######## alu_mul_sequencer ########
### Signal wires on met2, alu_mul_sequencer

Cells faint in the background.
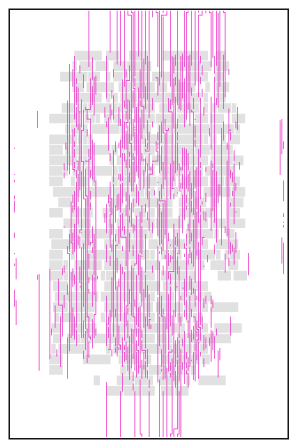

--- src/rtl/alu_pkg.sv ---
// Shared ALU definitions: opcode encodings and the multiply sequencer state type.
package alu_pkg;

    localparam logic [3:0] OP_ADD  = 4'b0000;
    localparam logic [3:0] OP_ADDI = 4'b0001;
    localparam logic [3:0] OP_SUB  = 4'b0010;
    localparam logic [3:0] OP_SHL  = 4'b0011;
    localparam logic [3:0] OP_LT   = 4'b0100;
    localparam logic [3:0] OP_EQ0  = 4'b0101;
    localparam logic [3:0] OP_CMP4 = 4'b0110;
    localparam logic [3:0] OP_XOR  = 4'b0111;
    localparam logic [3:0] OP_AND  = 4'b1000;
    localparam logic [3:0] OP_OR   = 4'b1001;
    localparam logic [3:0] OP_NOT  = 4'b1010;

    typedef enum logic [1:0] {
        IDLE  = 2'd0,
        ADD   = 2'd1,
        SHIFT = 2'd2,
        DONE  = 2'd3
    } mul_state_t;

endpackage

--- src/rtl/alu_mul_sequencer.sv ---
// Shift-and-add multiplier that borrows the shared ALU one operation per cycle.
//
// state | meaning
// IDLE  | ALU bus passes datapath controls through; ready for a new multiply
// ADD   | acc += mcand via ALU ADD
// SHIFT | mcand <<= 1 via ALU SHL, multiplier consumes one bit
// DONE  | product/overflow valid, one-cycle done pulse
module alu_mul_sequencer
    import alu_pkg::*;
#(
    parameter int WIDTH = 8
) (
    input  logic             clk,
    input  logic             reset,
    input  logic             start,
    input  logic [WIDTH-1:0] mul_a,
    input  logic [WIDTH-1:0] mul_b,
    output logic             start_ready,
    output logic             busy,
    output logic             done,
    output logic [WIDTH-1:0] product,
    output logic             mul_overflow,
    input  logic [3:0]       dp_opcode,
    input  logic [WIDTH-1:0] dp_rs1,
    input  logic [WIDTH-1:0] dp_rs2,
    input  logic [1:0]       dp_constant,
    output logic [3:0]       alu_opcode,
    output logic [WIDTH-1:0] alu_rs1,
    output logic [WIDTH-1:0] alu_rs2,
    output logic [1:0]       alu_constant,
    input  logic [WIDTH-1:0] alu_out
);

    mul_state_t       state_q, state_d;
    logic [WIDTH-1:0] acc_q, acc_d;
    logic [WIDTH-1:0] mcand_q, mcand_d;
    logic [WIDTH-1:0] mplr_q, mplr_d;
    logic             ovf_q, ovf_d;
    logic [WIDTH-1:0] product_q, product_d;
    logic             mul_overflow_q, mul_overflow_d;

    // Next-state, datapath updates and ALU bus ownership.
    always_comb begin
        state_d        = state_q;
        acc_d          = acc_q;
        mcand_d        = mcand_q;
        mplr_d         = mplr_q;
        ovf_d          = ovf_q;
        product_d      = product_q;
        mul_overflow_d = mul_overflow_q;
        alu_opcode     = dp_opcode;
        alu_rs1        = dp_rs1;
        alu_rs2        = dp_rs2;
        alu_constant   = dp_constant;

        case (state_q)
            IDLE: begin
                if (start) begin
                    acc_d   = '0;
                    mcand_d = mul_a;
                    mplr_d  = mul_b;
                    ovf_d   = 1'b0;
                    if (mul_b == '0)
                        state_d = DONE;
                    else if (mul_b[0])
                        state_d = ADD;
                    else
                        state_d = SHIFT;
                end
            end
            ADD: begin
                alu_opcode   = OP_ADD;
                alu_rs1      = acc_q;
                alu_rs2      = mcand_q;
                alu_constant = 2'b00;
                acc_d        = alu_out;
                // A smaller sum than the old accumulator means the add wrapped.
                if (alu_out < acc_q)
                    ovf_d = 1'b1;
                state_d = ((mplr_q >> 1) == '0) ? DONE : SHIFT;
            end
            SHIFT: begin
                alu_opcode   = OP_SHL;
                alu_rs1      = mcand_q;
                alu_rs2      = '0;
                alu_constant = 2'b00;
                mcand_d      = alu_out;
                mplr_d       = mplr_q >> 1;
                // Losing the top bit only matters if a later multiplier bit will add it.
                if (mcand_q[WIDTH-1] && (mplr_d != '0))
                    ovf_d = 1'b1;
                state_d = mplr_d[0] ? ADD : SHIFT;
            end
            DONE: begin
                state_d = IDLE;
            end
            default: begin
                state_d = IDLE;
            end
        endcase

        // DONE is only ever entered from another state, so this captures on entry.
        if (state_d == DONE) begin
            product_d      = acc_d;
            mul_overflow_d = ovf_d;
        end
    end

    // State and datapath registers with synchronous reset.
    always_ff @(posedge clk) begin
        if (reset) begin
            state_q        <= IDLE;
            acc_q          <= '0;
            mcand_q        <= '0;
            mplr_q         <= '0;
            ovf_q          <= 1'b0;
            product_q      <= '0;
            mul_overflow_q <= 1'b0;
        end else begin
            state_q        <= state_d;
            acc_q          <= acc_d;
            mcand_q        <= mcand_d;
            mplr_q         <= mplr_d;
            ovf_q          <= ovf_d;
            product_q      <= product_d;
            mul_overflow_q <= mul_overflow_d;
        end
    end

    assign start_ready  = (state_q == IDLE);
    assign busy         = (state_q == ADD) || (state_q == SHIFT);
    assign done         = (state_q == DONE);
    assign product      = product_q;
    assign mul_overflow = mul_overflow_q;

endmodule

--- config.mk ---
export PLATFORM = sky130hd
export DESIGN_NAME = alu_mul_sequencer
export DESIGN_NICKNAME = d
export VERILOG_FILES = /design/src/rtl/alu_pkg.sv /design/src/rtl/alu_mul_sequencer.sv
export SDC_FILE = /design/constraint.sdc
export NUM_CORES = 1
export LEC_CHECK = 0
export ABC_AREA = 1
export CORE_ASPECT_RATIO = 1.75
export CORE_MARGIN = 10
export CORE_UTILIZATION = 44
export DETAILED_ROUTE_END_ITERATION = 8
export HOLD_SLACK_MARGIN = 0.05
export PLACE_DENSITY = 0.81
export SETUP_SLACK_MARGIN = 0.3
export SKIP_CTS_REPAIR_TIMING = 1
export SLEW_MARGIN = 20
export SYNTH_ARGS = -nofsm -noshare
export SYNTH_HDL_FRONTEND = slang
export SYNTH_SLANG_ARGS = --single-unit
--- constraint.sdc ---
create_clock -name clk -period 2.25 [get_ports clk]
set_input_delay 0.45 -clock clk [delete_from_list [all_inputs] [get_ports clk]]
set_output_delay 0.45 -clock clk [all_outputs]
set_load 0.02 [all_outputs]
######## music_sequencer ########
[src/rtl/music_pkg.sv]
// Shared definitions for the music sequencer: FSM encoding, note-entry layout
// and the special field values that mark rests and the end of a song.
package music_pkg;

    typedef enum logic [2:0] {
        ST_IDLE   = 3'd0,
        ST_FETCH  = 3'd1,
        ST_LOAD   = 3'd2,
        ST_PLAY   = 3'd3,
        ST_GAP    = 3'd4,
        ST_FINISH = 3'd5
    } seq_state_t;

    // Note entry layout: {period, dur}, duration in the low bits.
    localparam int MUSIC_PERIOD_W = 23;
    localparam int MUSIC_DUR_W    = 4;
    localparam int MUSIC_DUR_LSB  = 0;

    localparam int END_MARKER_DUR = 0;
    localparam int REST_PERIOD    = 0;

    // Counter width that holds dur*beat_cycles for any dur without truncation.
    function automatic int note_cnt_w(input int dur_w, input int beat_cycles);
        return dur_w + $clog2(beat_cycles);
    endfunction

endpackage

[src/rtl/music_note_timer.sv]
// Note-length down-counter: loadable, freezable, with compare flags for the
// start of the articulation gap and for the end of the note.
module music_note_timer
    import music_pkg::*;
#(
    parameter int CNT_W      = 8,
    parameter int GAP_CYCLES = 2
) (
    input  logic             clk,
    input  logic             rst_n,
    input  logic             load,
    input  logic [CNT_W-1:0] load_val,
    input  logic             en,
    output logic             hit_gap,
    output logic             hit_zero
);

    localparam logic [CNT_W-1:0] GAP_CNT = CNT_W'(GAP_CYCLES);

    logic [CNT_W-1:0] count;

    // The counter parks at zero so a stalled GAP state cannot underflow it.
    always_ff @(posedge clk or negedge rst_n) begin
        if (!rst_n) begin
            count <= '0;
        end else if (load) begin
            count <= load_val;
        end else if (en && (count != '0)) begin
            count <= count - CNT_W'(1);
        end
    end

    assign hit_gap  = (count == GAP_CNT);
    assign hit_zero = (count == '0);

endmodule

[src/rtl/music_sequencer.sv]
// Steps a registered note ROM at a fixed beat rate and drives the tone generator.
// Define MUSIC_SEQ_LOOP_EN to repeat the song until stop instead of playing once.
module music_sequencer
    import music_pkg::*;
#(
    parameter int BEAT_CYCLES = 12_500_000,
    parameter int GAP_CYCLES  = 1_250_000,
    parameter int ADDR_W      = 5,
    parameter int PERIOD_W    = MUSIC_PERIOD_W,
    parameter int DUR_W       = MUSIC_DUR_W
) (
    input  logic                      clk,
    input  logic                      rst_n,
    input  logic                      start,
    input  logic                      stop,
    input  logic                      pause,
    output logic [ADDR_W-1:0]         rom_addr,
    input  logic [PERIOD_W+DUR_W-1:0] rom_data,
    output logic [PERIOD_W-1:0]       tone_period,
    output logic                      tone_en,
    output logic                      busy,
    output logic                      done
);

    localparam int                CNT_W      = note_cnt_w(DUR_W, BEAT_CYCLES);
    localparam int                PERIOD_LSB = MUSIC_DUR_LSB + DUR_W;
    localparam logic [ADDR_W-1:0] LAST_ADDR  = '1;

    seq_state_t          state, state_n;
    logic [ADDR_W-1:0]   addr_n;
    logic [PERIOD_W-1:0] period_n;
    logic                tmr_load;
    logic                tmr_en;
    logic                hit_gap;
    logic                hit_zero;

    logic [DUR_W-1:0]    rom_dur;
    logic [PERIOD_W-1:0] rom_period;
    logic [CNT_W-1:0]    note_len;
    logic [CNT_W-1:0]    load_val;

    assign rom_dur    = rom_data[MUSIC_DUR_LSB +: DUR_W];
    assign rom_period = rom_data[PERIOD_LSB +: PERIOD_W];

    // Full-width product so the longest note cannot wrap the counter.
    assign note_len = CNT_W'(rom_dur) * CNT_W'(BEAT_CYCLES);
    assign load_val = note_len - CNT_W'(1);

    assign tmr_en = !pause && ((state == ST_PLAY) || (state == ST_GAP));

    music_note_timer #(
        .CNT_W      (CNT_W),
        .GAP_CYCLES (GAP_CYCLES)
    ) u_timer (
        .clk      (clk),
        .rst_n    (rst_n),
        .load     (tmr_load),
        .load_val (load_val),
        .en       (tmr_en),
        .hit_gap  (hit_gap),
        .hit_zero (hit_zero)
    );

    always_ff @(posedge clk or negedge rst_n) begin
        if (!rst_n) begin
            state       <= ST_IDLE;
            rom_addr    <= '0;
            tone_period <= '0;
        end else begin
            state       <= state_n;
            rom_addr    <= addr_n;
            tone_period <= period_n;
        end
    end

    always_comb begin
        state_n  = state;
        addr_n   = rom_addr;
        period_n = tone_period;
        tmr_load = 1'b0;

        if (stop && (state != ST_IDLE)) begin
            state_n  = ST_IDLE;
            period_n = '0;
        end else begin
            case (state)
                ST_IDLE: begin
                    if (start && !stop) begin
                        state_n = ST_FETCH;
                        addr_n  = '0;
                    end
                end

                ST_FETCH: begin
                    state_n = ST_LOAD;
                end

                ST_LOAD: begin
                    if (rom_dur == DUR_W'(END_MARKER_DUR)) begin
`ifdef MUSIC_SEQ_LOOP_EN
                        state_n = ST_FETCH;
                        addr_n  = '0;
`else
                        state_n  = ST_FINISH;
                        period_n = '0;
`endif
                    end else begin
                        state_n  = ST_PLAY;
                        period_n = rom_period;
                        tmr_load = 1'b1;
                    end
                end

                ST_PLAY: begin
                    if (!pause && hit_gap) begin
                        state_n = ST_GAP;
                    end
                end

                // The last table slot ends the song even without an end marker.
                ST_GAP: begin
                    if (!pause && hit_zero) begin
                        if (rom_addr == LAST_ADDR) begin
`ifdef MUSIC_SEQ_LOOP_EN
                            state_n = ST_FETCH;
                            addr_n  = '0;
`else
                            state_n  = ST_FINISH;
                            period_n = '0;
`endif
                        end else begin
                            state_n = ST_FETCH;
                            addr_n  = rom_addr + ADDR_W'(1);
                        end
                    end
                end

                ST_FINISH: begin
                    state_n = ST_IDLE;
                end

                default: begin
                    state_n  = ST_IDLE;
                    period_n = '0;
                end
            endcase
        end
    end

    // Pause mutes combinationally so the tone stops in the same cycle.
    assign tone_en = (state == ST_PLAY) && (tone_period != PERIOD_W'(REST_PERIOD)) && !pause;
    assign busy    = (state != ST_IDLE);
    assign done    = (state == ST_FINISH);

endmodule

[config.mk]
export PLATFORM = sky130hd
export DESIGN_NAME = music_sequencer
export DESIGN_NICKNAME = d
export VERILOG_FILES = /design/src/rtl/music_pkg.sv /design/src/rtl/music_note_timer.sv /design/src/rtl/music_sequencer.sv
export SDC_FILE = /design/constraint.sdc
export NUM_CORES = 1
export LEC_CHECK = 0
export CORE_ASPECT_RATIO = 1.1
export CORE_MARGIN = 2
export CORE_UTILIZATION = 50
export DETAILED_ROUTE_END_ITERATION = 8
export DONT_BUFFER_PORTS = 1
export SETUP_SLACK_MARGIN = 0.15
export SKIP_LAST_GASP = 1
export SLEW_MARGIN = 10
export SYNTH_ARGS = -nofsm -noshare
export SYNTH_HDL_FRONTEND = slang
export SYNTH_SLANG_ARGS = --single-unit
[constraint.sdc]
create_clock -name clk -period 3.8 [get_ports clk]
set_clock_uncertainty 0.15 [all_clocks]
set_input_delay 0.38 -clock clk [delete_from_list [all_inputs] [get_ports clk]]
set_output_delay 0.38 -clock clk [all_outputs]
set_load 0.02 [all_outputs]
### M3 wires, alu_mul_sequencer

The bar under the picture is 20 µm long. Cells faint in the background.
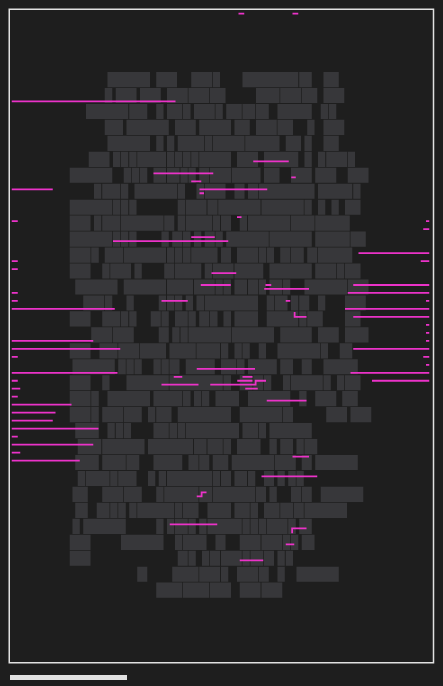
share of all routed wire: 5.6%
longest straight run: 27.6 µm
wire length on this layer: 421 µm
nets with wire on the layer: 61
GRT met3 Usage: 0.0475
via count: 2410
final wirelength: 7.51 mm

Notes on 'Signal wires on met2' of alu_mul_sequencer above:
wire length on this layer: 4130 µm
share of all routed wire: 55%
nets with wire on the layer: 393
main direction: vertical
longest straight run: 51.5 µm
GR Util met2: 0.308

==> flow_metrics.env, alu_mul_sequencer <==
# yosys + openroad results
export IMPL_synth_cell_types=31
export IMPL_max_freq_ghz=0.496
export IMPL_tns_ns=0
export IMPL_preCtsSetupSlack_ns=-0.0327
export IMPL_r2r_slack_ns=0.39
export IMPL_most_common_layout_cells="nand2_1 (91), clkdlybuf4s50_1 (56), inv_1 (42), dfxtp_1 (33), buf_4 (26)"
export IMPL_postRouteAntennaNets=0
export IMPL_worst_hold_slack_ns=0.481
export IMPL_grt_max_degree=24
export IMPL_top_power_group="combinational cells"
export IMPL_post_route_util=0.742
export IMPL_worst_setup_path_end_kind="output port"
export IMPL_die_x_um=72.1
export IMPL_crit_chain="inv_2 > ha_4 > buf_6 > nand2_8 > o221ai_2 > buf_4"
export IMPL_clkLatencyLatePin_ns=0.28
export IMPL_grt_ovfl_total=0
export IMPL_layoutNonFillerInstCount=453
export IMPL_crit_buf_inv=3
export IMPL_warnings=30
export IMPL_leakagePower_nw=1.48
export IMPL_drc=0
export IMPL_common_cells="nand2_1 (97), inv_1 (45), dfxtp_1 (35)"
export IMPL_buffers=95
export IMPL_core_um2=4620
export IMPL_synth_area_per_cell_um2=6.78
export IMPL_syn_area_um2=2090
export IMPL_power_internal_mw=2.55
export IMPL_met1_length_mm=2.74
export IMPL_status="complete, no violations"
export IMPL_p_switching_mw=2.55
export IMPL_async_flop_share=0
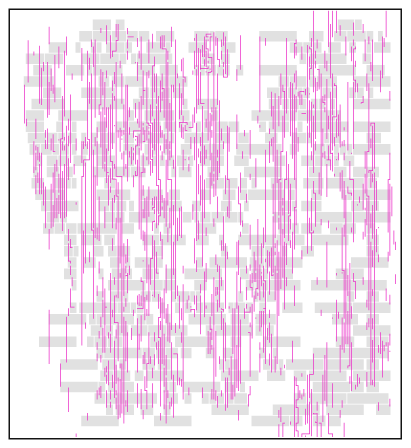
*Signal wires on met2, music_sequencer*
Cells faint in the background.
main direction: vertical
wire length on this layer: 5140 µm
longest straight run: 62.2 µm
GR Util met2: 0.386
via count: 3791
final wirelength: 11.0 mm

==> flow_metrics.env, music_sequencer <==
# yosys + openroad results
export IMPL_setup_viol=0
export IMPL_ys_flops=59
export IMPL_synth_nets=563
export IMPL_max_stage_delay_ns=0.60
export IMPL_initCoreUtil=0.508
export IMPL_async_flop_share=1.00
export IMPL_tightest_slew_ns=1.02
export IMPL_largest_register_ffs=28
export IMPL_clock_cell_area_share=0.0351
export IMPL_io_buffers=0
export IMPL_largest_register="u_timer.count"
export IMPL_dr_pass1_iters=5
export IMPL_adder_share=0.123
export IMPL_numCtsBuffers=9
export IMPL_final_layout_size_suffix_gt1_frac=0.153
export IMPL_clockRootBuffer="clkbuf_8"
export IMPL_yosys_area_um2=4440
export IMPL_status="complete, no violations"
export IMPL_die_x_um=93.9
export IMPL_logic_gates=396
export IMPL_nFlopsAndLatches=59
export IMPL_layoutNonFillerInstCount=638
export IMPL_use_met3=0.0585
export IMPL_crit_path_start_kind="primary input"
export IMPL_top_power_group="combinational cells"
export IMPL_yosys_top_cells_area="dfrtp_1 (33%), ha_1 (8.7%), xnor2_1 (5.7%)"
export IMPL_core_um2=8740
export IMPL_cp_max_fo=5
export IMPL_met1_length_mm=4.83
export IMPL_post_route_util=0.574
export IMPL_grt_pass1_vias=3639
export IMPL_cts_htree_levels=3
export IMPL_hold_violations=0
export IMPL_max_freq_ghz=0.284
export IMPL_drc=0
export IMPL_grt_use_met1=0.294
export IMPL_clock_sinks=59
export IMPL_synthAoiAreaFrac=0.186

######## wave_lut_mc ########
### Routed clock nets over the placement, wave_lut_mc

The bar under the picture is 100 µm long.
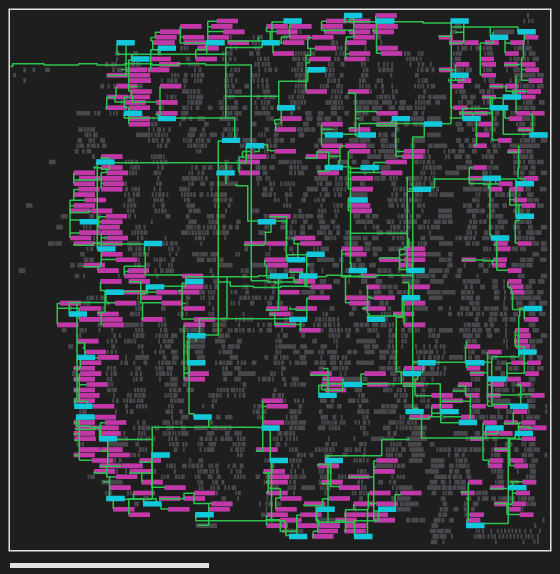

File: src/rtl/wave_lut_mc.sv
// wave_lut_mc: multi-channel wave lookup (pulse / LFSR noise / double-banked table).
// Each channel turns its phase address and 4-bit wave type into a registered sample.
// Optional feature macro: NOISE_SHORT_EN enables the per-channel short-period
// (127-step) noise polynomial selected by noise_short_in.
module wave_lut_mc #(
  parameter int CHANNELS = 4,
  parameter int ADDR_W   = 5,
  parameter int SAMPLE_W = 4,
  parameter int OUT_W    = 16,
  parameter int SYNC_CH  = 0
) (
  input  logic                         clk_in,
  input  logic                         reset_n_in,
  input  logic [CHANNELS*ADDR_W-1:0]   lut_addr_in,
  input  logic [CHANNELS*4-1:0]        wave_type_in,
  input  logic [CHANNELS-1:0]          noise_short_in,
  input  logic [ADDR_W-1:0]            mem_write_addr_in,
  input  logic [SAMPLE_W-1:0]          mem_write_data_in,
  input  logic                         mem_write_en_in,
  input  logic                         commit_in,
  output logic                         commit_pending_out,
  output logic                         active_bank_out,
  output logic [CHANNELS*OUT_W-1:0]    data_out
);

  localparam int DEPTH = 1 << ADDR_W;
  localparam int PAD_W = OUT_W - SAMPLE_W;

  // Long-period step: x^16 + x^14 + x^13 + x^11 + 1.
  function automatic logic [15:0] lfsr_long(input logic [15:0] v);
    return {v[14:0], v[15] ^ v[13] ^ v[12] ^ v[10]};
  endfunction

  // Short-period step: only the low 7 bits circulate (period 127).
  function automatic logic [15:0] lfsr_short(input logic [15:0] v);
    return {v[15:7], v[5:0], v[6] ^ v[5]};
  endfunction

  // Table address translation selected by type bits [1:0].
  function automatic logic [ADDR_W-1:0] xlate(input logic [1:0] mode, input logic [ADDR_W-1:0] a);
    logic [ADDR_W-1:0] r;
    case (mode)
      2'd0:    r = a;
      2'd1:    r = {1'b0, a[ADDR_W-1:1]};
      2'd2:    r = {1'b1, a[ADDR_W-1:1]};
      2'd3:    r = {a[0], a[ADDR_W-1:1]};
      default: r = a;
    endcase
    return r;
  endfunction

  // Two banks, indexed {bank, addr}. Deliberately not reset.
  logic [SAMPLE_W-1:0]         mem_q [0:2*DEPTH-1];

  logic                        active_bank_q, active_bank_d;
  logic                        pending_q, pending_d;
  logic                        wrap_s, swap_s, read_bank_s;
  logic [CHANNELS*ADDR_W-1:0]  prev_addr_all_s;

`ifndef NOISE_SHORT_EN
  // Short-noise select has no function in this build.
  logic noise_short_unused_s;
  assign noise_short_unused_s = ^noise_short_in;
`endif

  // Bank swap control: arm on commit, swap on the SYNC_CH wrap edge.
  always_comb begin
    wrap_s        = (prev_addr_all_s[SYNC_CH*ADDR_W +: ADDR_W] == {ADDR_W{1'b1}}) &&
                    (lut_addr_in[SYNC_CH*ADDR_W +: ADDR_W] == {ADDR_W{1'b0}});
    swap_s        = pending_q && wrap_s;
    active_bank_d = active_bank_q;
    pending_d     = pending_q;
    if (swap_s) begin
      active_bank_d = ~active_bank_q;
      pending_d     = 1'b0;
    end else if (commit_in) begin
      pending_d     = 1'b1;
    end else begin
      pending_d     = pending_q;
    end
    // The wrap-cycle sample already comes from the newly active bank.
    read_bank_s   = active_bank_q ^ swap_s;
  end

  // Bank state registers.
  always_ff @(posedge clk_in) begin
    if (!reset_n_in) begin
      active_bank_q <= 1'b0;
      pending_q     <= 1'b0;
    end else begin
      active_bank_q <= active_bank_d;
      pending_q     <= pending_d;
    end
  end

  // Table writes always target the shadow bank as registered before this edge.
  always_ff @(posedge clk_in) begin
    if (mem_write_en_in) begin
      mem_q[{~active_bank_q, mem_write_addr_in}] <= mem_write_data_in;
    end
  end

  assign commit_pending_out = pending_q;
  assign active_bank_out    = active_bank_q;

  for (genvar g = 0; g < CHANNELS; g++) begin : g_ch
    logic [ADDR_W-1:0]   addr_s, raddr_s;
    logic [3:0]          type_s;
    logic [SAMPLE_W-1:0] smp_s, tab_s;
    logic [ADDR_W-1:0]   prev_addr_q, prev_addr_d;
    logic [15:0]         lfsr_q, lfsr_d;
    logic [OUT_W-1:0]    sample_q, sample_d;

    // Per-channel sample selection and noise stepping.
    always_comb begin
      addr_s      = lut_addr_in[g*ADDR_W +: ADDR_W];
      type_s      = wave_type_in[g*4 +: 4];
      raddr_s     = xlate(type_s[1:0], addr_s);
      smp_s       = mem_q[{read_bank_s, raddr_s}];
      tab_s       = type_s[2] ? ~smp_s : smp_s;
      prev_addr_d = addr_s;
      lfsr_d      = lfsr_q;
      sample_d    = {OUT_W{1'b0}};

      if (addr_s != prev_addr_q) begin
`ifdef NOISE_SHORT_EN
        if (noise_short_in[g]) begin
          lfsr_d = lfsr_short(lfsr_q);
        end else begin
          lfsr_d = lfsr_long(lfsr_q);
        end
`else
        lfsr_d = lfsr_long(lfsr_q);
`endif
      end else begin
        lfsr_d = lfsr_q;
      end

      if (type_s[3]) begin
        sample_d = OUT_W'(tab_s) << PAD_W;
      end else if (type_s[2:0] == 3'd7) begin
        sample_d = {{(OUT_W-1){1'b0}}, lfsr_q[0]};
      end else if (addr_s[ADDR_W-1 -: 3] >= (3'd7 - type_s[2:0])) begin
        sample_d = {{(OUT_W-1){1'b0}}, 1'b1};
      end else begin
        sample_d = {OUT_W{1'b0}};
      end
    end

    // Per-channel registers: previous address, noise state, output sample.
    always_ff @(posedge clk_in) begin
      if (!reset_n_in) begin
        prev_addr_q <= {ADDR_W{1'b0}};
        lfsr_q      <= 16'hFFFF;
        sample_q    <= {OUT_W{1'b0}};
      end else begin
        prev_addr_q <= prev_addr_d;
        lfsr_q      <= lfsr_d;
        sample_q    <= sample_d;
      end
    end

    assign prev_addr_all_s[g*ADDR_W +: ADDR_W] = prev_addr_q;
    assign data_out[g*OUT_W +: OUT_W]          = sample_q;
  end

endmodule

File: config.mk
export PLATFORM = sky130hd
export DESIGN_NAME = wave_lut_mc
export DESIGN_NICKNAME = d
export VERILOG_FILES = /design/src/rtl/wave_lut_mc.sv
export SDC_FILE = /design/constraint.sdc
export NUM_CORES = 1
export LEC_CHECK = 0
export CAP_MARGIN = 40
export CORE_UTILIZATION = 30
export CTS_CLUSTER_DIAMETER = 30
export DETAILED_ROUTE_END_ITERATION = 7
export PLACE_DENSITY_LB_ADDON = 0.15
export REMOVE_ABC_BUFFERS = 1
export SLEW_MARGIN = 20
export SYNTH_ARGS = -nofsm -noshare
export SYNTH_HDL_FRONTEND = slang
export SYNTH_SLANG_ARGS = --single-unit
File: constraint.sdc
create_clock -name clk_in -period 3.07 [get_ports clk_in]
set_input_delay 0.7675 -clock clk_in [delete_from_list [all_inputs] [get_ports clk_in]]
set_output_delay 0.7675 -clock clk_in [all_outputs]
set_load 0.03 [all_outputs]
######## instr_encoder ########
### config.mk
export PLATFORM = sky130hd
export DESIGN_NAME = instr_encoder
export DESIGN_NICKNAME = d
export VERILOG_FILES = /design/src/rtl/instr_encoder.sv
export SDC_FILE = /design/constraint.sdc
export NUM_CORES = 1
export LEC_CHECK = 0
export ABC_AREA = 1
export CORE_ASPECT_RATIO = 1.1
export CORE_MARGIN = 2
export CORE_UTILIZATION = 40
export DETAILED_ROUTE_END_ITERATION = 12
export GPL_ROUTABILITY_DRIVEN = 0
export MAX_ROUTING_LAYER = met4
export SLEW_MARGIN = 20
export SYNTH_ARGS = -nofsm -noshare
export SYNTH_HDL_FRONTEND = slang
export SYNTH_SLANG_ARGS = --single-unit
export TNS_END_PERCENT = 5
### constraint.sdc
create_clock -name clk -period 4.7 [get_ports clk]
set_clock_uncertainty 0.1 [all_clocks]
set_input_delay 0.47 -clock clk [delete_from_list [all_inputs] [get_ports clk]]
set_output_delay 0.47 -clock clk [all_outputs]
set_load 0.02 [all_outputs]
### src/rtl/instr_encoder.sv
// instr_encoder: packs field-level instruction commands into RV32I words,
// buffers them with their word addresses in a small FIFO and streams them out.
// Optional feature: define IMM_RANGE_CHECK_EN to drop commands whose immediate
// cannot be encoded exactly (reported through err like an illegal command).
//
// Handshake semantics (both streams): a transfer happens on a rising clock
// edge where valid && ready are both high; valid never depends on ready, and
// the producer holds its payload stable until the transfer edge.
module instr_encoder #(
  parameter int                 DEPTH     = 4,
  parameter int                 ADDR_W    = 32,
  parameter logic [ADDR_W-1:0]  BASE_ADDR = '0
) (
  input  logic                         clk,
  input  logic                         reset,
  input  logic                         flush,
  input  logic                         cmd_valid,
  output logic                         cmd_ready,
  input  logic [3:0]                   cmd_kind,
  input  logic [2:0]                   cmd_funct3,
  input  logic                         cmd_funct7b5,
  input  logic [4:0]                   cmd_rd,
  input  logic [4:0]                   cmd_rs1,
  input  logic [4:0]                   cmd_rs2,
  input  logic [31:0]                  cmd_imm,
  output logic                         instr_valid,
  input  logic                         instr_ready,
  output logic [31:0]                  instr_data,
  output logic [ADDR_W-1:0]            instr_addr,
  output logic [$clog2(DEPTH+1)-1:0]   fifo_count,
  output logic                         err
);

  localparam int PTR_W = (DEPTH > 1) ? $clog2(DEPTH) : 1;
  localparam int CNT_W = $clog2(DEPTH + 1);

  localparam logic [3:0] K_LOAD   = 4'd0;
  localparam logic [3:0] K_STORE  = 4'd1;
  localparam logic [3:0] K_RTYPE  = 4'd2;
  localparam logic [3:0] K_ITYPE  = 4'd3;
  localparam logic [3:0] K_BRANCH = 4'd4;
  localparam logic [3:0] K_JAL    = 4'd5;
  localparam logic [3:0] K_JALR   = 4'd6;
  localparam logic [3:0] K_LUI    = 4'd7;
  localparam logic [3:0] K_AUIPC  = 4'd8;

  logic [31:0]       data_q [DEPTH];
  logic [ADDR_W-1:0] tag_q  [DEPTH];
  logic [PTR_W-1:0]  wr_ptr_q, wr_ptr_d;
  logic [PTR_W-1:0]  rd_ptr_q, rd_ptr_d;
  logic [CNT_W-1:0]  count_q, count_d;
  logic [ADDR_W-1:0] addr_ctr_q, addr_ctr_d;
  logic              err_q, err_d;

  logic [31:0] word;
  logic        kind_ok;
  logic        legal;
  logic        accept;
  logic        push;
  logic        pop;
  logic        is_shift;

`ifdef IMM_RANGE_CHECK_EN
  logic imm_ok;
`endif

  assign is_shift = (cmd_funct3[1:0] == 2'b01);

  // Field packing and legality of the presented command.
  always_comb begin
    word    = 32'h0;
    kind_ok = 1'b1;
    unique case (cmd_kind)
      K_LOAD:   word = {cmd_imm[11:0], cmd_rs1, cmd_funct3, cmd_rd, 7'b0000011};
      K_STORE:  word = {cmd_imm[11:5], cmd_rs2, cmd_rs1, cmd_funct3, cmd_imm[4:0], 7'b0100011};
      K_RTYPE:  word = {1'b0, cmd_funct7b5, 5'b00000, cmd_rs2, cmd_rs1, cmd_funct3, cmd_rd,
                        7'b0110011};
      K_ITYPE: begin
        if (is_shift) begin
          word = {1'b0, cmd_funct7b5, 5'b00000, cmd_imm[4:0], cmd_rs1, cmd_funct3, cmd_rd,
                  7'b0010011};
        end else begin
          word = {cmd_imm[11:0], cmd_rs1, cmd_funct3, cmd_rd, 7'b0010011};
        end
      end
      K_BRANCH: begin
        word = {cmd_imm[12], cmd_imm[10:5], cmd_rs2, cmd_rs1, cmd_funct3, cmd_imm[4:1],
                cmd_imm[11], 7'b1100011};
        // The core only decodes BEQ/BNE/BLT/BGE.
        kind_ok = (cmd_funct3 == 3'b000) || (cmd_funct3 == 3'b001) ||
                  (cmd_funct3 == 3'b100) || (cmd_funct3 == 3'b101);
      end
      K_JAL:    word = {cmd_imm[20], cmd_imm[10:1], cmd_imm[11], cmd_imm[19:12], cmd_rd,
                        7'b1101111};
      K_JALR:   word = {cmd_imm[11:0], cmd_rs1, 3'b000, cmd_rd, 7'b1100111};
      K_LUI:    word = {cmd_imm[31:12], cmd_rd, 7'b0110111};
      K_AUIPC:  word = {cmd_imm[31:12], cmd_rd, 7'b0010111};
      default:  kind_ok = 1'b0;
    endcase
  end

`ifdef IMM_RANGE_CHECK_EN
  // Immediate must be representable without truncation for its format.
  always_comb begin
    imm_ok = 1'b1;
    unique case (cmd_kind)
      K_LOAD, K_STORE, K_JALR:
        imm_ok = (&cmd_imm[31:11]) || !(|cmd_imm[31:11]);
      K_ITYPE: begin
        if (is_shift) imm_ok = !(|cmd_imm[31:5]);
        else          imm_ok = (&cmd_imm[31:11]) || !(|cmd_imm[31:11]);
      end
      K_BRANCH:
        imm_ok = ((&cmd_imm[31:12]) || !(|cmd_imm[31:12])) && !cmd_imm[0];
      K_JAL:
        imm_ok = ((&cmd_imm[31:20]) || !(|cmd_imm[31:20])) && !cmd_imm[0];
      K_LUI, K_AUIPC:
        imm_ok = !(|cmd_imm[11:0]);
      default: imm_ok = 1'b1;
    endcase
  end
  assign legal = kind_ok && imm_ok;
`else
  assign legal = kind_ok;
`endif

  // No pop bypass: a full FIFO stalls commands even if the head pops this cycle.
  assign cmd_ready = !flush && (count_q < CNT_W'(DEPTH));
  assign accept    = cmd_valid && cmd_ready;
  assign push      = accept && legal;
  assign pop       = !flush && instr_ready && (count_q != '0);

  // Next-state for pointers, occupancy, address counter and sticky error.
  always_comb begin
    wr_ptr_d   = wr_ptr_q;
    rd_ptr_d   = rd_ptr_q;
    count_d    = count_q;
    addr_ctr_d = addr_ctr_q;
    err_d      = err_q;
    if (flush) begin
      wr_ptr_d   = '0;
      rd_ptr_d   = '0;
      count_d    = '0;
      addr_ctr_d = BASE_ADDR;
      err_d      = 1'b0;
    end else begin
      if (push) begin
        wr_ptr_d   = wr_ptr_q + PTR_W'(1);
        addr_ctr_d = addr_ctr_q + ADDR_W'(4);
      end
      if (pop) rd_ptr_d = rd_ptr_q + PTR_W'(1);
      if (push && !pop)      count_d = count_q + CNT_W'(1);
      else if (pop && !push) count_d = count_q - CNT_W'(1);
      if (accept && !legal) err_d = 1'b1;
    end
  end

  // Control state register with asynchronous reset.
  always_ff @(posedge clk or posedge reset) begin
    if (reset) begin
      wr_ptr_q   <= '0;
      rd_ptr_q   <= '0;
      count_q    <= '0;
      addr_ctr_q <= BASE_ADDR;
      err_q      <= 1'b0;
    end else begin
      wr_ptr_q   <= wr_ptr_d;
      rd_ptr_q   <= rd_ptr_d;
      count_q    <= count_d;
      addr_ctr_q <= addr_ctr_d;
      err_q      <= err_d;
    end
  end

  // FIFO storage: word and its address are captured together on push.
  always_ff @(posedge clk) begin
    if (push) begin
      data_q[wr_ptr_q] <= word;
      tag_q[wr_ptr_q]  <= addr_ctr_q;
    end
  end

  // When empty, show zero data and the address the next word will take.
  assign instr_valid = (count_q != '0);
  assign instr_data  = instr_valid ? data_q[rd_ptr_q] : 32'h0;
  assign instr_addr  = instr_valid ? tag_q[rd_ptr_q] : addr_ctr_q;
  assign fifo_count  = count_q;
  assign err         = err_q;

endmodule
### Routing congestion, instr_encoder

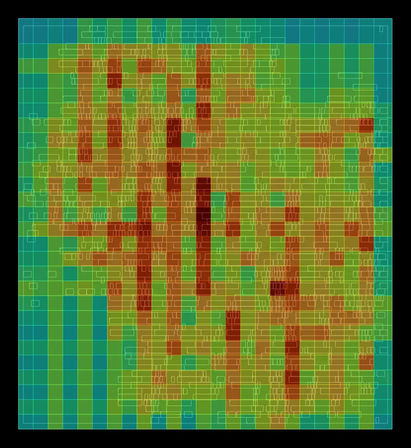
final core utilization: 0.488
GR Util met2: 0.327

==> flow_metrics.env, instr_encoder <==
# yosys + openroad results
export IMPL_pwr_share_clk=0.288
export IMPL_topCombFamilyByArea="simple AND/OR/NAND/NOR gates"
export IMPL_worst_hold_slack_ns=0.261
export IMPL_rows=68
export IMPL_switching_share=0.336
export IMPL_ios=130
export IMPL_preCtsSetupSlack_ns=1.08
export IMPL_slew_violations=0
export IMPL_largest_register="data_q"
export IMPL_yosys_area_top_type_share=0.576
export IMPL_max_stage_delay_ns=0.69
export IMPL_yosys_area_share_simple=0.160
export IMPL_max_slew_margin=0.316
export IMPL_pg_seq_mw=2.83
export IMPL_ys_flops=282
export IMPL_hold_violations=0
export IMPL_required_ns=4.13
export IMPL_finalWirelength_mm=34.0
export IMPL_status="complete, no violations"
export IMPL_cts_tree="yes"
export IMPL_top_layer="met4"
export IMPL_wl_per_cell_um=19.2
export IMPL_max_freq_ghz=0.242
export IMPL_r2r_slack_ns=1.98
export IMPL_place_area_um2=14400
export IMPL_rsz0062_at_grt="false"
export IMPL_cp_slowest_cell="buf_4"
export IMPL_syn_area_um2=12700
export IMPL_powerComb_mw=2.40
export IMPL_grt_pass1_vias=9042
export IMPL_route_met3_wl_mm=2.26
export IMPL_worstSetupPathDepth=7
export IMPL_startpoint="rd_ptr_q[0]$_DFFE_PP0P_"
export IMPL_setup_viol=0
export IMPL_core_um2=31400
export IMPL_cp_max_fo=70
export IMPL_buffer_area_frac=0.0940
export IMPL_logic_gates=795
export IMPL_synthAoiAreaFrac=0.132
export IMPL_final_layout_size_suffix_gt1_frac=0.0798
export IMPL_buffers=141
export IMPL_ys_dominant_reg_cell="edfxtp_1"
export IMPL_inverters=86
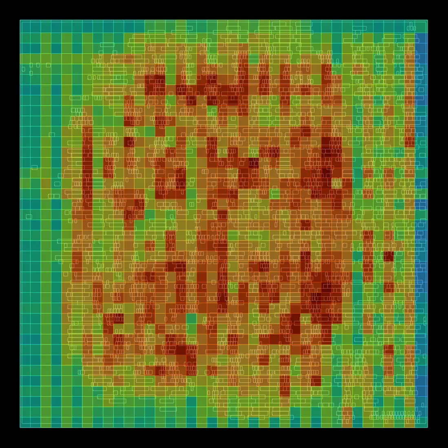
*Routing congestion, wave_lut_mc*
Tot GR Track Use: 0.262
routed wire length per instance: 25.2 µm
final core utilization: 0.417
GRT met3 Usage: 0.0593

## Picture notes: 'Routed clock nets over the placement' of wave_lut_mc
legend:
  flip-flops:
    color: magenta
    count: 362
  clock wires:
    color: green
    length: 6100 µm
  clock drivers:
    color: cyan
    count: 87
routed clock nets: 88
flops lie: all over the die
Clock Power: 9.86 mW
power share of the clock group: 0.542
Setup Skew: 0.0126 ns
worst skew pair latency: 0.63 ns

==> flow_metrics.env, wave_lut_mc <==
# yosys + openroad results
export IMPL_worstReg2RegStart="g_ch[0].prev_addr_q[3]$_SDFF_PN0_"
export IMPL_max_slew_margin=0.347
export IMPL_top_power_group="clock"
export IMPL_antenna_cells=0
export IMPL_status="complete, no violations"
export IMPL_power_internal_mw=13.1
export IMPL_die_y_um=271
export IMPL_power_share_combinational=0.164
export IMPL_gp_congestion=0.985
export IMPL_comb_cell_share=0.376
export IMPL_cts_resized=16
export IMPL_tightest_slew_ns=0.976
export IMPL_postRouteAntennaNets=0
export IMPL_fin_crit_sh=0.996
export IMPL_ys_cells=2566
export IMPL_xor_share=0.0182
export IMPL_buffers=446
export IMPL_worst_slack_ns=0.0127
export IMPL_route_met3_wl_mm=9.99
export IMPL_reg_top3="mem_q (256), g_ch.lfsr_q (64)"
export IMPL_place_area_um2=26100
export IMPL_ys_flops=362
export IMPL_yosys_area_top_type_share=0.355
export IMPL_post_place_cells=3763
export IMPL_yosys_top_cells_area="edfxtp_1 (35%), nand2_1 (15%), dfxtp_1 (9.8%)"
export IMPL_crit_path_start_kind="primary input"
export IMPL_final_layout_size_suffix_gt1_frac=0.218
export IMPL_startpoint="wave_type_in[1]"
export IMPL_clock_sinks=362
export IMPL_numCtsBuffers=87
export IMPL_clock_cell_area_share=0.107
export IMPL_met1_length_mm=41.8
export IMPL_worstHoldPathCells=2
export IMPL_dp_hpwl_mm=71.8
export IMPL_area_growth_pct=37.6
export IMPL_adder_share=0.00693
export IMPL_initCoreUtil=0.303
export IMPL_synth_cell_types=50
export IMPL_syn_area_um2=21700
export IMPL_worstPathArrival_ns=3.57
export IMPL_nWellTaps=950

## Gallery

Signal wires on met2.
Cells faint in the background.
picture 1
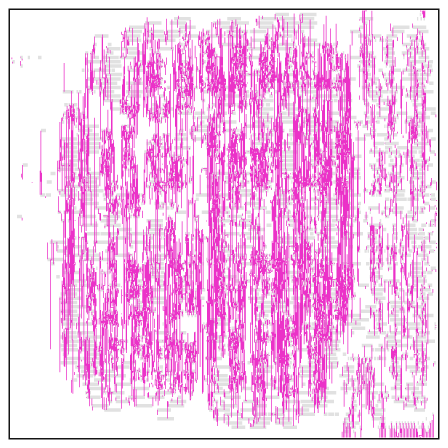
picture 2
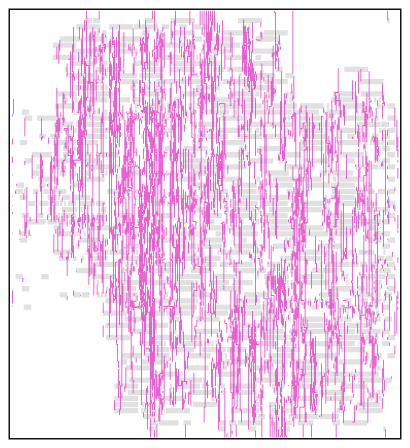
For instr_encoder, see picture 2.
For wave_lut_mc, see picture 1.

Key to picture 1:
nets with wire on the layer: 2357
longest straight run: 112 µm
share of all routed wire: 44%


######## ahb_rr_arbiter ########
### Routed clock nets over the placement, ahb_rr_arbiter

The bar under the picture is 50 µm long.
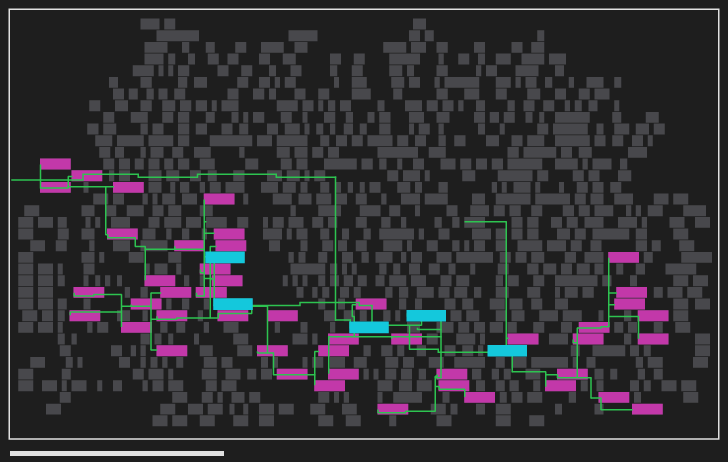

<file path="config.mk">
export PLATFORM = sky130hd
export DESIGN_NAME = ahb_rr_arbiter
export DESIGN_NICKNAME = d
export VERILOG_FILES = /design/src/rtl/ahb_rr_arbiter.sv
export SDC_FILE = /design/constraint.sdc
export NUM_CORES = 1
export LEC_CHECK = 0
export ABC_CLOCK_PERIOD_IN_PS = 4630
export CELL_PAD_IN_SITES_DETAIL_PLACEMENT = 1
export CELL_PAD_IN_SITES_GLOBAL_PLACEMENT = 2
export CORE_ASPECT_RATIO = 0.6
export CORE_UTILIZATION = 28
export DETAILED_ROUTE_END_ITERATION = 6
export GPL_ROUTABILITY_DRIVEN = 0
export PLACE_DENSITY = 0.75
export SETUP_SLACK_MARGIN = 0.02
export SLEW_MARGIN = 20
export SYNTH_ARGS = -nofsm -noshare
export SYNTH_HDL_FRONTEND = slang
export SYNTH_SLANG_ARGS = --single-unit
</file>
<file path="constraint.sdc">
create_clock -name HCLK -period 4.63 [get_ports HCLK]
set_input_delay 1.1575 -clock HCLK [delete_from_list [all_inputs] [get_ports HCLK]]
set_output_delay 1.1575 -clock HCLK [all_outputs]
set_load 0.005 [all_outputs]
</file>
<file path="src/rtl/ahb_rr_arbiter.sv">
// Round-robin AHB arbiter for up to 16 masters with locked-transfer hold,
// SPLIT masking, RETRY/SPLIT forced re-arbitration and default-master parking.
module ahb_rr_arbiter #(
  parameter int unsigned NUM_MASTERS    = 16,
  parameter int unsigned DEFAULT_MASTER = 0
) (
  input  logic        HCLK,
  input  logic        HRESET,
  input  logic [15:0] HBUSREQx,
  input  logic [15:0] HLOCKx,
  input  logic [15:0] HSPLIT,
  input  logic [1:0]  HRESP,
  input  logic        HREADY,
  output logic [15:0] HGRANTx,
  output logic [3:0]  HMASTER,
  output logic        HMASTLOCK
);

  typedef enum logic [1:0] {
    RESP_OKAY  = 2'b00,
    RESP_ERROR = 2'b01,
    RESP_RETRY = 2'b10,
    RESP_SPLIT = 2'b11
  } resp_e;

  localparam logic [3:0] DEF = 4'(DEFAULT_MASTER);

  resp_e       resp;
  logic [15:0] grant, grant_n;
  logic [3:0]  master, data_master, last_owner, last_owner_n, owner;
  logic        lock, resp_pend;
  logic [15:0] split_mask, split_mask_n;
  logic [15:0] valid, eligible, pick_mask;
  logic        rearb, arbitrate, found;
  logic [3:0]  winner;
  int unsigned idx;

  assign resp = resp_e'(HRESP);

  always_comb begin
    owner = '0;
    for (int unsigned i = 0; i < 16; i++) begin
      if (grant[i]) owner = 4'(i);
    end
  end

  always_comb begin
    valid = '0;
    for (int unsigned i = 0; i < 16; i++) begin
      valid[i] = (i < NUM_MASTERS);
    end
    eligible = HBUSREQx & ~split_mask & valid;
  end

  // Forced re-arbitration only on the first cycle of a two-cycle RETRY/SPLIT response.
  assign rearb     = ~HREADY & (resp == RESP_RETRY || resp == RESP_SPLIT) & ~resp_pend;
  assign arbitrate = rearb | (HREADY & ~HLOCKx[owner]);

  always_comb begin
    pick_mask = eligible;
    if (rearb) pick_mask[data_master] = 1'b0;
    found  = 1'b0;
    winner = DEF;
    idx    = 0;
    for (int unsigned k = 1; k <= NUM_MASTERS; k++) begin
      idx = 32'(last_owner) + k;
      if (idx >= NUM_MASTERS) idx = idx - NUM_MASTERS;
      if (!found && pick_mask[idx[3:0]]) begin
        found  = 1'b1;
        winner = idx[3:0];
      end
    end
  end

  always_comb begin
    grant_n      = grant;
    last_owner_n = last_owner;
    if (arbitrate) begin
      grant_n         = '0;
      grant_n[winner] = 1'b1;
      if (found) last_owner_n = winner;
    end
    split_mask_n = split_mask;
    if (rearb && resp == RESP_SPLIT && data_master != DEF) split_mask_n[data_master] = 1'b1;
    split_mask_n = split_mask_n & ~HSPLIT;
  end

  always_ff @(posedge HCLK) begin
    if (HRESET) begin
      grant            <= '0;
      grant[DEF]       <= 1'b1;
      master           <= DEF;
      lock             <= 1'b0;
      data_master      <= DEF;
      last_owner       <= DEF;
      split_mask       <= '0;
      resp_pend        <= 1'b0;
    end else begin
      grant      <= grant_n;
      last_owner <= last_owner_n;
      split_mask <= split_mask_n;
      resp_pend  <= ~HREADY & (resp_pend | HRESP[1]);
      if (HREADY) begin
        data_master <= master;
        master      <= owner;
        lock        <= HLOCKx[owner];
      end
    end
  end

  assign HGRANTx   = grant;
  assign HMASTER   = master;
  assign HMASTLOCK = lock;

endmodule

</file>
######## eu_scheduler ########
**config.mk**
```make
export PLATFORM = sky130hd
export DESIGN_NAME = eu_scheduler
export DESIGN_NICKNAME = d
export VERILOG_FILES = /design/src/rtl/eu_scheduler.sv
export SDC_FILE = /design/constraint.sdc
export NUM_CORES = 1
export LEC_CHECK = 0
export ABC_CLOCK_PERIOD_IN_PS = 5480
export CORE_ASPECT_RATIO = 1.75
export CORE_MARGIN = 10
export CORE_UTILIZATION = 29
export CTS_CLUSTER_DIAMETER = 80
export DETAILED_ROUTE_END_ITERATION = 8
export GPL_TIMING_DRIVEN = 0
export PLACE_DENSITY = 0.6
export SLEW_MARGIN = 10
export SYNTH_ARGS = -nofsm -noshare
export SYNTH_HDL_FRONTEND = slang
export SYNTH_SLANG_ARGS = --single-unit
```
**constraint.sdc**
```tcl
create_clock -name clk -period 5.48 [get_ports clk]
set_input_delay 0.822 -clock clk [delete_from_list [all_inputs] [get_ports clk]]
set_output_delay 0.822 -clock clk [all_outputs]
set_load 0.005 [all_outputs]
```
**src/rtl/eu_scheduler.sv**
```systemverilog
// eu_scheduler: round-robin arbiter sharing one execution unit between NREQ
// requesters. The unit computes (in1 + in2) ^ (in1 << 2) in one stage, and the
// tagged result goes through an in-order FIFO. Issue is credit-gated against
// FIFO occupancy, so the FIFO cannot overflow.
module eu_scheduler #(
    parameter int NREQ  = 4,
    parameter int IDW   = 2,
    parameter int DEPTH = 4
) (
    input  logic                 clk,
    input  logic                 rst,
    input  logic [NREQ-1:0]      req_valid,
    input  logic [NREQ*32-1:0]   req_in1,
    input  logic [NREQ*32-1:0]   req_in2,
    output logic [NREQ-1:0]      req_ready,
    output logic                 rsp_valid,
    input  logic                 rsp_ready,
    output logic [31:0]          rsp_data,
    output logic [IDW-1:0]       rsp_id,
    output logic                 busy,
    output logic [15:0]          issue_cnt
);

    localparam int AW = $clog2(DEPTH);

    // Round-robin pointer and stage-1 operand registers
    logic [IDW-1:0]  rr_ptr_q, rr_ptr_d;
    logic            s1_valid_q;
    logic [31:0]     s1_in1_q, s1_in2_q;
    logic [IDW-1:0]  s1_id_q;
    logic [15:0]     issue_cnt_q;

    // Result FIFO state
    logic [IDW+31:0] mem_q [DEPTH];
    logic [AW-1:0]   rd_ptr_q, wr_ptr_q;
    logic [AW:0]     cnt_q, cnt_d;

    logic [AW+1:0]   occ;
    logic            credit_ok;
    logic [NREQ-1:0] grant;
    logic [IDW-1:0]  gnt_idx;
    logic            gnt_any;
    logic [IDW-1:0]  scan_idx;
    logic [31:0]     s1_res;
    logic            push, pop;

    // Credit uses registered occupancy only: a pop this cycle frees a slot
    // next cycle, which keeps the issue path free of rsp_ready.
    always_comb begin
        occ       = {1'b0, cnt_q} + {{(AW+1){1'b0}}, s1_valid_q};
        credit_ok = (occ < (AW+2)'(DEPTH));
    end

    // Round-robin search starting at rr_ptr; reset masks every grant
    always_comb begin
        grant    = '0;
        gnt_idx  = '0;
        gnt_any  = 1'b0;
        scan_idx = '0;
        for (int k = 0; k < NREQ; k++) begin
            scan_idx = IDW'((int'(rr_ptr_q) + k) % NREQ);
            if (!gnt_any && credit_ok && req_valid[scan_idx]) begin
                grant[scan_idx] = 1'b1;
                gnt_idx         = scan_idx;
                gnt_any         = 1'b1;
            end
        end
        if (rst) begin
            grant   = '0;
            gnt_any = 1'b0;
        end
    end

    assign req_ready = grant;

    // Pointer moves just past the winner; it holds when nothing is accepted
    always_comb begin
        rr_ptr_d = rr_ptr_q;
        if (gnt_any) begin
            if (int'(gnt_idx) == NREQ - 1) rr_ptr_d = '0;
            else                           rr_ptr_d = gnt_idx + 1'b1;
        end
    end

    // Execution function; carry and in1[31:30] fall off naturally at 32 bits
    assign s1_res = (s1_in1_q + s1_in2_q) ^ (s1_in1_q << 2);

    assign push      = s1_valid_q;
    assign rsp_valid = !rst && (cnt_q != '0);
    assign pop       = rsp_valid && rsp_ready;
    assign rsp_data  = mem_q[rd_ptr_q][31:0];
    assign rsp_id    = mem_q[rd_ptr_q][IDW+31:32];
    assign busy      = s1_valid_q || (cnt_q != '0);
    assign issue_cnt = issue_cnt_q;

    // FIFO occupancy: a simultaneous push and pop leaves it unchanged
    always_comb begin
        cnt_d = cnt_q;
        case ({push, pop})
            2'b10:   cnt_d = cnt_q + 1'b1;
            2'b01:   cnt_d = cnt_q - 1'b1;
            default: cnt_d = cnt_q;
        endcase
    end

    // Arbiter, stage 1, FIFO pointers and issue counter
    always_ff @(posedge clk) begin
        if (rst) begin
            rr_ptr_q    <= '0;
            s1_valid_q  <= 1'b0;
            s1_in1_q    <= '0;
            s1_in2_q    <= '0;
            s1_id_q     <= '0;
            rd_ptr_q    <= '0;
            wr_ptr_q    <= '0;
            cnt_q       <= '0;
            issue_cnt_q <= '0;
        end else begin
            rr_ptr_q   <= rr_ptr_d;
            s1_valid_q <= gnt_any;
            if (gnt_any) begin
                s1_in1_q    <= req_in1[32*gnt_idx +: 32];
                s1_in2_q    <= req_in2[32*gnt_idx +: 32];
                s1_id_q     <= gnt_idx;
                issue_cnt_q <= issue_cnt_q + 16'd1;
            end
            if (push) wr_ptr_q <= wr_ptr_q + 1'b1;
            if (pop)  rd_ptr_q <= rd_ptr_q + 1'b1;
            cnt_q <= cnt_d;
        end
    end

    // FIFO storage needs no reset; only occupied slots are ever read out
    always_ff @(posedge clk) begin
        if (!rst && push) mem_q[wr_ptr_q] <= {s1_id_q, s1_res};
    end

    // Occupancy bound; credit gating should make an overflowing push impossible
    always_ff @(posedge clk) begin
        if (!rst) begin
            assert (cnt_q <= (AW+1)'(DEPTH));
            assert (!(push && !pop && cnt_q == (AW+1)'(DEPTH)));
        end
    end

endmodule

```

## Gallery

Routing congestion.
(a)
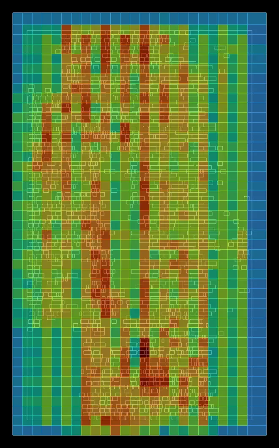
(b)
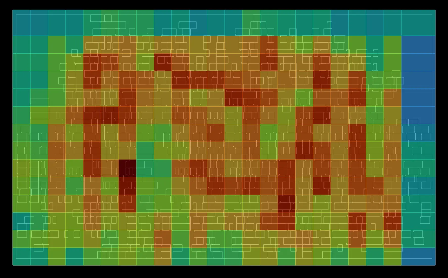
ahb_rr_arbiter -> (b)
eu_scheduler -> (a)
The one with the highest track usage is (b).

### Signal wires on met2, ahb_rr_arbiter

Cells faint in the background.
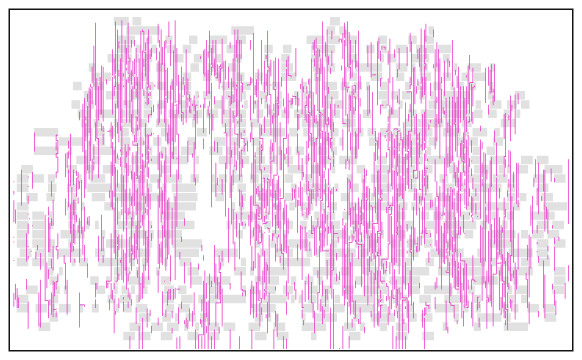
nets with wire on the layer: 761
share of all routed wire: 43%
final wirelength: 21.9 mm
via count: 5654
GR Util met2: 0.398

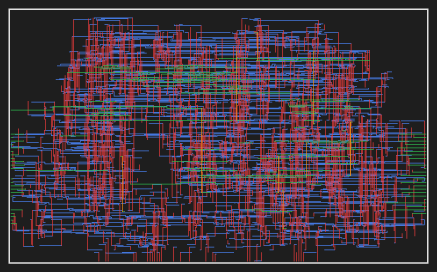
*Metal layers overlaid, ahb_rr_arbiter*
legend:
  metal 1:
    color: blue
    wire_length: 10700 µm
  metal 4:
    color: orange
    wire_length: 186 µm
  metal 3:
    color: green
    wire_length: 1540 µm
  metal 2:
    color: red
    wire_length: 9400 µm
Tot GR Track Use: 0.264
routed wire length per instance: 22.4 µm

About 'Routed clock nets over the placement' of ahb_rr_arbiter:
legend:
  clock drivers:
    color: cyan
    count: 5
  flip-flops:
    color: magenta
    count: 46
  clock wires:
    color: green
    length: 707 µm
routed clock nets: 6
Setup Skew: 0.00941 ns
Clock Power: 0.392 mW

==> flow_metrics.env, ahb_rr_arbiter <==
# yosys + openroad results
export IMPL_status="finished, violations left"
export IMPL_violations="setup timing"
export IMPL_most_common_layout_cells="buf_4 (131), clkdlybuf4s50_1 (71), nand2_1 (62), dfxtp_1 (46), nor2_1 (45)"
export IMPL_max_stage_delay_ns=0.53
export IMPL_warnings=33
export IMPL_nWellTaps=203
export IMPL_p_per_area_nw_per_um2=785
export IMPL_clockRootBuffer="clkbuf_16"
export IMPL_grt_busiest_layer="met2"
export IMPL_hold_violations=0
export IMPL_p_switching_mw=2.81
export IMPL_clock_cell_area_share=0.0229
export IMPL_yosysWarnings=0
export IMPL_hold_path_class="reg -> reg"
export IMPL_top_layer="met4"
export IMPL_numCtsBuffers=5
export IMPL_topCombFamilyByArea="simple AND/OR/NAND/NOR gates"
export IMPL_sh_seq_area=0.131
export IMPL_dp_hpwl_mm=16.2
export IMPL_tns_ns=-1.88
export IMPL_pwr_share_clk=0.071
export IMPL_crit_path_frequent_cell="buf_12"
export IMPL_ys_cells=582
export IMPL_worstSetupPathDepth=17
export IMPL_post_place_cells=946
export IMPL_viasPerCell=5.79
export IMPL_edf_count=0
export IMPL_cp_top_family="simple AND/OR/NAND/NOR gates"
export IMPL_setup_viol=18
export IMPL_ir_drop_uv=304
export IMPL_yosys_area_top_type_share=0.206
export IMPL_finalInstanceArea_um2=7040
export IMPL_holdBufCountCts=0
export IMPL_worstSetupPathType="in -> reg"
export IMPL_use_met3=0.0566
export IMPL_antenna_found_initial=0
export IMPL_yosys_area_share_simple=0.314
export IMPL_adder_share=0.0196
export IMPL_rsz0062_at_grt="true"
export IMPL_die_y_um=99.8
export IMPL_synth_area_per_cell_um2=7.67
export IMPL_worstPathArrival_ns=5.04
export IMPL_layoutNonFillerInstCount=977
export IMPL_worst_hold_slack_ns=0.493
export IMPL_slew_violations=0
export IMPL_worst_setup_path_end_kind="flip-flop"
export IMPL_whs_endpoint="HGRANTx[1]$_SDFFE_PP0P_"
export IMPL_syn_inst=582
export IMPL_antenna_cells=0
export IMPL_clock_sinks=46
export IMPL_fill_cells=1851
export IMPL_grt_pass1_wl_mm=33.3
export IMPL_cts_htree_levels=2
export IMPL_inverters=11
export IMPL_ys_dominant_reg_cell="dfxtp_1"
export IMPL_largest_area_cell="dfxtp_1"
export IMPL_synthAoiAreaFrac=0.269
export IMPL_final_layout_size_suffix_gt1_frac=0.326
export IMPL_ys_seq_frac=0.206
export IMPL_xor_share=0.0235
export IMPL_reg2reg_depth=14
export IMPL_worst_slack_ns=-0.195
export IMPL_preCtsSetupSlack_ns=-0.960
export IMPL_final_nets=833
export IMPL_buffers=212
export IMPL_clock_buffers=7
export IMPL_power_share_combinational=0.832
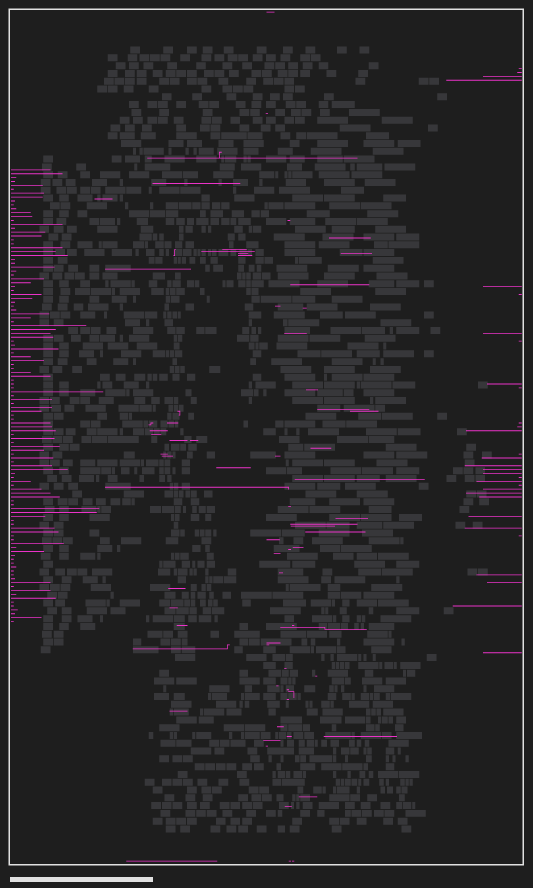
*M3 wires, eu_scheduler*
The bar under the picture is 50 µm long. Cells faint in the background.
wire length on this layer: 1880 µm
longest straight run: 73.1 µm
nets with wire on the layer: 186
via count: 9466
GRT met3 Usage: 0.0258
final wirelength: 41.3 mm

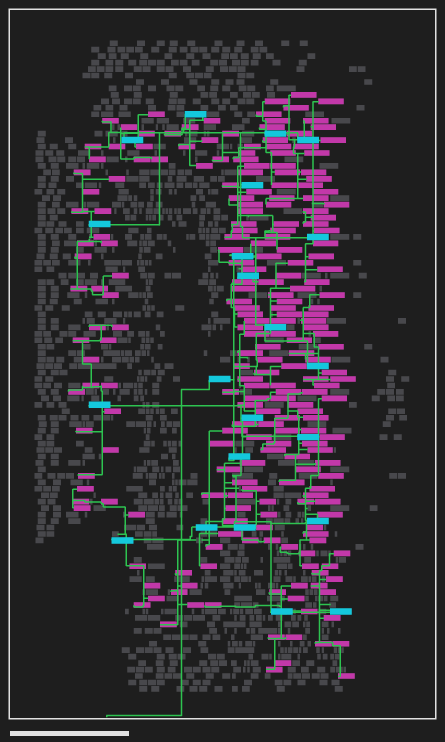
*Routed clock nets over the placement, eu_scheduler*
The bar under the picture is 50 µm long.
legend:
  clock wires:
    color: green
    length: 2870 µm
  clock drivers:
    color: cyan
    count: 22
  flip-flops:
    color: magenta
    count: 230
routed clock nets: 23
Setup Skew: 0.00923 ns
power share of the clock group: 0.158
worst skew pair latency: 0.52 ns

==> flow_metrics.env, eu_scheduler <==
# yosys + openroad results
export IMPL_status="complete, no violations"
export IMPL_cts_htree_levels=1
export IMPL_gp_congestion=0.874
export IMPL_power_internal_mw=5.80
export IMPL_tightest_slew_ns=1.06
export IMPL_tns_ns=0
export IMPL_required_ns=4.66
export IMPL_p_switching_mw=3.74
export IMPL_nWellTaps=566
export IMPL_post_place_cells=1902
export IMPL_die_y_um=298
export IMPL_cp_max_fo=9
export IMPL_common_cells="edfxtp_1 (136), mux2i_1 (133), nand2_1 (99)"
export IMPL_p_clk_mw=1.51
export IMPL_hold_violations=0
export IMPL_worstSetupPathType="reg -> out"
export IMPL_grt_pass1_vias=10300
export IMPL_reg2reg_depth=11
export IMPL_pg_seq_mw=3.15
export IMPL_power_share_combinational=0.512
export IMPL_grt_busiest_layer="met2"
export IMPL_setup_viol=0

######## id_ex_pipeline_reg ########
[src/rtl/id_ex_pipeline_reg_pkg.sv]
// Shared definitions for the ID/EX pipeline register slice.
//   - opcode / funct constants used by hazard and divide detection
//   - RUN / DIV_BUSY state encoding
//   - registered control bundle type
//   - decode helpers (rt-reading opcodes, divide detection)
package id_ex_pipeline_reg_pkg;

  localparam logic [5:0] OP_RTYPE    = 6'b000000;
  localparam logic [5:0] OP_SPECIAL2 = 6'b011100;
  localparam logic [5:0] OP_LW       = 6'b100011;
  localparam logic [5:0] OP_LH       = 6'b100001;
  localparam logic [5:0] OP_LB       = 6'b100000;
  localparam logic [5:0] OP_SW       = 6'b101011;
  localparam logic [5:0] OP_SH       = 6'b101001;
  localparam logic [5:0] OP_SB       = 6'b101000;
  localparam logic [5:0] OP_BEQ      = 6'b000100;
  localparam logic [5:0] OP_BNE      = 6'b000101;

  localparam logic [5:0] FN_DIV      = 6'b011010;
  localparam logic [5:0] FN_DIVU     = 6'b011011;

  typedef enum logic {
    RUN      = 1'b0,
    DIV_BUSY = 1'b1
  } state_e;

  typedef struct packed {
    logic rw;   // register write
    logic mr;   // memory read
    logic mw;   // memory write
    logic vld;  // slot holds a real instruction
  } ctrl_t;

  // Opcodes whose rt field is a source operand (stores/branches/R-type).
  function automatic logic reads_rt(input logic [5:0] op);
    return (op == OP_RTYPE) || (op == OP_SPECIAL2) || (op == OP_SW) ||
           (op == OP_SH) || (op == OP_SB) || (op == OP_BEQ) || (op == OP_BNE);
  endfunction

  function automatic logic is_div(input logic [5:0] op, input logic [5:0] funct);
    return (op == OP_RTYPE) && ((funct == FN_DIV) || (funct == FN_DIVU));
  endfunction

endpackage

[src/rtl/id_ex_pipeline_reg_load_use_detect.sv]
// load_use_detect: combinational load-use hazard compare.
// Fires when the EX slot holds a valid load to a nonzero register that the
// ID instruction reads through rs, or through rt for opcodes that source rt.
//   ex_valid_i, ex_memread_i, ex_dst_i : EX slot load info
//   id_valid_i, id_op_i, id_rs_i, id_rt_i : ID slot source fields
//   hazard_o : dependency present (caller gates with pipeline state)
module load_use_detect
  import id_ex_pipeline_reg_pkg::*;
(
  input  logic       ex_valid_i,
  input  logic       ex_memread_i,
  input  logic [4:0] ex_dst_i,
  input  logic       id_valid_i,
  input  logic [5:0] id_op_i,
  input  logic [4:0] id_rs_i,
  input  logic [4:0] id_rt_i,
  output logic       hazard_o
);

  logic ex_load;
  logic rs_hit;
  logic rt_hit;

  assign ex_load  = ex_valid_i && ex_memread_i && (ex_dst_i != 5'd0);
  assign rs_hit   = (ex_dst_i == id_rs_i);
  assign rt_hit   = reads_rt(id_op_i) && (ex_dst_i == id_rt_i);
  assign hazard_o = ex_load && id_valid_i && (rs_hit || rt_hit);

endmodule

[src/rtl/id_ex_pipeline_reg.sv]
// id_ex_pipeline_reg: ID/EX pipeline register with load-use bubble
// insertion, multi-cycle divide hold and branch/jump flush.
//   Inputs : Clk, Rst_n (sync, active low), ID_* decode operands/control,
//            Flush (squash ID slot)
//   Outputs: EX_* registered operands/control, RegisterDestination
//            (zero-extended), StallIF (hold PC and IF/ID), DivBusy
// Optional: ID_EX_PERF_CNT_EN adds StallCount / BubbleCount outputs.
module id_ex_pipeline_reg
  import id_ex_pipeline_reg_pkg::*;
#(
  parameter int DATA_W     = 32,
  parameter int DIV_CYCLES = 4
) (
  input  logic              Clk,
  input  logic              Rst_n,
  input  logic [31:0]       ID_Instruction,
  input  logic [DATA_W-1:0] ID_ReadData1,
  input  logic [DATA_W-1:0] ID_ReadData2,
  input  logic [DATA_W-1:0] ID_SignExtImm,
  input  logic [4:0]        ID_RegisterDestination,
  input  logic              ID_RegisterWrite,
  input  logic              ID_MemRead,
  input  logic              ID_MemWrite,
  input  logic              ID_Valid,
  input  logic              Flush,
  output logic [31:0]       EX_Instruction,
  output logic [DATA_W-1:0] EX_ReadData1,
  output logic [DATA_W-1:0] EX_ReadData2,
  output logic [DATA_W-1:0] EX_SignExtImm,
  output logic [31:0]       RegisterDestination,
  output logic              EX_RegisterWrite,
  output logic              EX_MemRead,
  output logic              EX_MemWrite,
  output logic              EX_Valid,
  output logic              StallIF,
`ifdef ID_EX_PERF_CNT_EN
  output logic [31:0]       StallCount,
  output logic [31:0]       BubbleCount,
`endif
  output logic              DivBusy
);

  // Counter holds DIV_CYCLES-1 at most.
  localparam int CW = (DIV_CYCLES > 1) ? $clog2(DIV_CYCLES) : 1;
  localparam logic [CW-1:0] CNT_LOAD = CW'(DIV_CYCLES - 1);

  logic [31:0]       instr_q, instr_d;
  logic [DATA_W-1:0] rd1_q, rd1_d;
  logic [DATA_W-1:0] rd2_q, rd2_d;
  logic [DATA_W-1:0] imm_q, imm_d;
  logic [4:0]        dst_q, dst_d;
  ctrl_t             ctrl_q, ctrl_d;
  state_e            state_q, state_d;
  logic [CW-1:0]     cnt_q, cnt_d;

  logic hazard;
  logic haz_run;

  load_use_detect u_lud (
    .ex_valid_i   (ctrl_q.vld),
    .ex_memread_i (ctrl_q.mr),
    .ex_dst_i     (dst_q),
    .id_valid_i   (ID_Valid),
    .id_op_i      (ID_Instruction[31:26]),
    .id_rs_i      (ID_Instruction[25:21]),
    .id_rt_i      (ID_Instruction[20:16]),
    .hazard_o     (hazard)
  );

  // The load-use check is meaningless while a divide owns EX.
  assign haz_run = hazard && (state_q == RUN);

  always_comb begin
    instr_d = instr_q;
    rd1_d   = rd1_q;
    rd2_d   = rd2_q;
    imm_d   = imm_q;
    dst_d   = dst_q;
    ctrl_d  = ctrl_q;
    state_d = state_q;
    cnt_d   = cnt_q;
    if (Flush) begin
      instr_d = '0; rd1_d = '0; rd2_d = '0; imm_d = '0; dst_d = '0; ctrl_d = '0;
      state_d = RUN;
      cnt_d   = '0;
    end else if (state_q == DIV_BUSY) begin
      cnt_d = cnt_q - CW'(1);
      if (cnt_q == CW'(1)) state_d = RUN;
    end else if (haz_run) begin
      instr_d = '0; rd1_d = '0; rd2_d = '0; imm_d = '0; dst_d = '0; ctrl_d = '0;
    end else begin
      instr_d = ID_Instruction;
      rd1_d   = ID_ReadData1;
      rd2_d   = ID_ReadData2;
      imm_d   = ID_SignExtImm;
      dst_d   = ID_RegisterDestination;
      ctrl_d  = '{rw: ID_RegisterWrite, mr: ID_MemRead, mw: ID_MemWrite, vld: ID_Valid};
      if ((DIV_CYCLES > 1) && ID_Valid &&
          is_div(ID_Instruction[31:26], ID_Instruction[5:0])) begin
        state_d = DIV_BUSY;
        cnt_d   = CNT_LOAD;
      end
    end
  end

  always_ff @(posedge Clk) begin
    if (!Rst_n) begin
      instr_q <= '0;
      rd1_q   <= '0;
      rd2_q   <= '0;
      imm_q   <= '0;
      dst_q   <= '0;
      ctrl_q  <= '0;
      state_q <= RUN;
      cnt_q   <= '0;
    end else begin
      instr_q <= instr_d;
      rd1_q   <= rd1_d;
      rd2_q   <= rd2_d;
      imm_q   <= imm_d;
      dst_q   <= dst_d;
      ctrl_q  <= ctrl_d;
      state_q <= state_d;
      cnt_q   <= cnt_d;
    end
  end

  assign EX_Instruction      = instr_q;
  assign EX_ReadData1        = rd1_q;
  assign EX_ReadData2        = rd2_q;
  assign EX_SignExtImm       = imm_q;
  assign RegisterDestination = {27'd0, dst_q};
  assign EX_RegisterWrite    = ctrl_q.rw;
  assign EX_MemRead          = ctrl_q.mr;
  assign EX_MemWrite         = ctrl_q.mw;
  assign EX_Valid            = ctrl_q.vld;
  assign DivBusy             = (state_q == DIV_BUSY);
  // A taken branch discards the ID slot, so there is nothing to hold.
  assign StallIF             = (haz_run || DivBusy) && !Flush;

`ifdef ID_EX_PERF_CNT_EN
  logic [31:0] stall_cnt_q;
  logic [31:0] bub_cnt_q;

  always_ff @(posedge Clk) begin
    if (!Rst_n) begin
      stall_cnt_q <= '0;
      bub_cnt_q   <= '0;
    end else begin
      if (StallIF)           stall_cnt_q <= stall_cnt_q + 32'd1;
      if (Flush || haz_run)  bub_cnt_q   <= bub_cnt_q + 32'd1;
    end
  end

  assign StallCount  = stall_cnt_q;
  assign BubbleCount = bub_cnt_q;
`endif

endmodule
[config.mk]
export PLATFORM = sky130hd
export DESIGN_NAME = id_ex_pipeline_reg
export DESIGN_NICKNAME = d
export VERILOG_FILES = /design/src/rtl/id_ex_pipeline_reg_pkg.sv /design/src/rtl/id_ex_pipeline_reg_load_use_detect.sv /design/src/rtl/id_ex_pipeline_reg.sv
export SDC_FILE = /design/constraint.sdc
export NUM_CORES = 1
export LEC_CHECK = 0
export CORE_AREA = 2 2 125 127
export DETAILED_ROUTE_END_ITERATION = 8
export DIE_AREA = 0 0 127 129
export GPL_ROUTABILITY_DRIVEN = 0
export GPL_TIMING_DRIVEN = 0
export PLACE_DENSITY = 0.8
export SKIP_LAST_GASP = 1
export SLEW_MARGIN = 25
export SYNTH_ARGS = -nofsm -noshare
export SYNTH_HDL_FRONTEND = slang
export SYNTH_HIERARCHICAL = 1
export SYNTH_SLANG_ARGS = --single-unit
[constraint.sdc]
create_clock -name Clk -period 2 [get_ports Clk]
set_clock_uncertainty 0.1 [all_clocks]
set_input_delay 0.3 -clock Clk [delete_from_list [all_inputs] [get_ports Clk]]
set_output_delay 0.3 -clock Clk [all_outputs]
set_load 0.05 [all_outputs]
######## rhythm_game_ctrl ########
### src/rtl/rhythm_pkg.sv
// Shared definitions for the rhythm game session controller: state encoding,
// field widths, scoring constants and saturation limits.
package rhythm_pkg;

  localparam int unsigned STATE_W  = 3;
  localparam int unsigned SONG_W   = 2;
  localparam int unsigned OFFSET_W = 3;
  localparam int unsigned CD_W     = 25;
  localparam int unsigned SCORE_W  = 16;
  localparam int unsigned CNT_W    = 10;
  localparam int unsigned COMBO_W  = 8;
  localparam int unsigned PTS_W    = 3;

  typedef enum logic [STATE_W-1:0] {
    ST_IDLE      = 3'd0,
    ST_ARMED     = 3'd1,
    ST_COUNTDOWN = 3'd2,
    ST_PLAY      = 3'd3,
    ST_RESULT    = 3'd4
  } state_e;

  localparam logic [PTS_W-1:0]    PTS_PERFECT = 3'd3;
  localparam logic [PTS_W-1:0]    PTS_GOOD    = 3'd1;
  localparam logic [PTS_W-1:0]    PTS_BONUS   = 3'd1;

  localparam logic [SCORE_W-1:0]  SCORE_MAX   = 16'hFFFF;
  localparam logic [CNT_W-1:0]    CNT_MAX     = 10'd1023;
  localparam logic [COMBO_W-1:0]  COMBO_MAX   = 8'd255;
  localparam logic [OFFSET_W-1:0] OFFSET_MAX  = 3'd6;

  // Points earned by one good press.
  function automatic logic [PTS_W-1:0] hit_points(input logic perfect, input logic bonus);
    logic [PTS_W-1:0] pts;
    pts = perfect ? PTS_PERFECT : PTS_GOOD;
    if (bonus) pts = pts + PTS_BONUS;
    return pts;
  endfunction

endpackage

### src/rtl/rhythm_game_ctrl_note_judge.sv
// Combinational press classifier for the judge row.
// Inputs : btn_red/btn_blue press pulses, note_R_judge/note_B_judge note
//          presence, offset and its one-cycle-delayed copy, hit_flag.
// Outputs: good (correct single-colour press), bad (wrong colour or both
//          buttons while a note is present), perfect (offset in window),
//          boundary (slot wrap from OFFSET_MAX to 0).
import rhythm_pkg::*;

module note_judge #(
  parameter int unsigned PERF_LO = 3,
  parameter int unsigned PERF_HI = 5
) (
  input  logic                btn_red,
  input  logic                btn_blue,
  input  logic                note_R_judge,
  input  logic                note_B_judge,
  input  logic [OFFSET_W-1:0] offset,
  input  logic [OFFSET_W-1:0] offset_d,
  input  logic                hit_flag,
  output logic                good,
  output logic                bad,
  output logic                perfect,
  output logic                boundary
);

  logic solo_red, solo_blue, any_note;

  assign solo_red  = btn_red & ~btn_blue;
  assign solo_blue = btn_blue & ~btn_red;
  assign any_note  = note_R_judge | note_B_judge;

  // Once a slot's note is consumed (hit or missed) further presses are ignored.
  assign good = ~hit_flag & ((solo_red & note_R_judge) | (solo_blue & note_B_judge));
  assign bad  = ~hit_flag & any_note &
                ((btn_red & btn_blue) | (solo_red & ~note_R_judge) | (solo_blue & ~note_B_judge));

  assign perfect  = (offset >= OFFSET_W'(PERF_LO)) && (offset <= OFFSET_W'(PERF_HI));
  assign boundary = (offset_d == OFFSET_MAX) && (offset == '0);

endmodule

### src/rtl/rhythm_game_ctrl.sv
// Session controller for the LED-matrix rhythm game: song select, countdown,
// play and result phases; judges presses and keeps score/hit/miss/combo stats.
// Inputs : clk, rst (async, active-high), btn_red/btn_blue/btn_start pulses,
//          song_sw, note_R_judge/note_B_judge, offset, finish.
// Outputs: song, delete, yellow_button, state, countdown, score, hit_cnt,
//          miss_cnt, combo, max_combo (all registered).
import rhythm_pkg::*;

module rhythm_game_ctrl #(
  parameter int unsigned COUNTDOWN_CYC = 30_000_000,
  parameter int unsigned PERF_LO       = 3,
  parameter int unsigned PERF_HI       = 5,
  parameter int unsigned COMBO_BONUS   = 10
) (
  input  logic                clk,
  input  logic                rst,
  input  logic                btn_red,
  input  logic                btn_blue,
  input  logic                btn_start,
  input  logic [SONG_W-1:0]   song_sw,
  input  logic                note_R_judge,
  input  logic                note_B_judge,
  input  logic [OFFSET_W-1:0] offset,
  input  logic                finish,
  output logic [SONG_W-1:0]   song,
  output logic                delete,
  output logic                yellow_button,
  output logic [STATE_W-1:0]  state,
  output logic [1:0]          countdown,
  output logic [SCORE_W-1:0]  score,
  output logic [CNT_W-1:0]    hit_cnt,
  output logic [CNT_W-1:0]    miss_cnt,
  output logic [COMBO_W-1:0]  combo,
  output logic [COMBO_W-1:0]  max_combo
);

  // Countdown thirds resolved at elaboration so no runtime divider is needed.
  localparam logic [CD_W-1:0]    CD_LAST  = CD_W'(COUNTDOWN_CYC - 1);
  localparam logic [CD_W-1:0]    CD_T1    = CD_W'(COUNTDOWN_CYC / 3);
  localparam logic [CD_W-1:0]    CD_T2    = CD_W'((2 * COUNTDOWN_CYC) / 3);
  localparam logic [COMBO_W-1:0] BONUS_AT = COMBO_W'(COMBO_BONUS);

  state_e              state_q, state_d;
  logic [CD_W-1:0]     cnt_q, cnt_d;
  logic [SONG_W-1:0]   song_lat_q, song_lat_d;
  logic [SONG_W-1:0]   song_q, song_d;
  logic [1:0]          countdown_q, countdown_d;
  logic                delete_q, delete_d;
  logic                yellow_q, yellow_d;
  logic [SCORE_W-1:0]  score_q, score_d;
  logic [CNT_W-1:0]    hit_cnt_q, hit_cnt_d;
  logic [CNT_W-1:0]    miss_cnt_q, miss_cnt_d;
  logic [COMBO_W-1:0]  combo_q, combo_d;
  logic [COMBO_W-1:0]  max_combo_q, max_combo_d;
  logic                hit_flag_q, hit_flag_d;
  logic                note_seen_q, note_seen_d;
  logic [OFFSET_W-1:0] offset_d_q;

  logic                good_c, bad_c, perfect_c, boundary_c;
  logic [COMBO_W-1:0]  combo_inc;
  logic [SCORE_W:0]    score_sum;

  note_judge #(.PERF_LO(PERF_LO), .PERF_HI(PERF_HI)) u_judge (
    .btn_red      (btn_red),
    .btn_blue     (btn_blue),
    .note_R_judge (note_R_judge),
    .note_B_judge (note_B_judge),
    .offset       (offset),
    .offset_d     (offset_d_q),
    .hit_flag     (hit_flag_q),
    .good         (good_c),
    .bad          (bad_c),
    .perfect      (perfect_c),
    .boundary     (boundary_c)
  );

  // Next-state, judging and statistics.
  always_comb begin
    state_d     = state_q;
    cnt_d       = cnt_q;
    song_lat_d  = song_lat_q;
    delete_d    = 1'b0;
    yellow_d    = 1'b0;
    score_d     = score_q;
    hit_cnt_d   = hit_cnt_q;
    miss_cnt_d  = miss_cnt_q;
    combo_d     = combo_q;
    max_combo_d = max_combo_q;
    hit_flag_d  = 1'b0;
    note_seen_d = 1'b0;
    combo_inc   = (combo_q == COMBO_MAX) ? combo_q : combo_q + COMBO_W'(1);
    score_sum   = {1'b0, score_q} +
                  (SCORE_W+1)'(hit_points(perfect_c, combo_q >= BONUS_AT));

    case (state_q)
      ST_IDLE: begin
        if (song_sw != '0) state_d = ST_ARMED;
      end
      ST_ARMED: begin
        if (song_sw == '0) begin
          state_d = ST_IDLE;
        end else if (btn_start) begin
          state_d     = ST_COUNTDOWN;
          song_lat_d  = song_sw;
          cnt_d       = '0;
          score_d     = '0;
          hit_cnt_d   = '0;
          miss_cnt_d  = '0;
          combo_d     = '0;
          max_combo_d = '0;
        end
      end
      ST_COUNTDOWN: begin
        if (cnt_q == CD_LAST) begin
          cnt_d   = '0;
          state_d = ST_PLAY;
        end else begin
          cnt_d = cnt_q + CD_W'(1);
        end
      end
      ST_PLAY: begin
        if (finish) state_d = ST_RESULT;
        hit_flag_d  = hit_flag_q | good_c | bad_c;
        note_seen_d = note_seen_q | note_R_judge | note_B_judge;
        if (good_c) begin
          delete_d    = 1'b1;
          hit_cnt_d   = (hit_cnt_q == CNT_MAX) ? hit_cnt_q : hit_cnt_q + CNT_W'(1);
          combo_d     = combo_inc;
          max_combo_d = (combo_inc > max_combo_q) ? combo_inc : max_combo_q;
          score_d     = score_sum[SCORE_W] ? SCORE_MAX : score_sum[SCORE_W-1:0];
        end
        if (bad_c) begin
          miss_cnt_d = (miss_cnt_q == CNT_MAX) ? miss_cnt_q : miss_cnt_q + CNT_W'(1);
          combo_d    = '0;
        end
        // Slot wrap: an unjudged note in the closing slot is a miss. A press
        // in this same cycle has already set hit_flag_d and suppresses it.
        if (boundary_c) begin
          if (note_seen_q && !hit_flag_d) begin
            miss_cnt_d = (miss_cnt_q == CNT_MAX) ? miss_cnt_q : miss_cnt_q + CNT_W'(1);
            combo_d    = '0;
          end
          hit_flag_d  = 1'b0;
          note_seen_d = 1'b0;
        end
      end
      ST_RESULT: begin
        if (btn_start) begin
          state_d  = ST_IDLE;
          yellow_d = 1'b1;
        end
      end
      default: state_d = ST_IDLE;
    endcase

    // Registered outputs track the next state so they line up with it.
    song_d      = (state_d == ST_PLAY) ? song_lat_d : '0;
    countdown_d = '0;
    if (state_d == ST_COUNTDOWN) begin
      if (cnt_d < CD_T1)      countdown_d = 2'd3;
      else if (cnt_d < CD_T2) countdown_d = 2'd2;
      else                    countdown_d = 2'd1;
    end
  end

  always_ff @(posedge clk or posedge rst) begin
    if (rst) begin
      state_q     <= ST_IDLE;
      cnt_q       <= '0;
      song_lat_q  <= '0;
      song_q      <= '0;
      countdown_q <= '0;
      delete_q    <= 1'b0;
      yellow_q    <= 1'b0;
      score_q     <= '0;
      hit_cnt_q   <= '0;
      miss_cnt_q  <= '0;
      combo_q     <= '0;
      max_combo_q <= '0;
      hit_flag_q  <= 1'b0;
      note_seen_q <= 1'b0;
      offset_d_q  <= '0;
    end else begin
      state_q     <= state_d;
      cnt_q       <= cnt_d;
      song_lat_q  <= song_lat_d;
      song_q      <= song_d;
      countdown_q <= countdown_d;
      delete_q    <= delete_d;
      yellow_q    <= yellow_d;
      score_q     <= score_d;
      hit_cnt_q   <= hit_cnt_d;
      miss_cnt_q  <= miss_cnt_d;
      combo_q     <= combo_d;
      max_combo_q <= max_combo_d;
      hit_flag_q  <= hit_flag_d;
      note_seen_q <= note_seen_d;
      offset_d_q  <= offset;
    end
  end

  assign state         = state_q;
  assign song          = song_q;
  assign countdown     = countdown_q;
  assign delete        = delete_q;
  assign yellow_button = yellow_q;
  assign score         = score_q;
  assign hit_cnt       = hit_cnt_q;
  assign miss_cnt      = miss_cnt_q;
  assign combo         = combo_q;
  assign max_combo     = max_combo_q;

endmodule

### config.mk
export PLATFORM = sky130hd
export DESIGN_NAME = rhythm_game_ctrl
export DESIGN_NICKNAME = d
export VERILOG_FILES = /design/src/rtl/rhythm_pkg.sv /design/src/rtl/rhythm_game_ctrl_note_judge.sv /design/src/rtl/rhythm_game_ctrl.sv
export SDC_FILE = /design/constraint.sdc
export NUM_CORES = 1
export LEC_CHECK = 0
export ABC_AREA = 1
export CAP_MARGIN = 20
export CORE_MARGIN = 1.5
export CORE_UTILIZATION = 57
export DETAILED_ROUTE_END_ITERATION = 8
export GPL_TIMING_DRIVEN = 0
export PLACE_DENSITY = 0.94
export SLEW_MARGIN = 25
export SYNTH_ARGS = -nofsm -noshare
export SYNTH_HDL_FRONTEND = slang
export SYNTH_HIERARCHICAL = 1
export SYNTH_SLANG_ARGS = --single-unit
### constraint.sdc
create_clock -name clk -period 4.4 [get_ports clk]
set_clock_uncertainty 0.15 [all_clocks]
set_input_delay 1.1 -clock clk [delete_from_list [all_inputs] [get_ports clk]]
set_output_delay 1.1 -clock clk [all_outputs]
set_load 0.05 [all_outputs]
######## uart_tx_buffered_flat ########
## src/rtl/uart_tx_buffered_if.sv

```systemverilog
// Byte handshake between a producer and the buffered UART transmitter.
// The producer drives data/valid; the transmitter answers with ready.
interface uart_tx_buffered_if #(
  parameter int PAYLOAD_BITS = 8
);
  logic [PAYLOAD_BITS-1:0] tx_data;
  logic                    tx_valid;
  logic                    tx_ready;

  modport master (output tx_data, output tx_valid, input tx_ready);
  modport slave  (input tx_data, input tx_valid, output tx_ready);
endinterface

```

## src/rtl/uart_tx_buffered.sv

```systemverilog
// Buffered UART transmitter.
// Bytes are queued in a small FIFO through a valid/ready handshake.
// They are serialised as start / data (LSB first) / stop frames.
// A one-cycle break_req queues a BREAK, which jumps ahead of any queued
// data but never interrupts a frame that is already on the line.
// uart_txd is registered from the current state, so the line follows the
// FSM one cycle late. Every period therefore keeps its exact length, and a
// byte pushed at edge N is popped at N+1 and starts the line at N+2.
module uart_tx_buffered #(
  parameter int CLK_HZ       = 50000000,
  parameter int BIT_RATE     = 115200,
  parameter int PAYLOAD_BITS = 8,
  parameter int STOP_BITS    = 1,
  parameter int FIFO_DEPTH   = 16,
  parameter int BREAK_BITS   = 11
) (
  input  logic                             clk,
  input  logic                             reset,
  uart_tx_buffered_if.slave                tx_if,
  input  logic                             break_req,
  output logic                             uart_txd,
  output logic                             tx_busy,
  output logic [$clog2(FIFO_DEPTH+1)-1:0]  fifo_count
);

  localparam int CPB      = CLK_HZ / BIT_RATE;
  localparam int STOP_CYC = STOP_BITS * CPB;
  localparam int BRK_LOW  = BREAK_BITS * CPB;
  localparam int BRK_CYC  = BRK_LOW + CPB;          // low period plus one mark bit
  localparam int CW       = $clog2(BRK_CYC + 1);    // BREAK is the longest timed state
  localparam int PW       = $clog2(FIFO_DEPTH);
  localparam int NW       = $clog2(FIFO_DEPTH + 1);
  localparam int BW       = $clog2(PAYLOAD_BITS + 1);

  typedef enum logic [2:0] {
    S_IDLE  = 3'd0,
    S_START = 3'd1,
    S_DATA  = 3'd2,
    S_STOP  = 3'd3,
    S_BREAK = 3'd4
  } state_e;

  state_e                  state_q, state_d;
  logic [CW-1:0]           cyc_q, cyc_d;
  logic [BW-1:0]           bit_q, bit_d;
  logic [PAYLOAD_BITS-1:0] shift_q, shift_d;
  logic [PW-1:0]           wr_ptr_q, wr_ptr_d;
  logic [PW-1:0]           rd_ptr_q, rd_ptr_d;
  logic [NW-1:0]           count_q, count_d;
  logic                    brk_pend_q, brk_pend_d;
  logic                    txd_q, txd_d;
  logic [PAYLOAD_BITS-1:0] mem_q [FIFO_DEPTH];

  logic tx_ready_s;
  logic push_s;
  logic pop_s;
  logic enter_brk_s;

  // A full FIFO refuses data even if a pop frees a slot in the same cycle.
  assign tx_ready_s     = (count_q != NW'(FIFO_DEPTH));
  assign push_s         = tx_if.tx_valid && tx_ready_s;
  assign tx_if.tx_ready = tx_ready_s;
  assign uart_txd       = txd_q;
  assign tx_busy        = (state_q != S_IDLE);
  assign fifo_count     = count_q;

  // Serialiser sequencing: next state, bit/cycle counters, shift register, line level.
  always_comb begin
    state_d     = state_q;
    cyc_d       = cyc_q;
    bit_d       = bit_q;
    shift_d     = shift_q;
    pop_s       = 1'b0;
    enter_brk_s = 1'b0;
    txd_d       = 1'b1;
    case (state_q)
      S_IDLE: begin
        txd_d = 1'b1;
        cyc_d = '0;
        bit_d = '0;
        if (brk_pend_q) begin
          enter_brk_s = 1'b1;
          state_d     = S_BREAK;
        end else if (count_q != '0) begin
          pop_s   = 1'b1;
          shift_d = mem_q[rd_ptr_q];
          state_d = S_START;
        end else begin
          state_d = S_IDLE;
        end
      end
      S_START: begin
        txd_d = 1'b0;
        if (cyc_q == CW'(CPB - 1)) begin
          cyc_d   = '0;
          state_d = S_DATA;
        end else begin
          cyc_d = cyc_q + CW'(1);
        end
      end
      S_DATA: begin
        txd_d = shift_q[0];
        if (cyc_q == CW'(CPB - 1)) begin
          cyc_d   = '0;
          shift_d = shift_q >> 1;
          if (bit_q == BW'(PAYLOAD_BITS - 1)) begin
            bit_d   = '0;
            state_d = S_STOP;
          end else begin
            bit_d = bit_q + BW'(1);
          end
        end else begin
          cyc_d = cyc_q + CW'(1);
        end
      end
      S_STOP: begin
        txd_d = 1'b1;
        if (cyc_q == CW'(STOP_CYC - 1)) begin
          cyc_d   = '0;
          state_d = S_IDLE;
        end else begin
          cyc_d = cyc_q + CW'(1);
        end
      end
      S_BREAK: begin
        if (cyc_q < CW'(BRK_LOW)) begin
          txd_d = 1'b0;
        end else begin
          txd_d = 1'b1;
        end
        if (cyc_q == CW'(BRK_CYC - 1)) begin
          cyc_d   = '0;
          state_d = S_IDLE;
        end else begin
          cyc_d = cyc_q + CW'(1);
        end
      end
      default: begin
        txd_d   = 1'b1;
        cyc_d   = '0;
        bit_d   = '0;
        state_d = S_IDLE;
      end
    endcase
  end

  // FIFO pointers, occupancy and the break-pending flag.
  always_comb begin
    wr_ptr_d = wr_ptr_q;
    rd_ptr_d = rd_ptr_q;
    count_d  = count_q;
    if (push_s) begin
      wr_ptr_d = wr_ptr_q + PW'(1);
    end else begin
      wr_ptr_d = wr_ptr_q;
    end
    if (pop_s) begin
      rd_ptr_d = rd_ptr_q + PW'(1);
    end else begin
      rd_ptr_d = rd_ptr_q;
    end
    case ({push_s, pop_s})
      2'b10:   count_d = count_q + NW'(1);
      2'b01:   count_d = count_q - NW'(1);
      default: count_d = count_q;
    endcase
    // Requests seen while a break is already pending fold into that one break.
    if (enter_brk_s) begin
      brk_pend_d = 1'b0;
    end else begin
      brk_pend_d = brk_pend_q | break_req;
    end
  end

  // FIFO storage; contents need no reset because the pointers define validity.
  always_ff @(posedge clk) begin
    if (push_s) begin
      mem_q[wr_ptr_q] <= tx_if.tx_data;
    end
  end

  // All control state; reset aborts any frame and leaves the line idle high.
  always_ff @(posedge clk or posedge reset) begin
    if (reset) begin
      state_q    <= S_IDLE;
      cyc_q      <= '0;
      bit_q      <= '0;
      shift_q    <= '0;
      wr_ptr_q   <= '0;
      rd_ptr_q   <= '0;
      count_q    <= '0;
      brk_pend_q <= 1'b0;
      txd_q      <= 1'b1;
    end else begin
      state_q    <= state_d;
      cyc_q      <= cyc_d;
      bit_q      <= bit_d;
      shift_q    <= shift_d;
      wr_ptr_q   <= wr_ptr_d;
      rd_ptr_q   <= rd_ptr_d;
      count_q    <= count_d;
      brk_pend_q <= brk_pend_d;
      txd_q      <= txd_d;
    end
  end

endmodule
```

## src/flat_wrapper.sv

```systemverilog
// flat-port wrapper written by rule: the top's interface ports become plain ports
module uart_tx_buffered_flat 
#(
  parameter int CLK_HZ       = 50000000,
  parameter int BIT_RATE     = 115200,
  parameter int PAYLOAD_BITS = 8,
  parameter int STOP_BITS    = 1,
  parameter int FIFO_DEPTH   = 16,
  parameter int BREAK_BITS   = 11
)
  (clk, reset, break_req, uart_txd, tx_busy, fifo_count, tx_if_tx_data, tx_if_tx_valid, tx_if_tx_ready);
  uart_tx_buffered_if #(.PAYLOAD_BITS(PAYLOAD_BITS)) tx_if_i ();
  input  logic clk;
  input  logic reset;
  input  logic break_req;
  output logic uart_txd;
  output logic tx_busy;
  output logic [$clog2(FIFO_DEPTH+1)-1:0] fifo_count;
  input wire logic [$bits(tx_if_i.tx_data)-1:0] tx_if_tx_data;
  input wire logic [$bits(tx_if_i.tx_valid)-1:0] tx_if_tx_valid;
  output wire logic [$bits(tx_if_i.tx_ready)-1:0] tx_if_tx_ready;
  assign tx_if_i.tx_data = tx_if_tx_data;
  assign tx_if_i.tx_valid = tx_if_tx_valid;
  assign tx_if_tx_ready = tx_if_i.tx_ready;
  uart_tx_buffered #(.CLK_HZ(CLK_HZ), .BIT_RATE(BIT_RATE), .PAYLOAD_BITS(PAYLOAD_BITS), .STOP_BITS(STOP_BITS), .FIFO_DEPTH(FIFO_DEPTH), .BREAK_BITS(BREAK_BITS)) u_core (.clk(clk), .reset(reset), .tx_if(tx_if_i), .break_req(break_req), .uart_txd(uart_txd), .tx_busy(tx_busy), .fifo_count(fifo_count));
endmodule
```

## config.mk

```make
export PLATFORM = sky130hd
export DESIGN_NAME = uart_tx_buffered_flat
export DESIGN_NICKNAME = d
export VERILOG_FILES = /design/src/rtl/uart_tx_buffered_if.sv /design/src/rtl/uart_tx_buffered.sv /design/src/flat_wrapper.sv
export SDC_FILE = /design/constraint.sdc
export NUM_CORES = 1
export LEC_CHECK = 0
export CAP_MARGIN = 5
export CORE_MARGIN = 1.5
export CORE_UTILIZATION = 45
export CTS_BUF_LIST = sky130_fd_sc_hd__clkbuf_8 sky130_fd_sc_hd__clkbuf_16
export CTS_CLUSTER_DIAMETER = 150
export DETAILED_ROUTE_END_ITERATION = 10
export MAX_ROUTING_LAYER = met4
export PLACE_DENSITY = 0.59
export SLEW_MARGIN = 20
export SYNTH_ARGS = -nofsm -noshare
export SYNTH_HDL_FRONTEND = slang
export SYNTH_SLANG_ARGS = --single-unit
```

## constraint.sdc

```tcl
create_clock -name clk -period 3 [get_ports clk]
set_input_delay 0.3 -clock clk [delete_from_list [all_inputs] [get_ports clk]]
set_output_delay 0.3 -clock clk [all_outputs]
set_load 0.05 [all_outputs]
```

######## hilo_unit ########
$ cat config.mk
export PLATFORM = sky130hd
export DESIGN_NAME = hilo_unit
export DESIGN_NICKNAME = d
export VERILOG_FILES = /design/src/rtl/hilo_unit.sv
export SDC_FILE = /design/constraint.sdc
export NUM_CORES = 1
export LEC_CHECK = 0
export CORE_UTILIZATION = 40
export CTS_BUF_LIST = sky130_fd_sc_hd__clkbuf_2 sky130_fd_sc_hd__clkbuf_4 sky130_fd_sc_hd__clkbuf_8
export CTS_CLUSTER_SIZE = 24
export DETAILED_ROUTE_END_ITERATION = 7
export MAX_ROUTING_LAYER = met4
export PLACE_DENSITY = 0.83
export SYNTH_ARGS = -nofsm -noshare
export SYNTH_HDL_FRONTEND = slang
export SYNTH_SLANG_ARGS = --single-unit
$ cat constraint.sdc
create_clock -name clk -period 2.1 [get_ports clk]
set_clock_uncertainty 0.1 [all_clocks]
set_input_delay 0.42 -clock clk [delete_from_list [all_inputs] [get_ports clk]]
set_output_delay 0.42 -clock clk [all_outputs]
set_load 0.005 [all_outputs]
$ cat src/rtl/hilo_unit.sv
// HI/LO register stage behind the combinational mdu: holds the multicycle busy window,
// captures {HI,LO} on retirement, services MTHI/MTLO/MFHI/MFLO and flags divide-by-zero.
module hilo_unit #(
  parameter int MUL_LAT = 4,
  parameter int DIV_LAT = 32
) (
  input  logic        clk,
  input  logic        rst_n,
  input  logic        start,
  input  logic        MUL_C,
  input  logic        DIV_C,
  input  logic [31:0] DIVISOR,
  input  logic [31:0] MDU_HI,
  input  logic [31:0] MDU_LO,
  input  logic        MTHI,
  input  logic        MTLO,
  input  logic [31:0] wdata,
  input  logic        MFHI,
  input  logic        MFLO,
  output logic [31:0] rdata,
  output logic [31:0] HI,
  output logic [31:0] LO,
  output logic        busy,
  output logic        done,
  output logic        div_zero
);

  localparam logic [0:0] IDLE = 1'b0;
  localparam logic [0:0] BUSY = 1'b1;

  localparam logic [7:0] MUL_CNT = 8'(MUL_LAT - 1);
  localparam logic [7:0] DIV_CNT = 8'(DIV_LAT - 1);

  logic [0:0] state;
  logic [7:0] cnt;
  logic       accept;
  logic       div_by_zero;

  assign accept      = (state == IDLE) && start && (MUL_C || DIV_C);
  assign div_by_zero = !MUL_C && (DIVISOR == 32'd0);

  // A zero-divisor divide retires immediately from IDLE without touching HI/LO.
  always_ff @(posedge clk or negedge rst_n) begin
    if (!rst_n) begin
      state    <= IDLE;
      cnt      <= 8'd0;
      HI       <= 32'd0;
      LO       <= 32'd0;
      done     <= 1'b0;
      div_zero <= 1'b0;
    end else begin
      done <= 1'b0;
      case (state)
        IDLE: begin
          if (accept) begin
            if (div_by_zero) begin
              div_zero <= 1'b1;
              done     <= 1'b1;
            end else begin
              cnt      <= MUL_C ? MUL_CNT : DIV_CNT;
              state    <= BUSY;
              div_zero <= 1'b0;
            end
          end else begin
            if (MTHI) HI <= wdata;
            if (MTLO) LO <= wdata;
          end
        end
        BUSY: begin
          if (cnt != 8'd0) begin
            cnt <= cnt - 8'd1;
          end else begin
            HI    <= MDU_HI;
            LO    <= MDU_LO;
            state <= IDLE;
            done  <= 1'b1;
          end
        end
        default: state <= IDLE;
      endcase
    end
  end

  assign busy  = (state == BUSY);
  assign rdata = MFHI ? HI : (MFLO ? LO : 32'd0);

endmodule

### Metal layers overlaid, hilo_unit

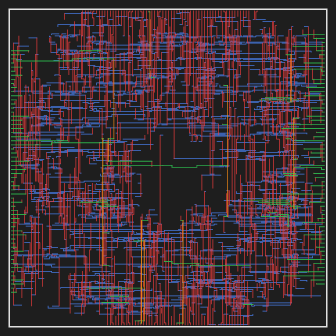
legend:
  metal 4:
    color: orange
    wire_length: 282 µm
  metal 1:
    color: blue
    wire_length: 5270 µm
  metal 3:
    color: green
    wire_length: 773 µm
  metal 2:
    color: red
    wire_length: 7430 µm
routed wire length per instance: 16.8 µm
via count: 4287
final wirelength: 13.7 mm
Tot GR Track Use: 0.252

==> flow_metrics.env, hilo_unit <==
# yosys + openroad results
export IMPL_crit_chain="clkdlybuf4s50_1"
export IMPL_tightest_slew_ns=0.408
export IMPL_cts_tree="yes"
export IMPL_edf_count=0
export IMPL_topCombFamilyByArea="AND-OR/OR-AND gates"
export IMPL_clkTransAtPathRegs_ns=0.08
export IMPL_r2r_slack_ns=0.12
export IMPL_post_place_cells=785
export IMPL_die_y_um=105
export IMPL_globalRouteMet2Util=0.472
export IMPL_max_stage_delay_ns=0.58
export IMPL_cts_resized=76
export IMPL_status="complete, no violations"
export IMPL_whs_endpoint="div_zero$_DFFE_PN0P_"
export IMPL_grt_use_met1=0.273
export IMPL_antenna_found_initial=0
export IMPL_top_cell="dfrtp_1"
export IMPL_warnings=28
export IMPL_worstSetupPathType="reg -> out"
export IMPL_ys_flops=75
export IMPL_reg2reg_depth=8
export IMPL_die_area_um2=11000
export IMPL_cts_buffer_depth=2
export IMPL_ys_dominant_reg_cell="dfrtp_1"
export IMPL_io_buffers=235
export IMPL_crit_buf_inv=1
export IMPL_required_ns=1.58
export IMPL_powerComb_mw=4.55
export IMPL_cts_htree_levels=3
export IMPL_seqPwrFrac=0.335
export IMPL_die_x_um=105
export IMPL_setup_viol=0
export IMPL_final_nets=814
export IMPL_cp_top_family="flip-flops"
export IMPL_synthAoiAreaFrac=0.299
export IMPL_area_growth_pct=64.7
export IMPL_mostFrequentLayoutCell="clkdlybuf4s50_1"
export IMPL_p_per_area_nw_per_um2=1210
export IMPL_hold_violations=0
export IMPL_power_share_combinational=0.536
export IMPL_yosys_area_um2=4240
export IMPL_inverters=3
export IMPL_largest_area_cell="dfrtp_1"
export IMPL_hold_path_class="reg -> reg"
export IMPL_mi_logic_area_um2=2070
export IMPL_logic_gates=319
export IMPL_dp_hpwl_mm=9.72
export IMPL_wl_met2_mm=7.43
export IMPL_postRouteAntennaNets=0
export IMPL_gp_congestion=0.828
export IMPL_syn_area_um2=4240
export IMPL_synth_nets=570
export IMPL_place_area_um2=6660
export IMPL_power_total_mw=8.48
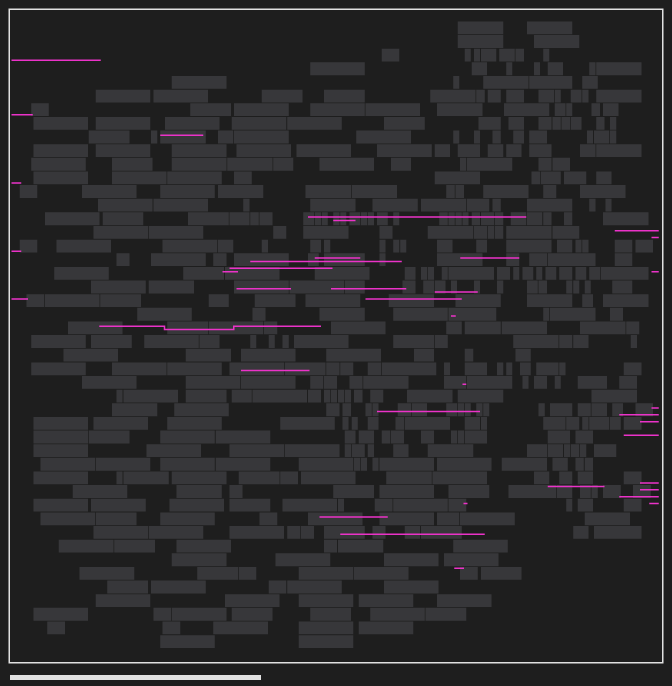
*M3 wires, uart_tx_buffered_flat*
The bar under the picture is 50 µm long. Cells faint in the background.
nets with wire on the layer: 29
longest straight run: 43.2 µm
wire length on this layer: 389 µm
main direction: horizontal
via count: 3865
final wirelength: 13.9 mm
GRT met3 Usage: 0.0369

==> flow_metrics.env, uart_tx_buffered_flat <==
# yosys + openroad results
export IMPL_status="complete, no violations"
export IMPL_inverters=9
export IMPL_worstPathArrival_ns=2.95
export IMPL_setup_viol=0
export IMPL_mostFrequentLayoutCell="edfxtp_1"
export IMPL_cts_resized=0
export IMPL_nFlopsAndLatches=171
export IMPL_ys_seq_frac=0.678
export IMPL_top_power_group="sequential cells"
export IMPL_max_stage_delay_ns=0.57
export IMPL_largest_class="flip-flops and latches"
export IMPL_clkTransAtPathRegs_ns=0.06
export IMPL_worst_hold_slack_ns=0.272
export IMPL_p_per_area_nw_per_um2=934
export IMPL_p_switching_mw=2.55
export IMPL_ys_dominant_reg_cell="edfxtp_1"
export IMPL_pwr_share_clk=0.270
export IMPL_adder_share=0.0189
export IMPL_synthAoiAreaFrac=0.0453
export IMPL_logic_gates=250
export IMPL_grt_pass1_wl_mm=21.8
export IMPL_largest_area_cell="edfxtp_1"
export IMPL_place_area_um2=7830
export IMPL_grtUsageTotal=0.186
export IMPL_drv_cap=0
export IMPL_skew_ns=0.0210
export IMPL_clock_sinks=171
export IMPL_area_growth_pct=15.7
export IMPL_max_slew_margin=0.585
export IMPL_grt_ovfl_total=0
export IMPL_cts_tree="yes"
export IMPL_hold_path_class="in -> async"
export IMPL_top_cell="edfxtp_1"
export IMPL_antenna_cells=0
export IMPL_reg2reg_depth=11
export IMPL_wl_met2_mm=6.95
export IMPL_min_period_ns=2.66
export IMPL_worst_setup_path_end_kind="flip-flop"
export IMPL_most_common_layout_cells="edfxtp_1 (128), nor2_1 (45), dfrtp_1 (39), nand2_1 (32), mux4_2 (32)"
export IMPL_wl_per_cell_um=19.2
export IMPL_crit_path_end="u_core.fifo_count[4]$_DFFE_PP0P_"
export IMPL_layout_area_seq_um2=4920
export IMPL_cts_buffer_depth=2
export IMPL_edf_count=128
export IMPL_mux_share=0.126
export IMPL_yosys_area_top_type_share=0.529
export IMPL_post_route_util=0.531
export IMPL_startpoint="u_core.fifo_count[1]$_DFFE_PP0P_"
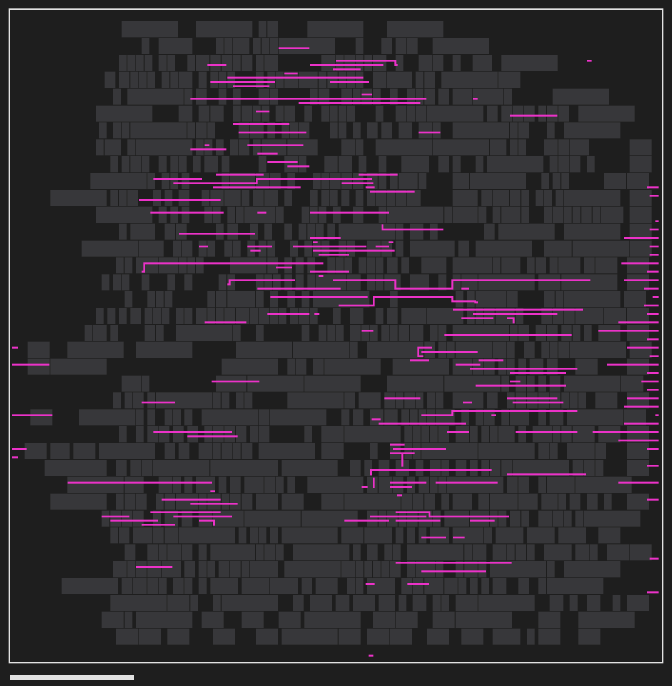
*M3 wires, rhythm_game_ctrl*
The bar under the picture is 20 µm long. Cells faint in the background.
longest straight run: 37.7 µm
share of all routed wire: 7.6%
nets with wire on the layer: 132
wire length on this layer: 1140 µm
main direction: horizontal
GRT met3 Usage: 0.0405
final wirelength: 15.1 mm
via count: 5916

==> flow_metrics.env, rhythm_game_ctrl <==
# yosys + openroad results
export IMPL_status="complete, no violations"
export IMPL_sh_seq_area=0.328
export IMPL_ys_cells=826
export IMPL_startpoint="offset[1]"
export IMPL_hold_path_class="reg -> reg"
export IMPL_crit_path_start_kind="primary input"
export IMPL_grt_pass1_wl_mm=25.3
export IMPL_crit_path_frequent_cell="a21oi_1"
export IMPL_mostFrequentLayoutCell="nand2_1"
export IMPL_initCoreUtil=0.581
export IMPL_final_nets=942
export IMPL_worstSetupPathDepth=16
export IMPL_nWellTaps=136
export IMPL_clock_sinks=93
export IMPL_worstPathArrival_ns=4.21
export IMPL_area_growth_pct=19.4
export IMPL_die_y_um=105
export IMPL_rsz0062_at_grt="false"
export IMPL_synthAoiAreaFrac=0.127
export IMPL_postRouteAntennaNets=0
export IMPL_cp_max_fo=4
export IMPL_power_internal_mw=1.79
export IMPL_top_power_group="combinational cells"
export IMPL_worstHoldPathCells=2
export IMPL_cp_top_family="simple AND/OR/NAND/NOR gates"
export IMPL_grt_use_met1=0.385
export IMPL_async_flop_share=1.00
export IMPL_common_cells="nand2_1 (188), inv_1 (119), nor2_1 (98)"
export IMPL_dp_hpwl_mm=11.3
export IMPL_ios=74
export IMPL_yosys_top_cells_area="dfrtp_1 (39%), nand2_1 (12%), inv_1 (7.5%)"
export IMPL_cts_resized=0
export IMPL_edf_count=0
export IMPL_buffers=82
export IMPL_finalInstanceArea_um2=7090
export IMPL_io_buffers=73
export IMPL_place_area_um2=6870
export IMPL_top_cell="nand2_1"
export IMPL_pwr_share_clk=0.186
export IMPL_logic_gates=596
export IMPL_min_delay_start="song_lat_q[1]$_DFF_PP0_"
export IMPL_layout_area_seq_um2=2330
export IMPL_final_layout_size_suffix_gt1_frac=0.0775
export IMPL_gp_congestion=0.954
export IMPL_holdBufCountCts=0
export IMPL_most_common_layout_cells="nand2_1 (188), inv_1 (118), nor2_1 (98), dfrtp_1 (93), clkdlybuf4s50_1 (73)"
export IMPL_r2r_end="score[13]$_DFFE_PP0P_"
export IMPL_clock_cell_area_share=0.0309
export IMPL_die_x_um=105
export IMPL_hold_violations=0
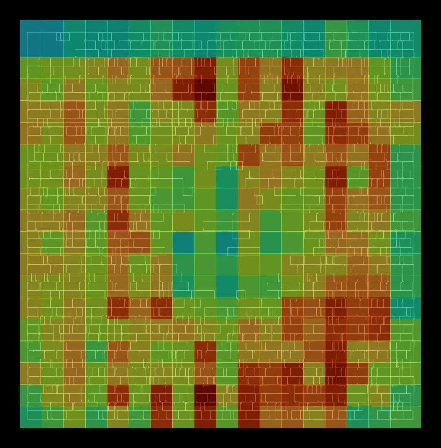
*Routing congestion, id_ex_pipeline_reg*
final core utilization: 0.736
GR peak layer: met2
Tot GR Track Use: 0.254
met1 Resource Use GR: 0.277
routed wire length per instance: 18.1 µm

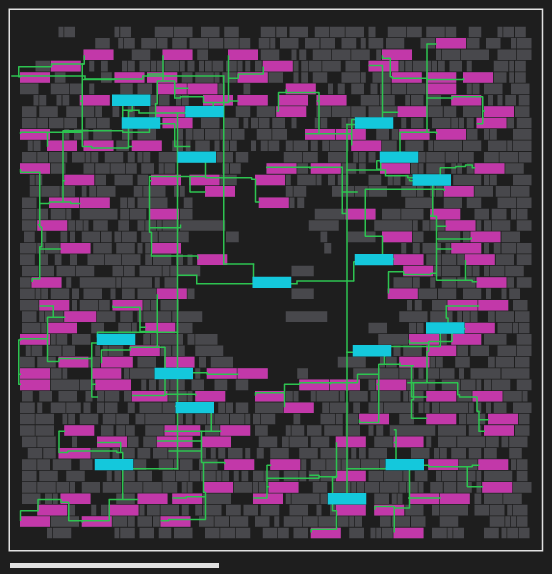
*Routed clock nets over the placement, id_ex_pipeline_reg*
The bar under the picture is 50 µm long.
legend:
  clock wires:
    color: green
    length: 1800 µm
  clock drivers:
    color: cyan
    count: 17
  flip-flops:
    color: magenta
    count: 140
flops lie: all over the die
routed clock nets: 18
worst skew pair latency: 0.42 ns
Clock Power: 3.31 mW
power share of the clock group: 0.429

==> flow_metrics.env, id_ex_pipeline_reg <==
# yosys + openroad results
export IMPL_status="finished, violations left"
export IMPL_rows=45
export IMPL_cts_buffer_depth=2
export IMPL_top_power_group="clock"
export IMPL_cts_htree_levels=4
export IMPL_dp_hpwl_mm=14.0
export IMPL_ys_flops=140
export IMPL_crit_path_start_kind="flip-flop"
export IMPL_drv_cap=0
export IMPL_worst_slack_ns=-0.265
export IMPL_synth_area_per_cell_um2=8.68
export IMPL_comb_cell_share=0.305
export IMPL_inverters=3
export IMPL_max_freq_ghz=0.442
export IMPL_slew_violations=0
export IMPL_worst_hold_slack_ns=0.221
export IMPL_violations="setup timing"
export IMPL_fill_cells=1035
export IMPL_power_share_combinational=0.185
export IMPL_crit_buf_inv=2
export IMPL_common_cells="nor2_1 (142), dfxtp_1 (140), a21oi_1 (131)"
export IMPL_top_layer="met4"
export IMPL_grt_ovfl_total=0
export IMPL_setup_viol=107
export IMPL_post_place_cells=1169
export IMPL_r2r_slack_ns=-0.13
export IMPL_grt_pass1_wl_mm=32.6
export IMPL_adder_share=0.00213
export IMPL_min_delay_start="ID_Instruction[31]"
export IMPL_antenna_cells=0
export IMPL_edf_count=0
export IMPL_die_x_um=127
export IMPL_mostFrequentLayoutCell="clkdlybuf4s50_1"

==> notes/layouts.md <==
Pictures saved along the way, in no particular order.

Signal wires on met2.
Cells faint in the background.
panel A
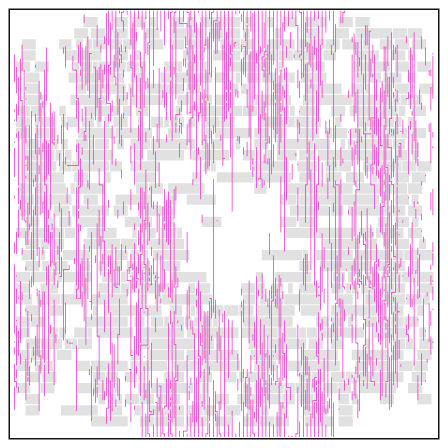
panel B
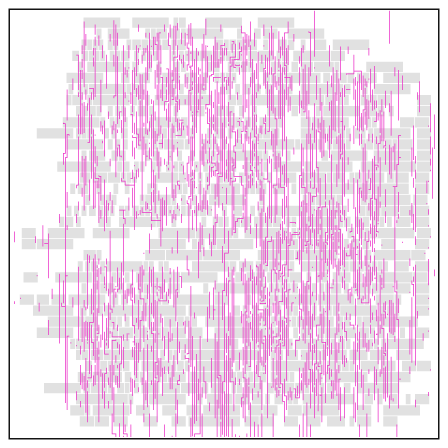
panel C
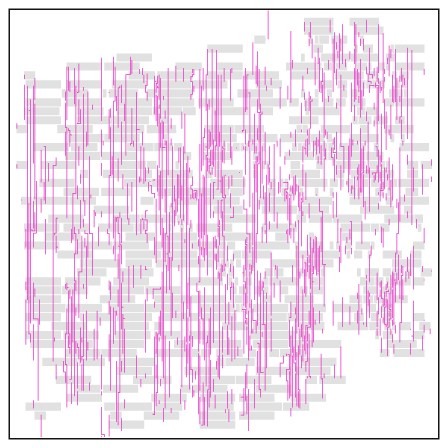
panel D
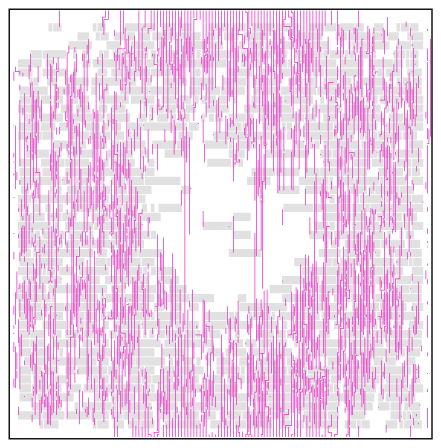
- panel B = rhythm_game_ctrl
- panel C = uart_tx_buffered_flat
- panel D = id_ex_pipeline_reg
- panel A = hilo_unit


######## message_streamer_flat ########
### M3 wires, message_streamer_flat

The bar under the picture is 20 µm long. Cells faint in the background.
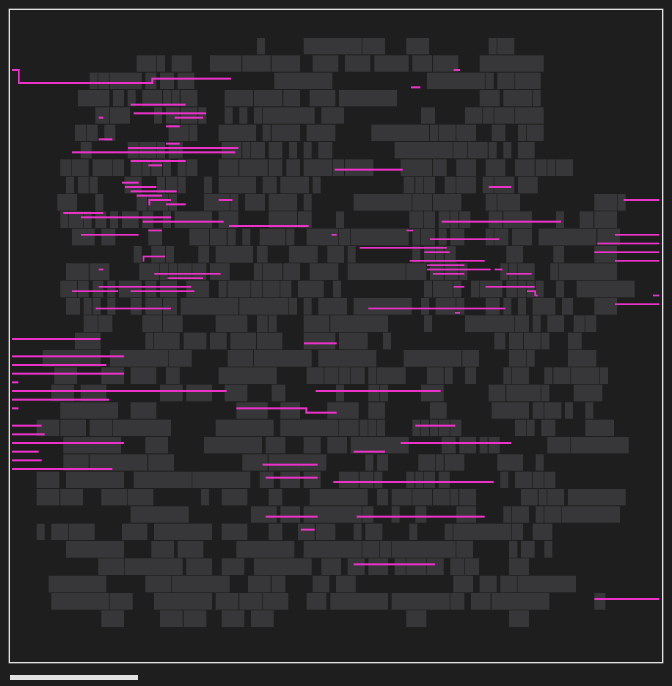
File: config.mk
export PLATFORM = sky130hd
export DESIGN_NAME = message_streamer_flat
export DESIGN_NICKNAME = d
export VERILOG_FILES = /design/src/rtl/message_streamer_pkg.sv /design/src/rtl/message_streamer_if.sv /design/src/rtl/message_streamer_rom.sv /design/src/rtl/message_streamer.sv /design/src/flat_wrapper.sv
export SDC_FILE = /design/constraint.sdc
export NUM_CORES = 1
export LEC_CHECK = 0
export CAP_MARGIN = 30
export CORE_MARGIN = 4
export CORE_UTILIZATION = 49
export CTS_CLUSTER_DIAMETER = 30
export CTS_CLUSTER_SIZE = 8
export DETAILED_ROUTE_END_ITERATION = 8
export GPL_TIMING_DRIVEN = 0
export PLACE_DENSITY = 0.66
export SYNTH_ARGS = -nofsm -noshare
export SYNTH_HDL_FRONTEND = slang
export SYNTH_HIERARCHICAL = 1
export SYNTH_SLANG_ARGS = --single-unit
File: constraint.sdc
create_clock -name clk -period 6.9 [get_ports clk]
set_input_delay 1.035 -clock clk [delete_from_list [all_inputs] [get_ports clk]]
set_output_delay 1.035 -clock clk [all_outputs]
set_load 0.02 [all_outputs]
File: src/rtl/message_streamer_pkg.sv
// Shared constants, message ROM contents and FSM state type for the message streamer.
package message_streamer_pkg;

  localparam int unsigned DEF_MSG_COUNT = 4;
  localparam int unsigned DEF_MSG_DEPTH = 64;
  localparam int unsigned DEF_DATA_W    = 8;
  localparam int unsigned DEF_DIV_W     = 16;
  localparam int unsigned LEN_W         = $clog2(DEF_MSG_DEPTH) + 1;

  typedef logic [DEF_MSG_DEPTH*DEF_DATA_W-1:0] msg_t;

  // String literals are right-justified: the last character sits in the low byte.
  localparam msg_t MSG_ROM [DEF_MSG_COUNT] = '{
    msg_t'("Tajumulco Tacana Acatenango Fuego Sa"),
    msg_t'("Hi"),
    msg_t'("OK!"),
    msg_t'("Hola!")
  };

  // Every entry must stay <= DEF_MSG_DEPTH so index and length widths never overflow.
  localparam logic [LEN_W-1:0] MSG_LEN [DEF_MSG_COUNT] = '{
    LEN_W'(36), LEN_W'(2), LEN_W'(3), LEN_W'(5)
  };

  typedef enum logic [1:0] {StIdle, StSend, StGap} state_e;

  function automatic logic [DEF_DATA_W-1:0] msg_char(msg_t m, int unsigned len, int unsigned idx);
    logic [DEF_DATA_W-1:0] c;
    c = '0;
    if (idx < len) c = m[(len - 1 - idx) * DEF_DATA_W +: DEF_DATA_W];
    return c;
  endfunction

endpackage

File: src/rtl/message_streamer_if.sv
// Character stream handshake between the streamer and its display/UART sink.
interface message_streamer_if
  import message_streamer_pkg::*;
#(
  parameter int unsigned DATA_W = DEF_DATA_W
) ();
  logic [DATA_W-1:0] char_out;
  logic              char_valid;
  logic              char_ready;

  modport master (output char_out, output char_valid, input char_ready);
  modport slave  (input char_out, input char_valid, output char_ready);
endinterface

File: src/rtl/message_streamer_rom.sv
// Combinational message lookup: (sel, idx) -> character and (sel) -> length.
module message_rom
  import message_streamer_pkg::*;
#(
  parameter int unsigned MSG_COUNT = DEF_MSG_COUNT,
  parameter int unsigned SEL_W     = 2,
  parameter int unsigned IDX_W     = 6,
  parameter int unsigned DATA_W    = DEF_DATA_W
) (
  input  logic [SEL_W-1:0]  sel,
  input  logic [IDX_W-1:0]  idx,
  output logic [DATA_W-1:0] chr,
  output logic [LEN_W-1:0]  len
);

  int unsigned s;

  // Out-of-range selects behave as empty messages.
  always_comb begin
    s   = 32'(sel);
    chr = '0;
    len = '0;
    if (s < MSG_COUNT && s < DEF_MSG_COUNT) begin
      len = MSG_LEN[s];
      chr = DATA_W'(msg_char(MSG_ROM[s], 32'(MSG_LEN[s]), 32'(idx)));
    end
  end

endmodule

File: src/rtl/message_streamer.sv
// Streams one of several ROM messages over valid/ready with programmable gap and loop mode.
module message_streamer
  import message_streamer_pkg::*;
#(
  parameter int unsigned MSG_COUNT = DEF_MSG_COUNT,
  parameter int unsigned MSG_DEPTH = DEF_MSG_DEPTH,
  parameter int unsigned DATA_W    = DEF_DATA_W,
  parameter int unsigned DIV_W     = DEF_DIV_W,
  localparam int unsigned SEL_W    = (MSG_COUNT > 1) ? $clog2(MSG_COUNT) : 1,
  localparam int unsigned IDX_W    = $clog2(MSG_DEPTH)
) (
  input  logic                clk,
  input  logic                rst_n,
  input  logic                en,
  input  logic                start,
  input  logic                abort,
  input  logic [SEL_W-1:0]    msg_sel,
  input  logic                loop_mode,
  input  logic [DIV_W-1:0]    rate_div,
  message_streamer_if.master  stream,
  output logic                busy,
  output logic                done
);

  state_e            state_q, state_d;
  logic [IDX_W-1:0]  idx_q, idx_d;
  logic [DIV_W-1:0]  cnt_q, cnt_d, div_q, div_d;
  logic [SEL_W-1:0]  sel_q, sel_d, rom_sel;
  logic              loop_q, loop_d, valid_q, valid_d, done_q, done_d;
  logic [DATA_W-1:0] char_q, char_d, rom_chr;
  logic [LEN_W-1:0]  rom_len;
  logic              load_char, accept, last;

  // While idle the ROM looks at the live select so start can check length and fetch char 0.
  assign rom_sel = (state_q == StIdle) ? msg_sel : sel_q;

  message_rom #(
    .MSG_COUNT (MSG_COUNT),
    .SEL_W     (SEL_W),
    .IDX_W     (IDX_W),
    .DATA_W    (DATA_W)
  ) u_rom (
    .sel (rom_sel),
    .idx (idx_d),
    .chr (rom_chr),
    .len (rom_len)
  );

  assign accept = en && valid_q && stream.char_ready;
  assign last   = (LEN_W'(idx_q) == rom_len - LEN_W'(1));

  always_comb begin
    state_d   = state_q;
    idx_d     = idx_q;
    cnt_d     = cnt_q;
    sel_d     = sel_q;
    loop_d    = loop_q;
    div_d     = div_q;
    valid_d   = valid_q;
    done_d    = 1'b0;
    load_char = 1'b0;
    if (abort) begin
      state_d = StIdle;
      valid_d = 1'b0;
      idx_d   = '0;
      cnt_d   = '0;
    end else if (en) begin
      unique case (state_q)
        StIdle: begin
          if (start) begin
            sel_d  = msg_sel;
            loop_d = loop_mode;
            div_d  = rate_div;
            idx_d  = '0;
            cnt_d  = '0;
            if (rom_len == '0) begin
              done_d = 1'b1;
            end else begin
              state_d   = StSend;
              valid_d   = 1'b1;
              load_char = 1'b1;
            end
          end
        end
        StSend: begin
          if (accept) begin
            done_d = last;
            idx_d  = last ? '0 : idx_q + 1'b1;
            if (last && !loop_q) begin
              state_d = StIdle;
              valid_d = 1'b0;
            end else if (div_q == '0) begin
              load_char = 1'b1;
            end else begin
              state_d = StGap;
              valid_d = 1'b0;
              cnt_d   = div_q;
            end
          end
        end
        StGap: begin
          if (cnt_q <= DIV_W'(1)) begin
            state_d   = StSend;
            valid_d   = 1'b1;
            load_char = 1'b1;
            cnt_d     = '0;
          end else begin
            cnt_d = cnt_q - 1'b1;
          end
        end
        default: state_d = StIdle;
      endcase
    end
  end

  assign char_d = load_char ? rom_chr : char_q;

  always_ff @(posedge clk or negedge rst_n) begin
    if (!rst_n) begin
      state_q <= StIdle;
      idx_q   <= '0;
      cnt_q   <= '0;
      sel_q   <= '0;
      loop_q  <= 1'b0;
      div_q   <= '0;
      valid_q <= 1'b0;
      done_q  <= 1'b0;
      char_q  <= '0;
    end else begin
      state_q <= state_d;
      idx_q   <= idx_d;
      cnt_q   <= cnt_d;
      sel_q   <= sel_d;
      loop_q  <= loop_d;
      div_q   <= div_d;
      valid_q <= valid_d;
      done_q  <= done_d;
      char_q  <= char_d;
    end
  end

  assign stream.char_out   = char_q;
  assign stream.char_valid = valid_q;
  assign busy              = (state_q != StIdle);
  assign done              = done_q & en;

endmodule

File: src/flat_wrapper.sv
// flat-port wrapper written by rule: the top's interface ports become plain ports
module message_streamer_flat import message_streamer_pkg::*;
#(
  parameter int unsigned MSG_COUNT = DEF_MSG_COUNT,
  parameter int unsigned MSG_DEPTH = DEF_MSG_DEPTH,
  parameter int unsigned DATA_W    = DEF_DATA_W,
  parameter int unsigned DIV_W     = DEF_DIV_W,
  localparam int unsigned SEL_W    = (MSG_COUNT > 1) ? $clog2(MSG_COUNT) : 1,
  localparam int unsigned IDX_W    = $clog2(MSG_DEPTH)
)
  (clk, rst_n, en, start, abort, msg_sel, loop_mode, rate_div, busy, done, stream_char_out, stream_char_valid, stream_char_ready);
  message_streamer_if #(.DATA_W(DATA_W)) stream_i ();
  input  logic clk;
  input  logic rst_n;
  input  logic en;
  input  logic start;
  input  logic abort;
  input  logic [SEL_W-1:0] msg_sel;
  input  logic loop_mode;
  input  logic [DIV_W-1:0] rate_div;
  output logic busy;
  output logic done;
  output wire logic [$bits(stream_i.char_out)-1:0] stream_char_out;
  output wire logic [$bits(stream_i.char_valid)-1:0] stream_char_valid;
  input wire logic [$bits(stream_i.char_ready)-1:0] stream_char_ready;
  assign stream_char_out = stream_i.char_out;
  assign stream_char_valid = stream_i.char_valid;
  assign stream_i.char_ready = stream_char_ready;
  message_streamer #(.MSG_COUNT(MSG_COUNT), .MSG_DEPTH(MSG_DEPTH), .DATA_W(DATA_W), .DIV_W(DIV_W)) u_core (.clk(clk), .rst_n(rst_n), .en(en), .start(start), .abort(abort), .msg_sel(msg_sel), .loop_mode(loop_mode), .rate_div(rate_div), .stream(stream_i), .busy(busy), .done(done));
endmodule
==> flow_metrics.env <==
# yosys + openroad results
export IMPL_clock_buffers=5
export IMPL_whs_endpoint="u_core/sel_q[0]$_DFFE_PN0P_"
export IMPL_yosys_top_cells_area="dfrtp_1 (30%), mux2_2 (7.5%), ha_1 (7.2%)"
export IMPL_skew_ns=0.00952
export IMPL_p_switching_mw=0.500
export IMPL_grt_max_degree=31
export IMPL_power_total_mw=1.18
export IMPL_max_slew_margin=0.431
export IMPL_nWellTaps=108
export IMPL_area_growth_pct=16.2
export IMPL_core_um2=8680
export IMPL_drv_cap=0
export IMPL_rows=34
export IMPL_synthAoiAreaFrac=0.234
export IMPL_gp_congestion=0.914
export IMPL_min_delay_start="u_core/sel_q[0]$_DFFE_PN0P_"
export IMPL_ys_seq_frac=0.305
export IMPL_status="complete, no violations"
export IMPL_async_flop_share=1.00
export IMPL_cts_resized=2
export IMPL_grt_busiest_layer="met2"
export IMPL_clkLatencyLatePin_ns=0.32
export IMPL_logic_gates=382
export IMPL_finalInstanceArea_um2=5050
export IMPL_crit_path_end="u_core/stream.char_out[4]$_DFFE_PN0P_"
export IMPL_topCombFamilyByArea="AND-OR/OR-AND gates"
export IMPL_die_x_um=102
export IMPL_cts_tree="yes"
export IMPL_crit_chain="clkdlybuf4s50_1 > mux2_4 > inv_1 > ha_4 > clkbuf_4 > inv_1 > or3_1 > or4_4 > a2111oi_4 > nand4_1 > nand3_1 > a21oi_1 > ha_1 > fa_2 > nand2b_1 > a21oi_4 > buf_4 > xnor2_1 > nand2_2 > a221oi_1 > o21ai_0 > o22ai_1 > mux2_2"
export IMPL_sh_seq_area=0.262
export IMPL_edf_count=0
export IMPL_mostFrequentLayoutCell="dfrtp_1"
Notes on 'M3 wires' of message_streamer_flat above:
nets with wire on the layer: 74
main direction: horizontal
GRT met3 Usage: 0.0341
via count: 4047
final wirelength: 11.9 mm



==> layout pictures side by side <==
M3 wires.
Plate I
The bar under the picture is 50 µm long. Cells faint in the background.
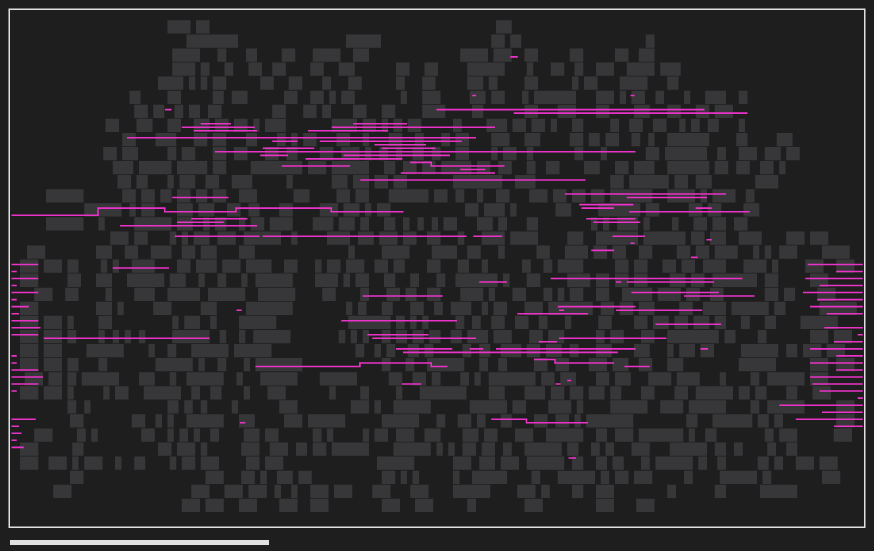
Plate II
The bar under the picture is 50 µm long. Cells faint in the background.
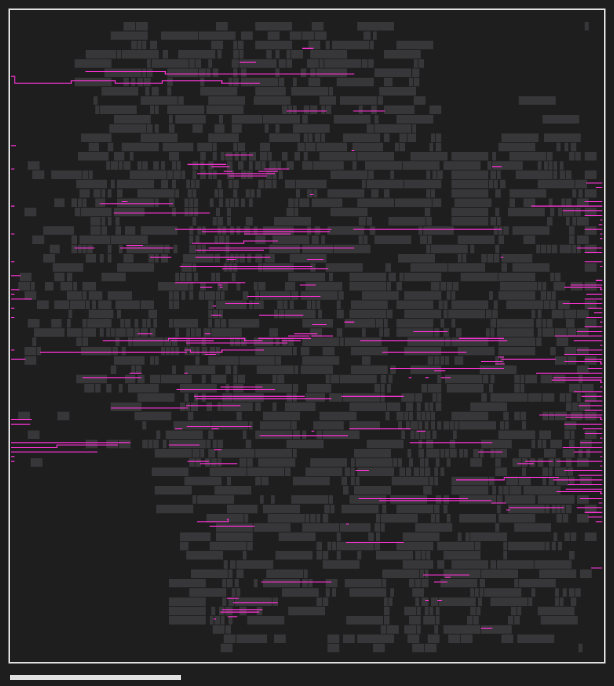
Plate III
The bar under the picture is 20 µm long. Cells faint in the background.
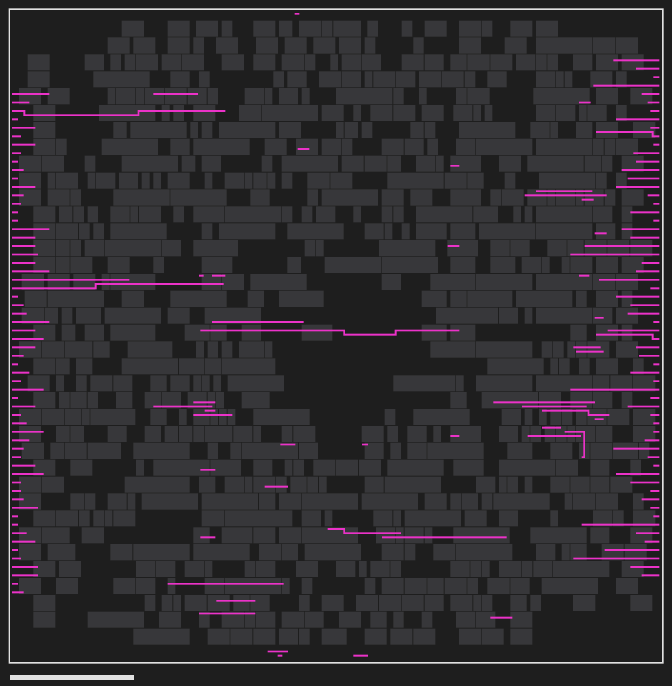
Plate IV
The bar under the picture is 50 µm long. Cells faint in the background.
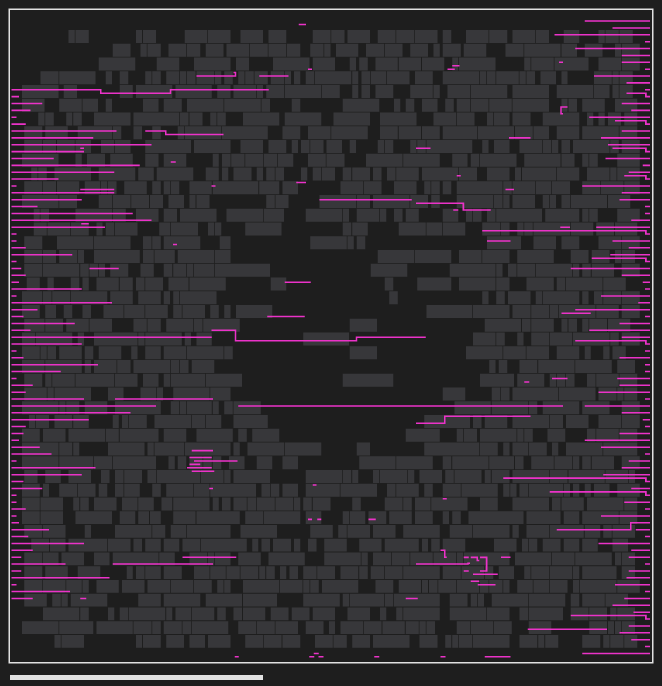
Plate V
The bar under the picture is 100 µm long. Cells faint in the background.
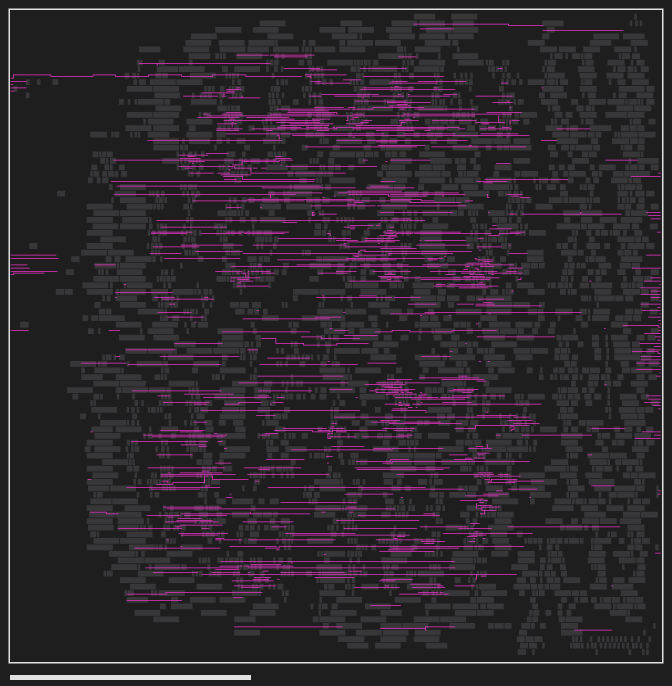
Plate VI
The bar under the picture is 20 µm long. Cells faint in the background.
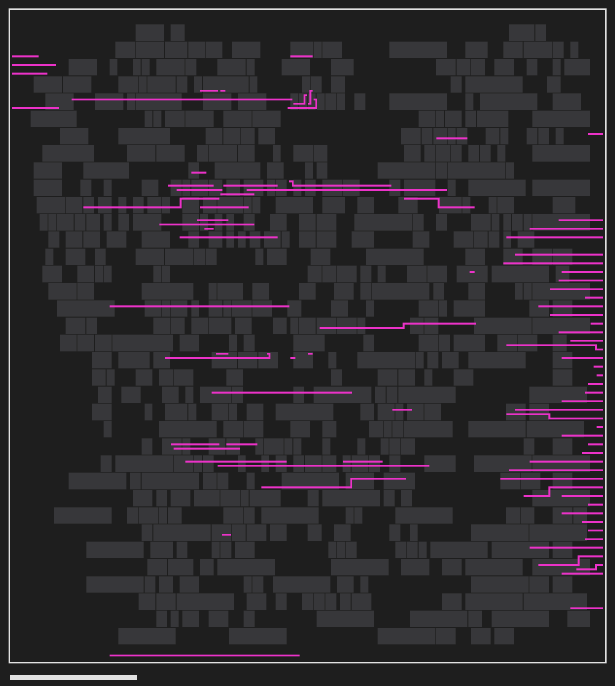
Of these, largest die: Plate V
wave_lut_mc -> Plate V
hilo_unit -> Plate III
ahb_rr_arbiter -> Plate I
id_ex_pipeline_reg -> Plate IV
music_sequencer -> Plate VI
instr_encoder -> Plate II


==> screenshots <==
Metal layers overlaid.
shot_01.png
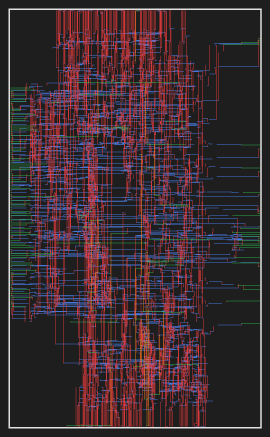
shot_02.png
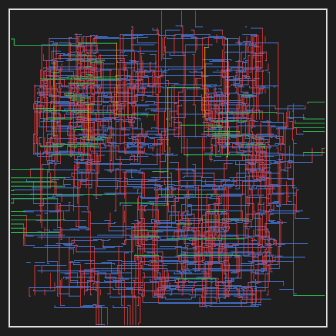
shot_03.png
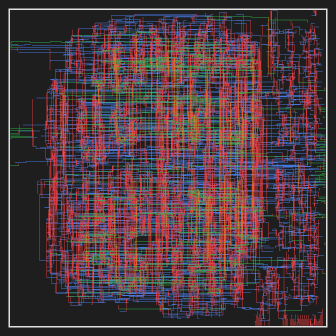
shot_04.png
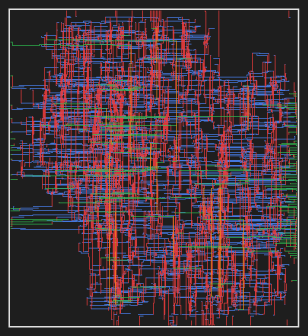
shot_05.png
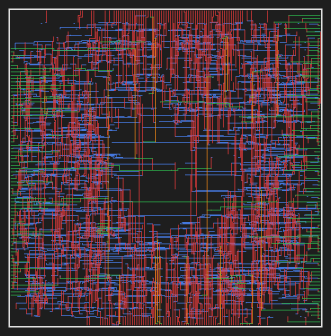
shot_04.png: instr_encoder
shot_05.png: id_ex_pipeline_reg
shot_02.png: message_streamer_flat
shot_03.png: wave_lut_mc
shot_01.png: eu_scheduler
- least wire: shot_02.png

Power and IR drop assume default switching activity.
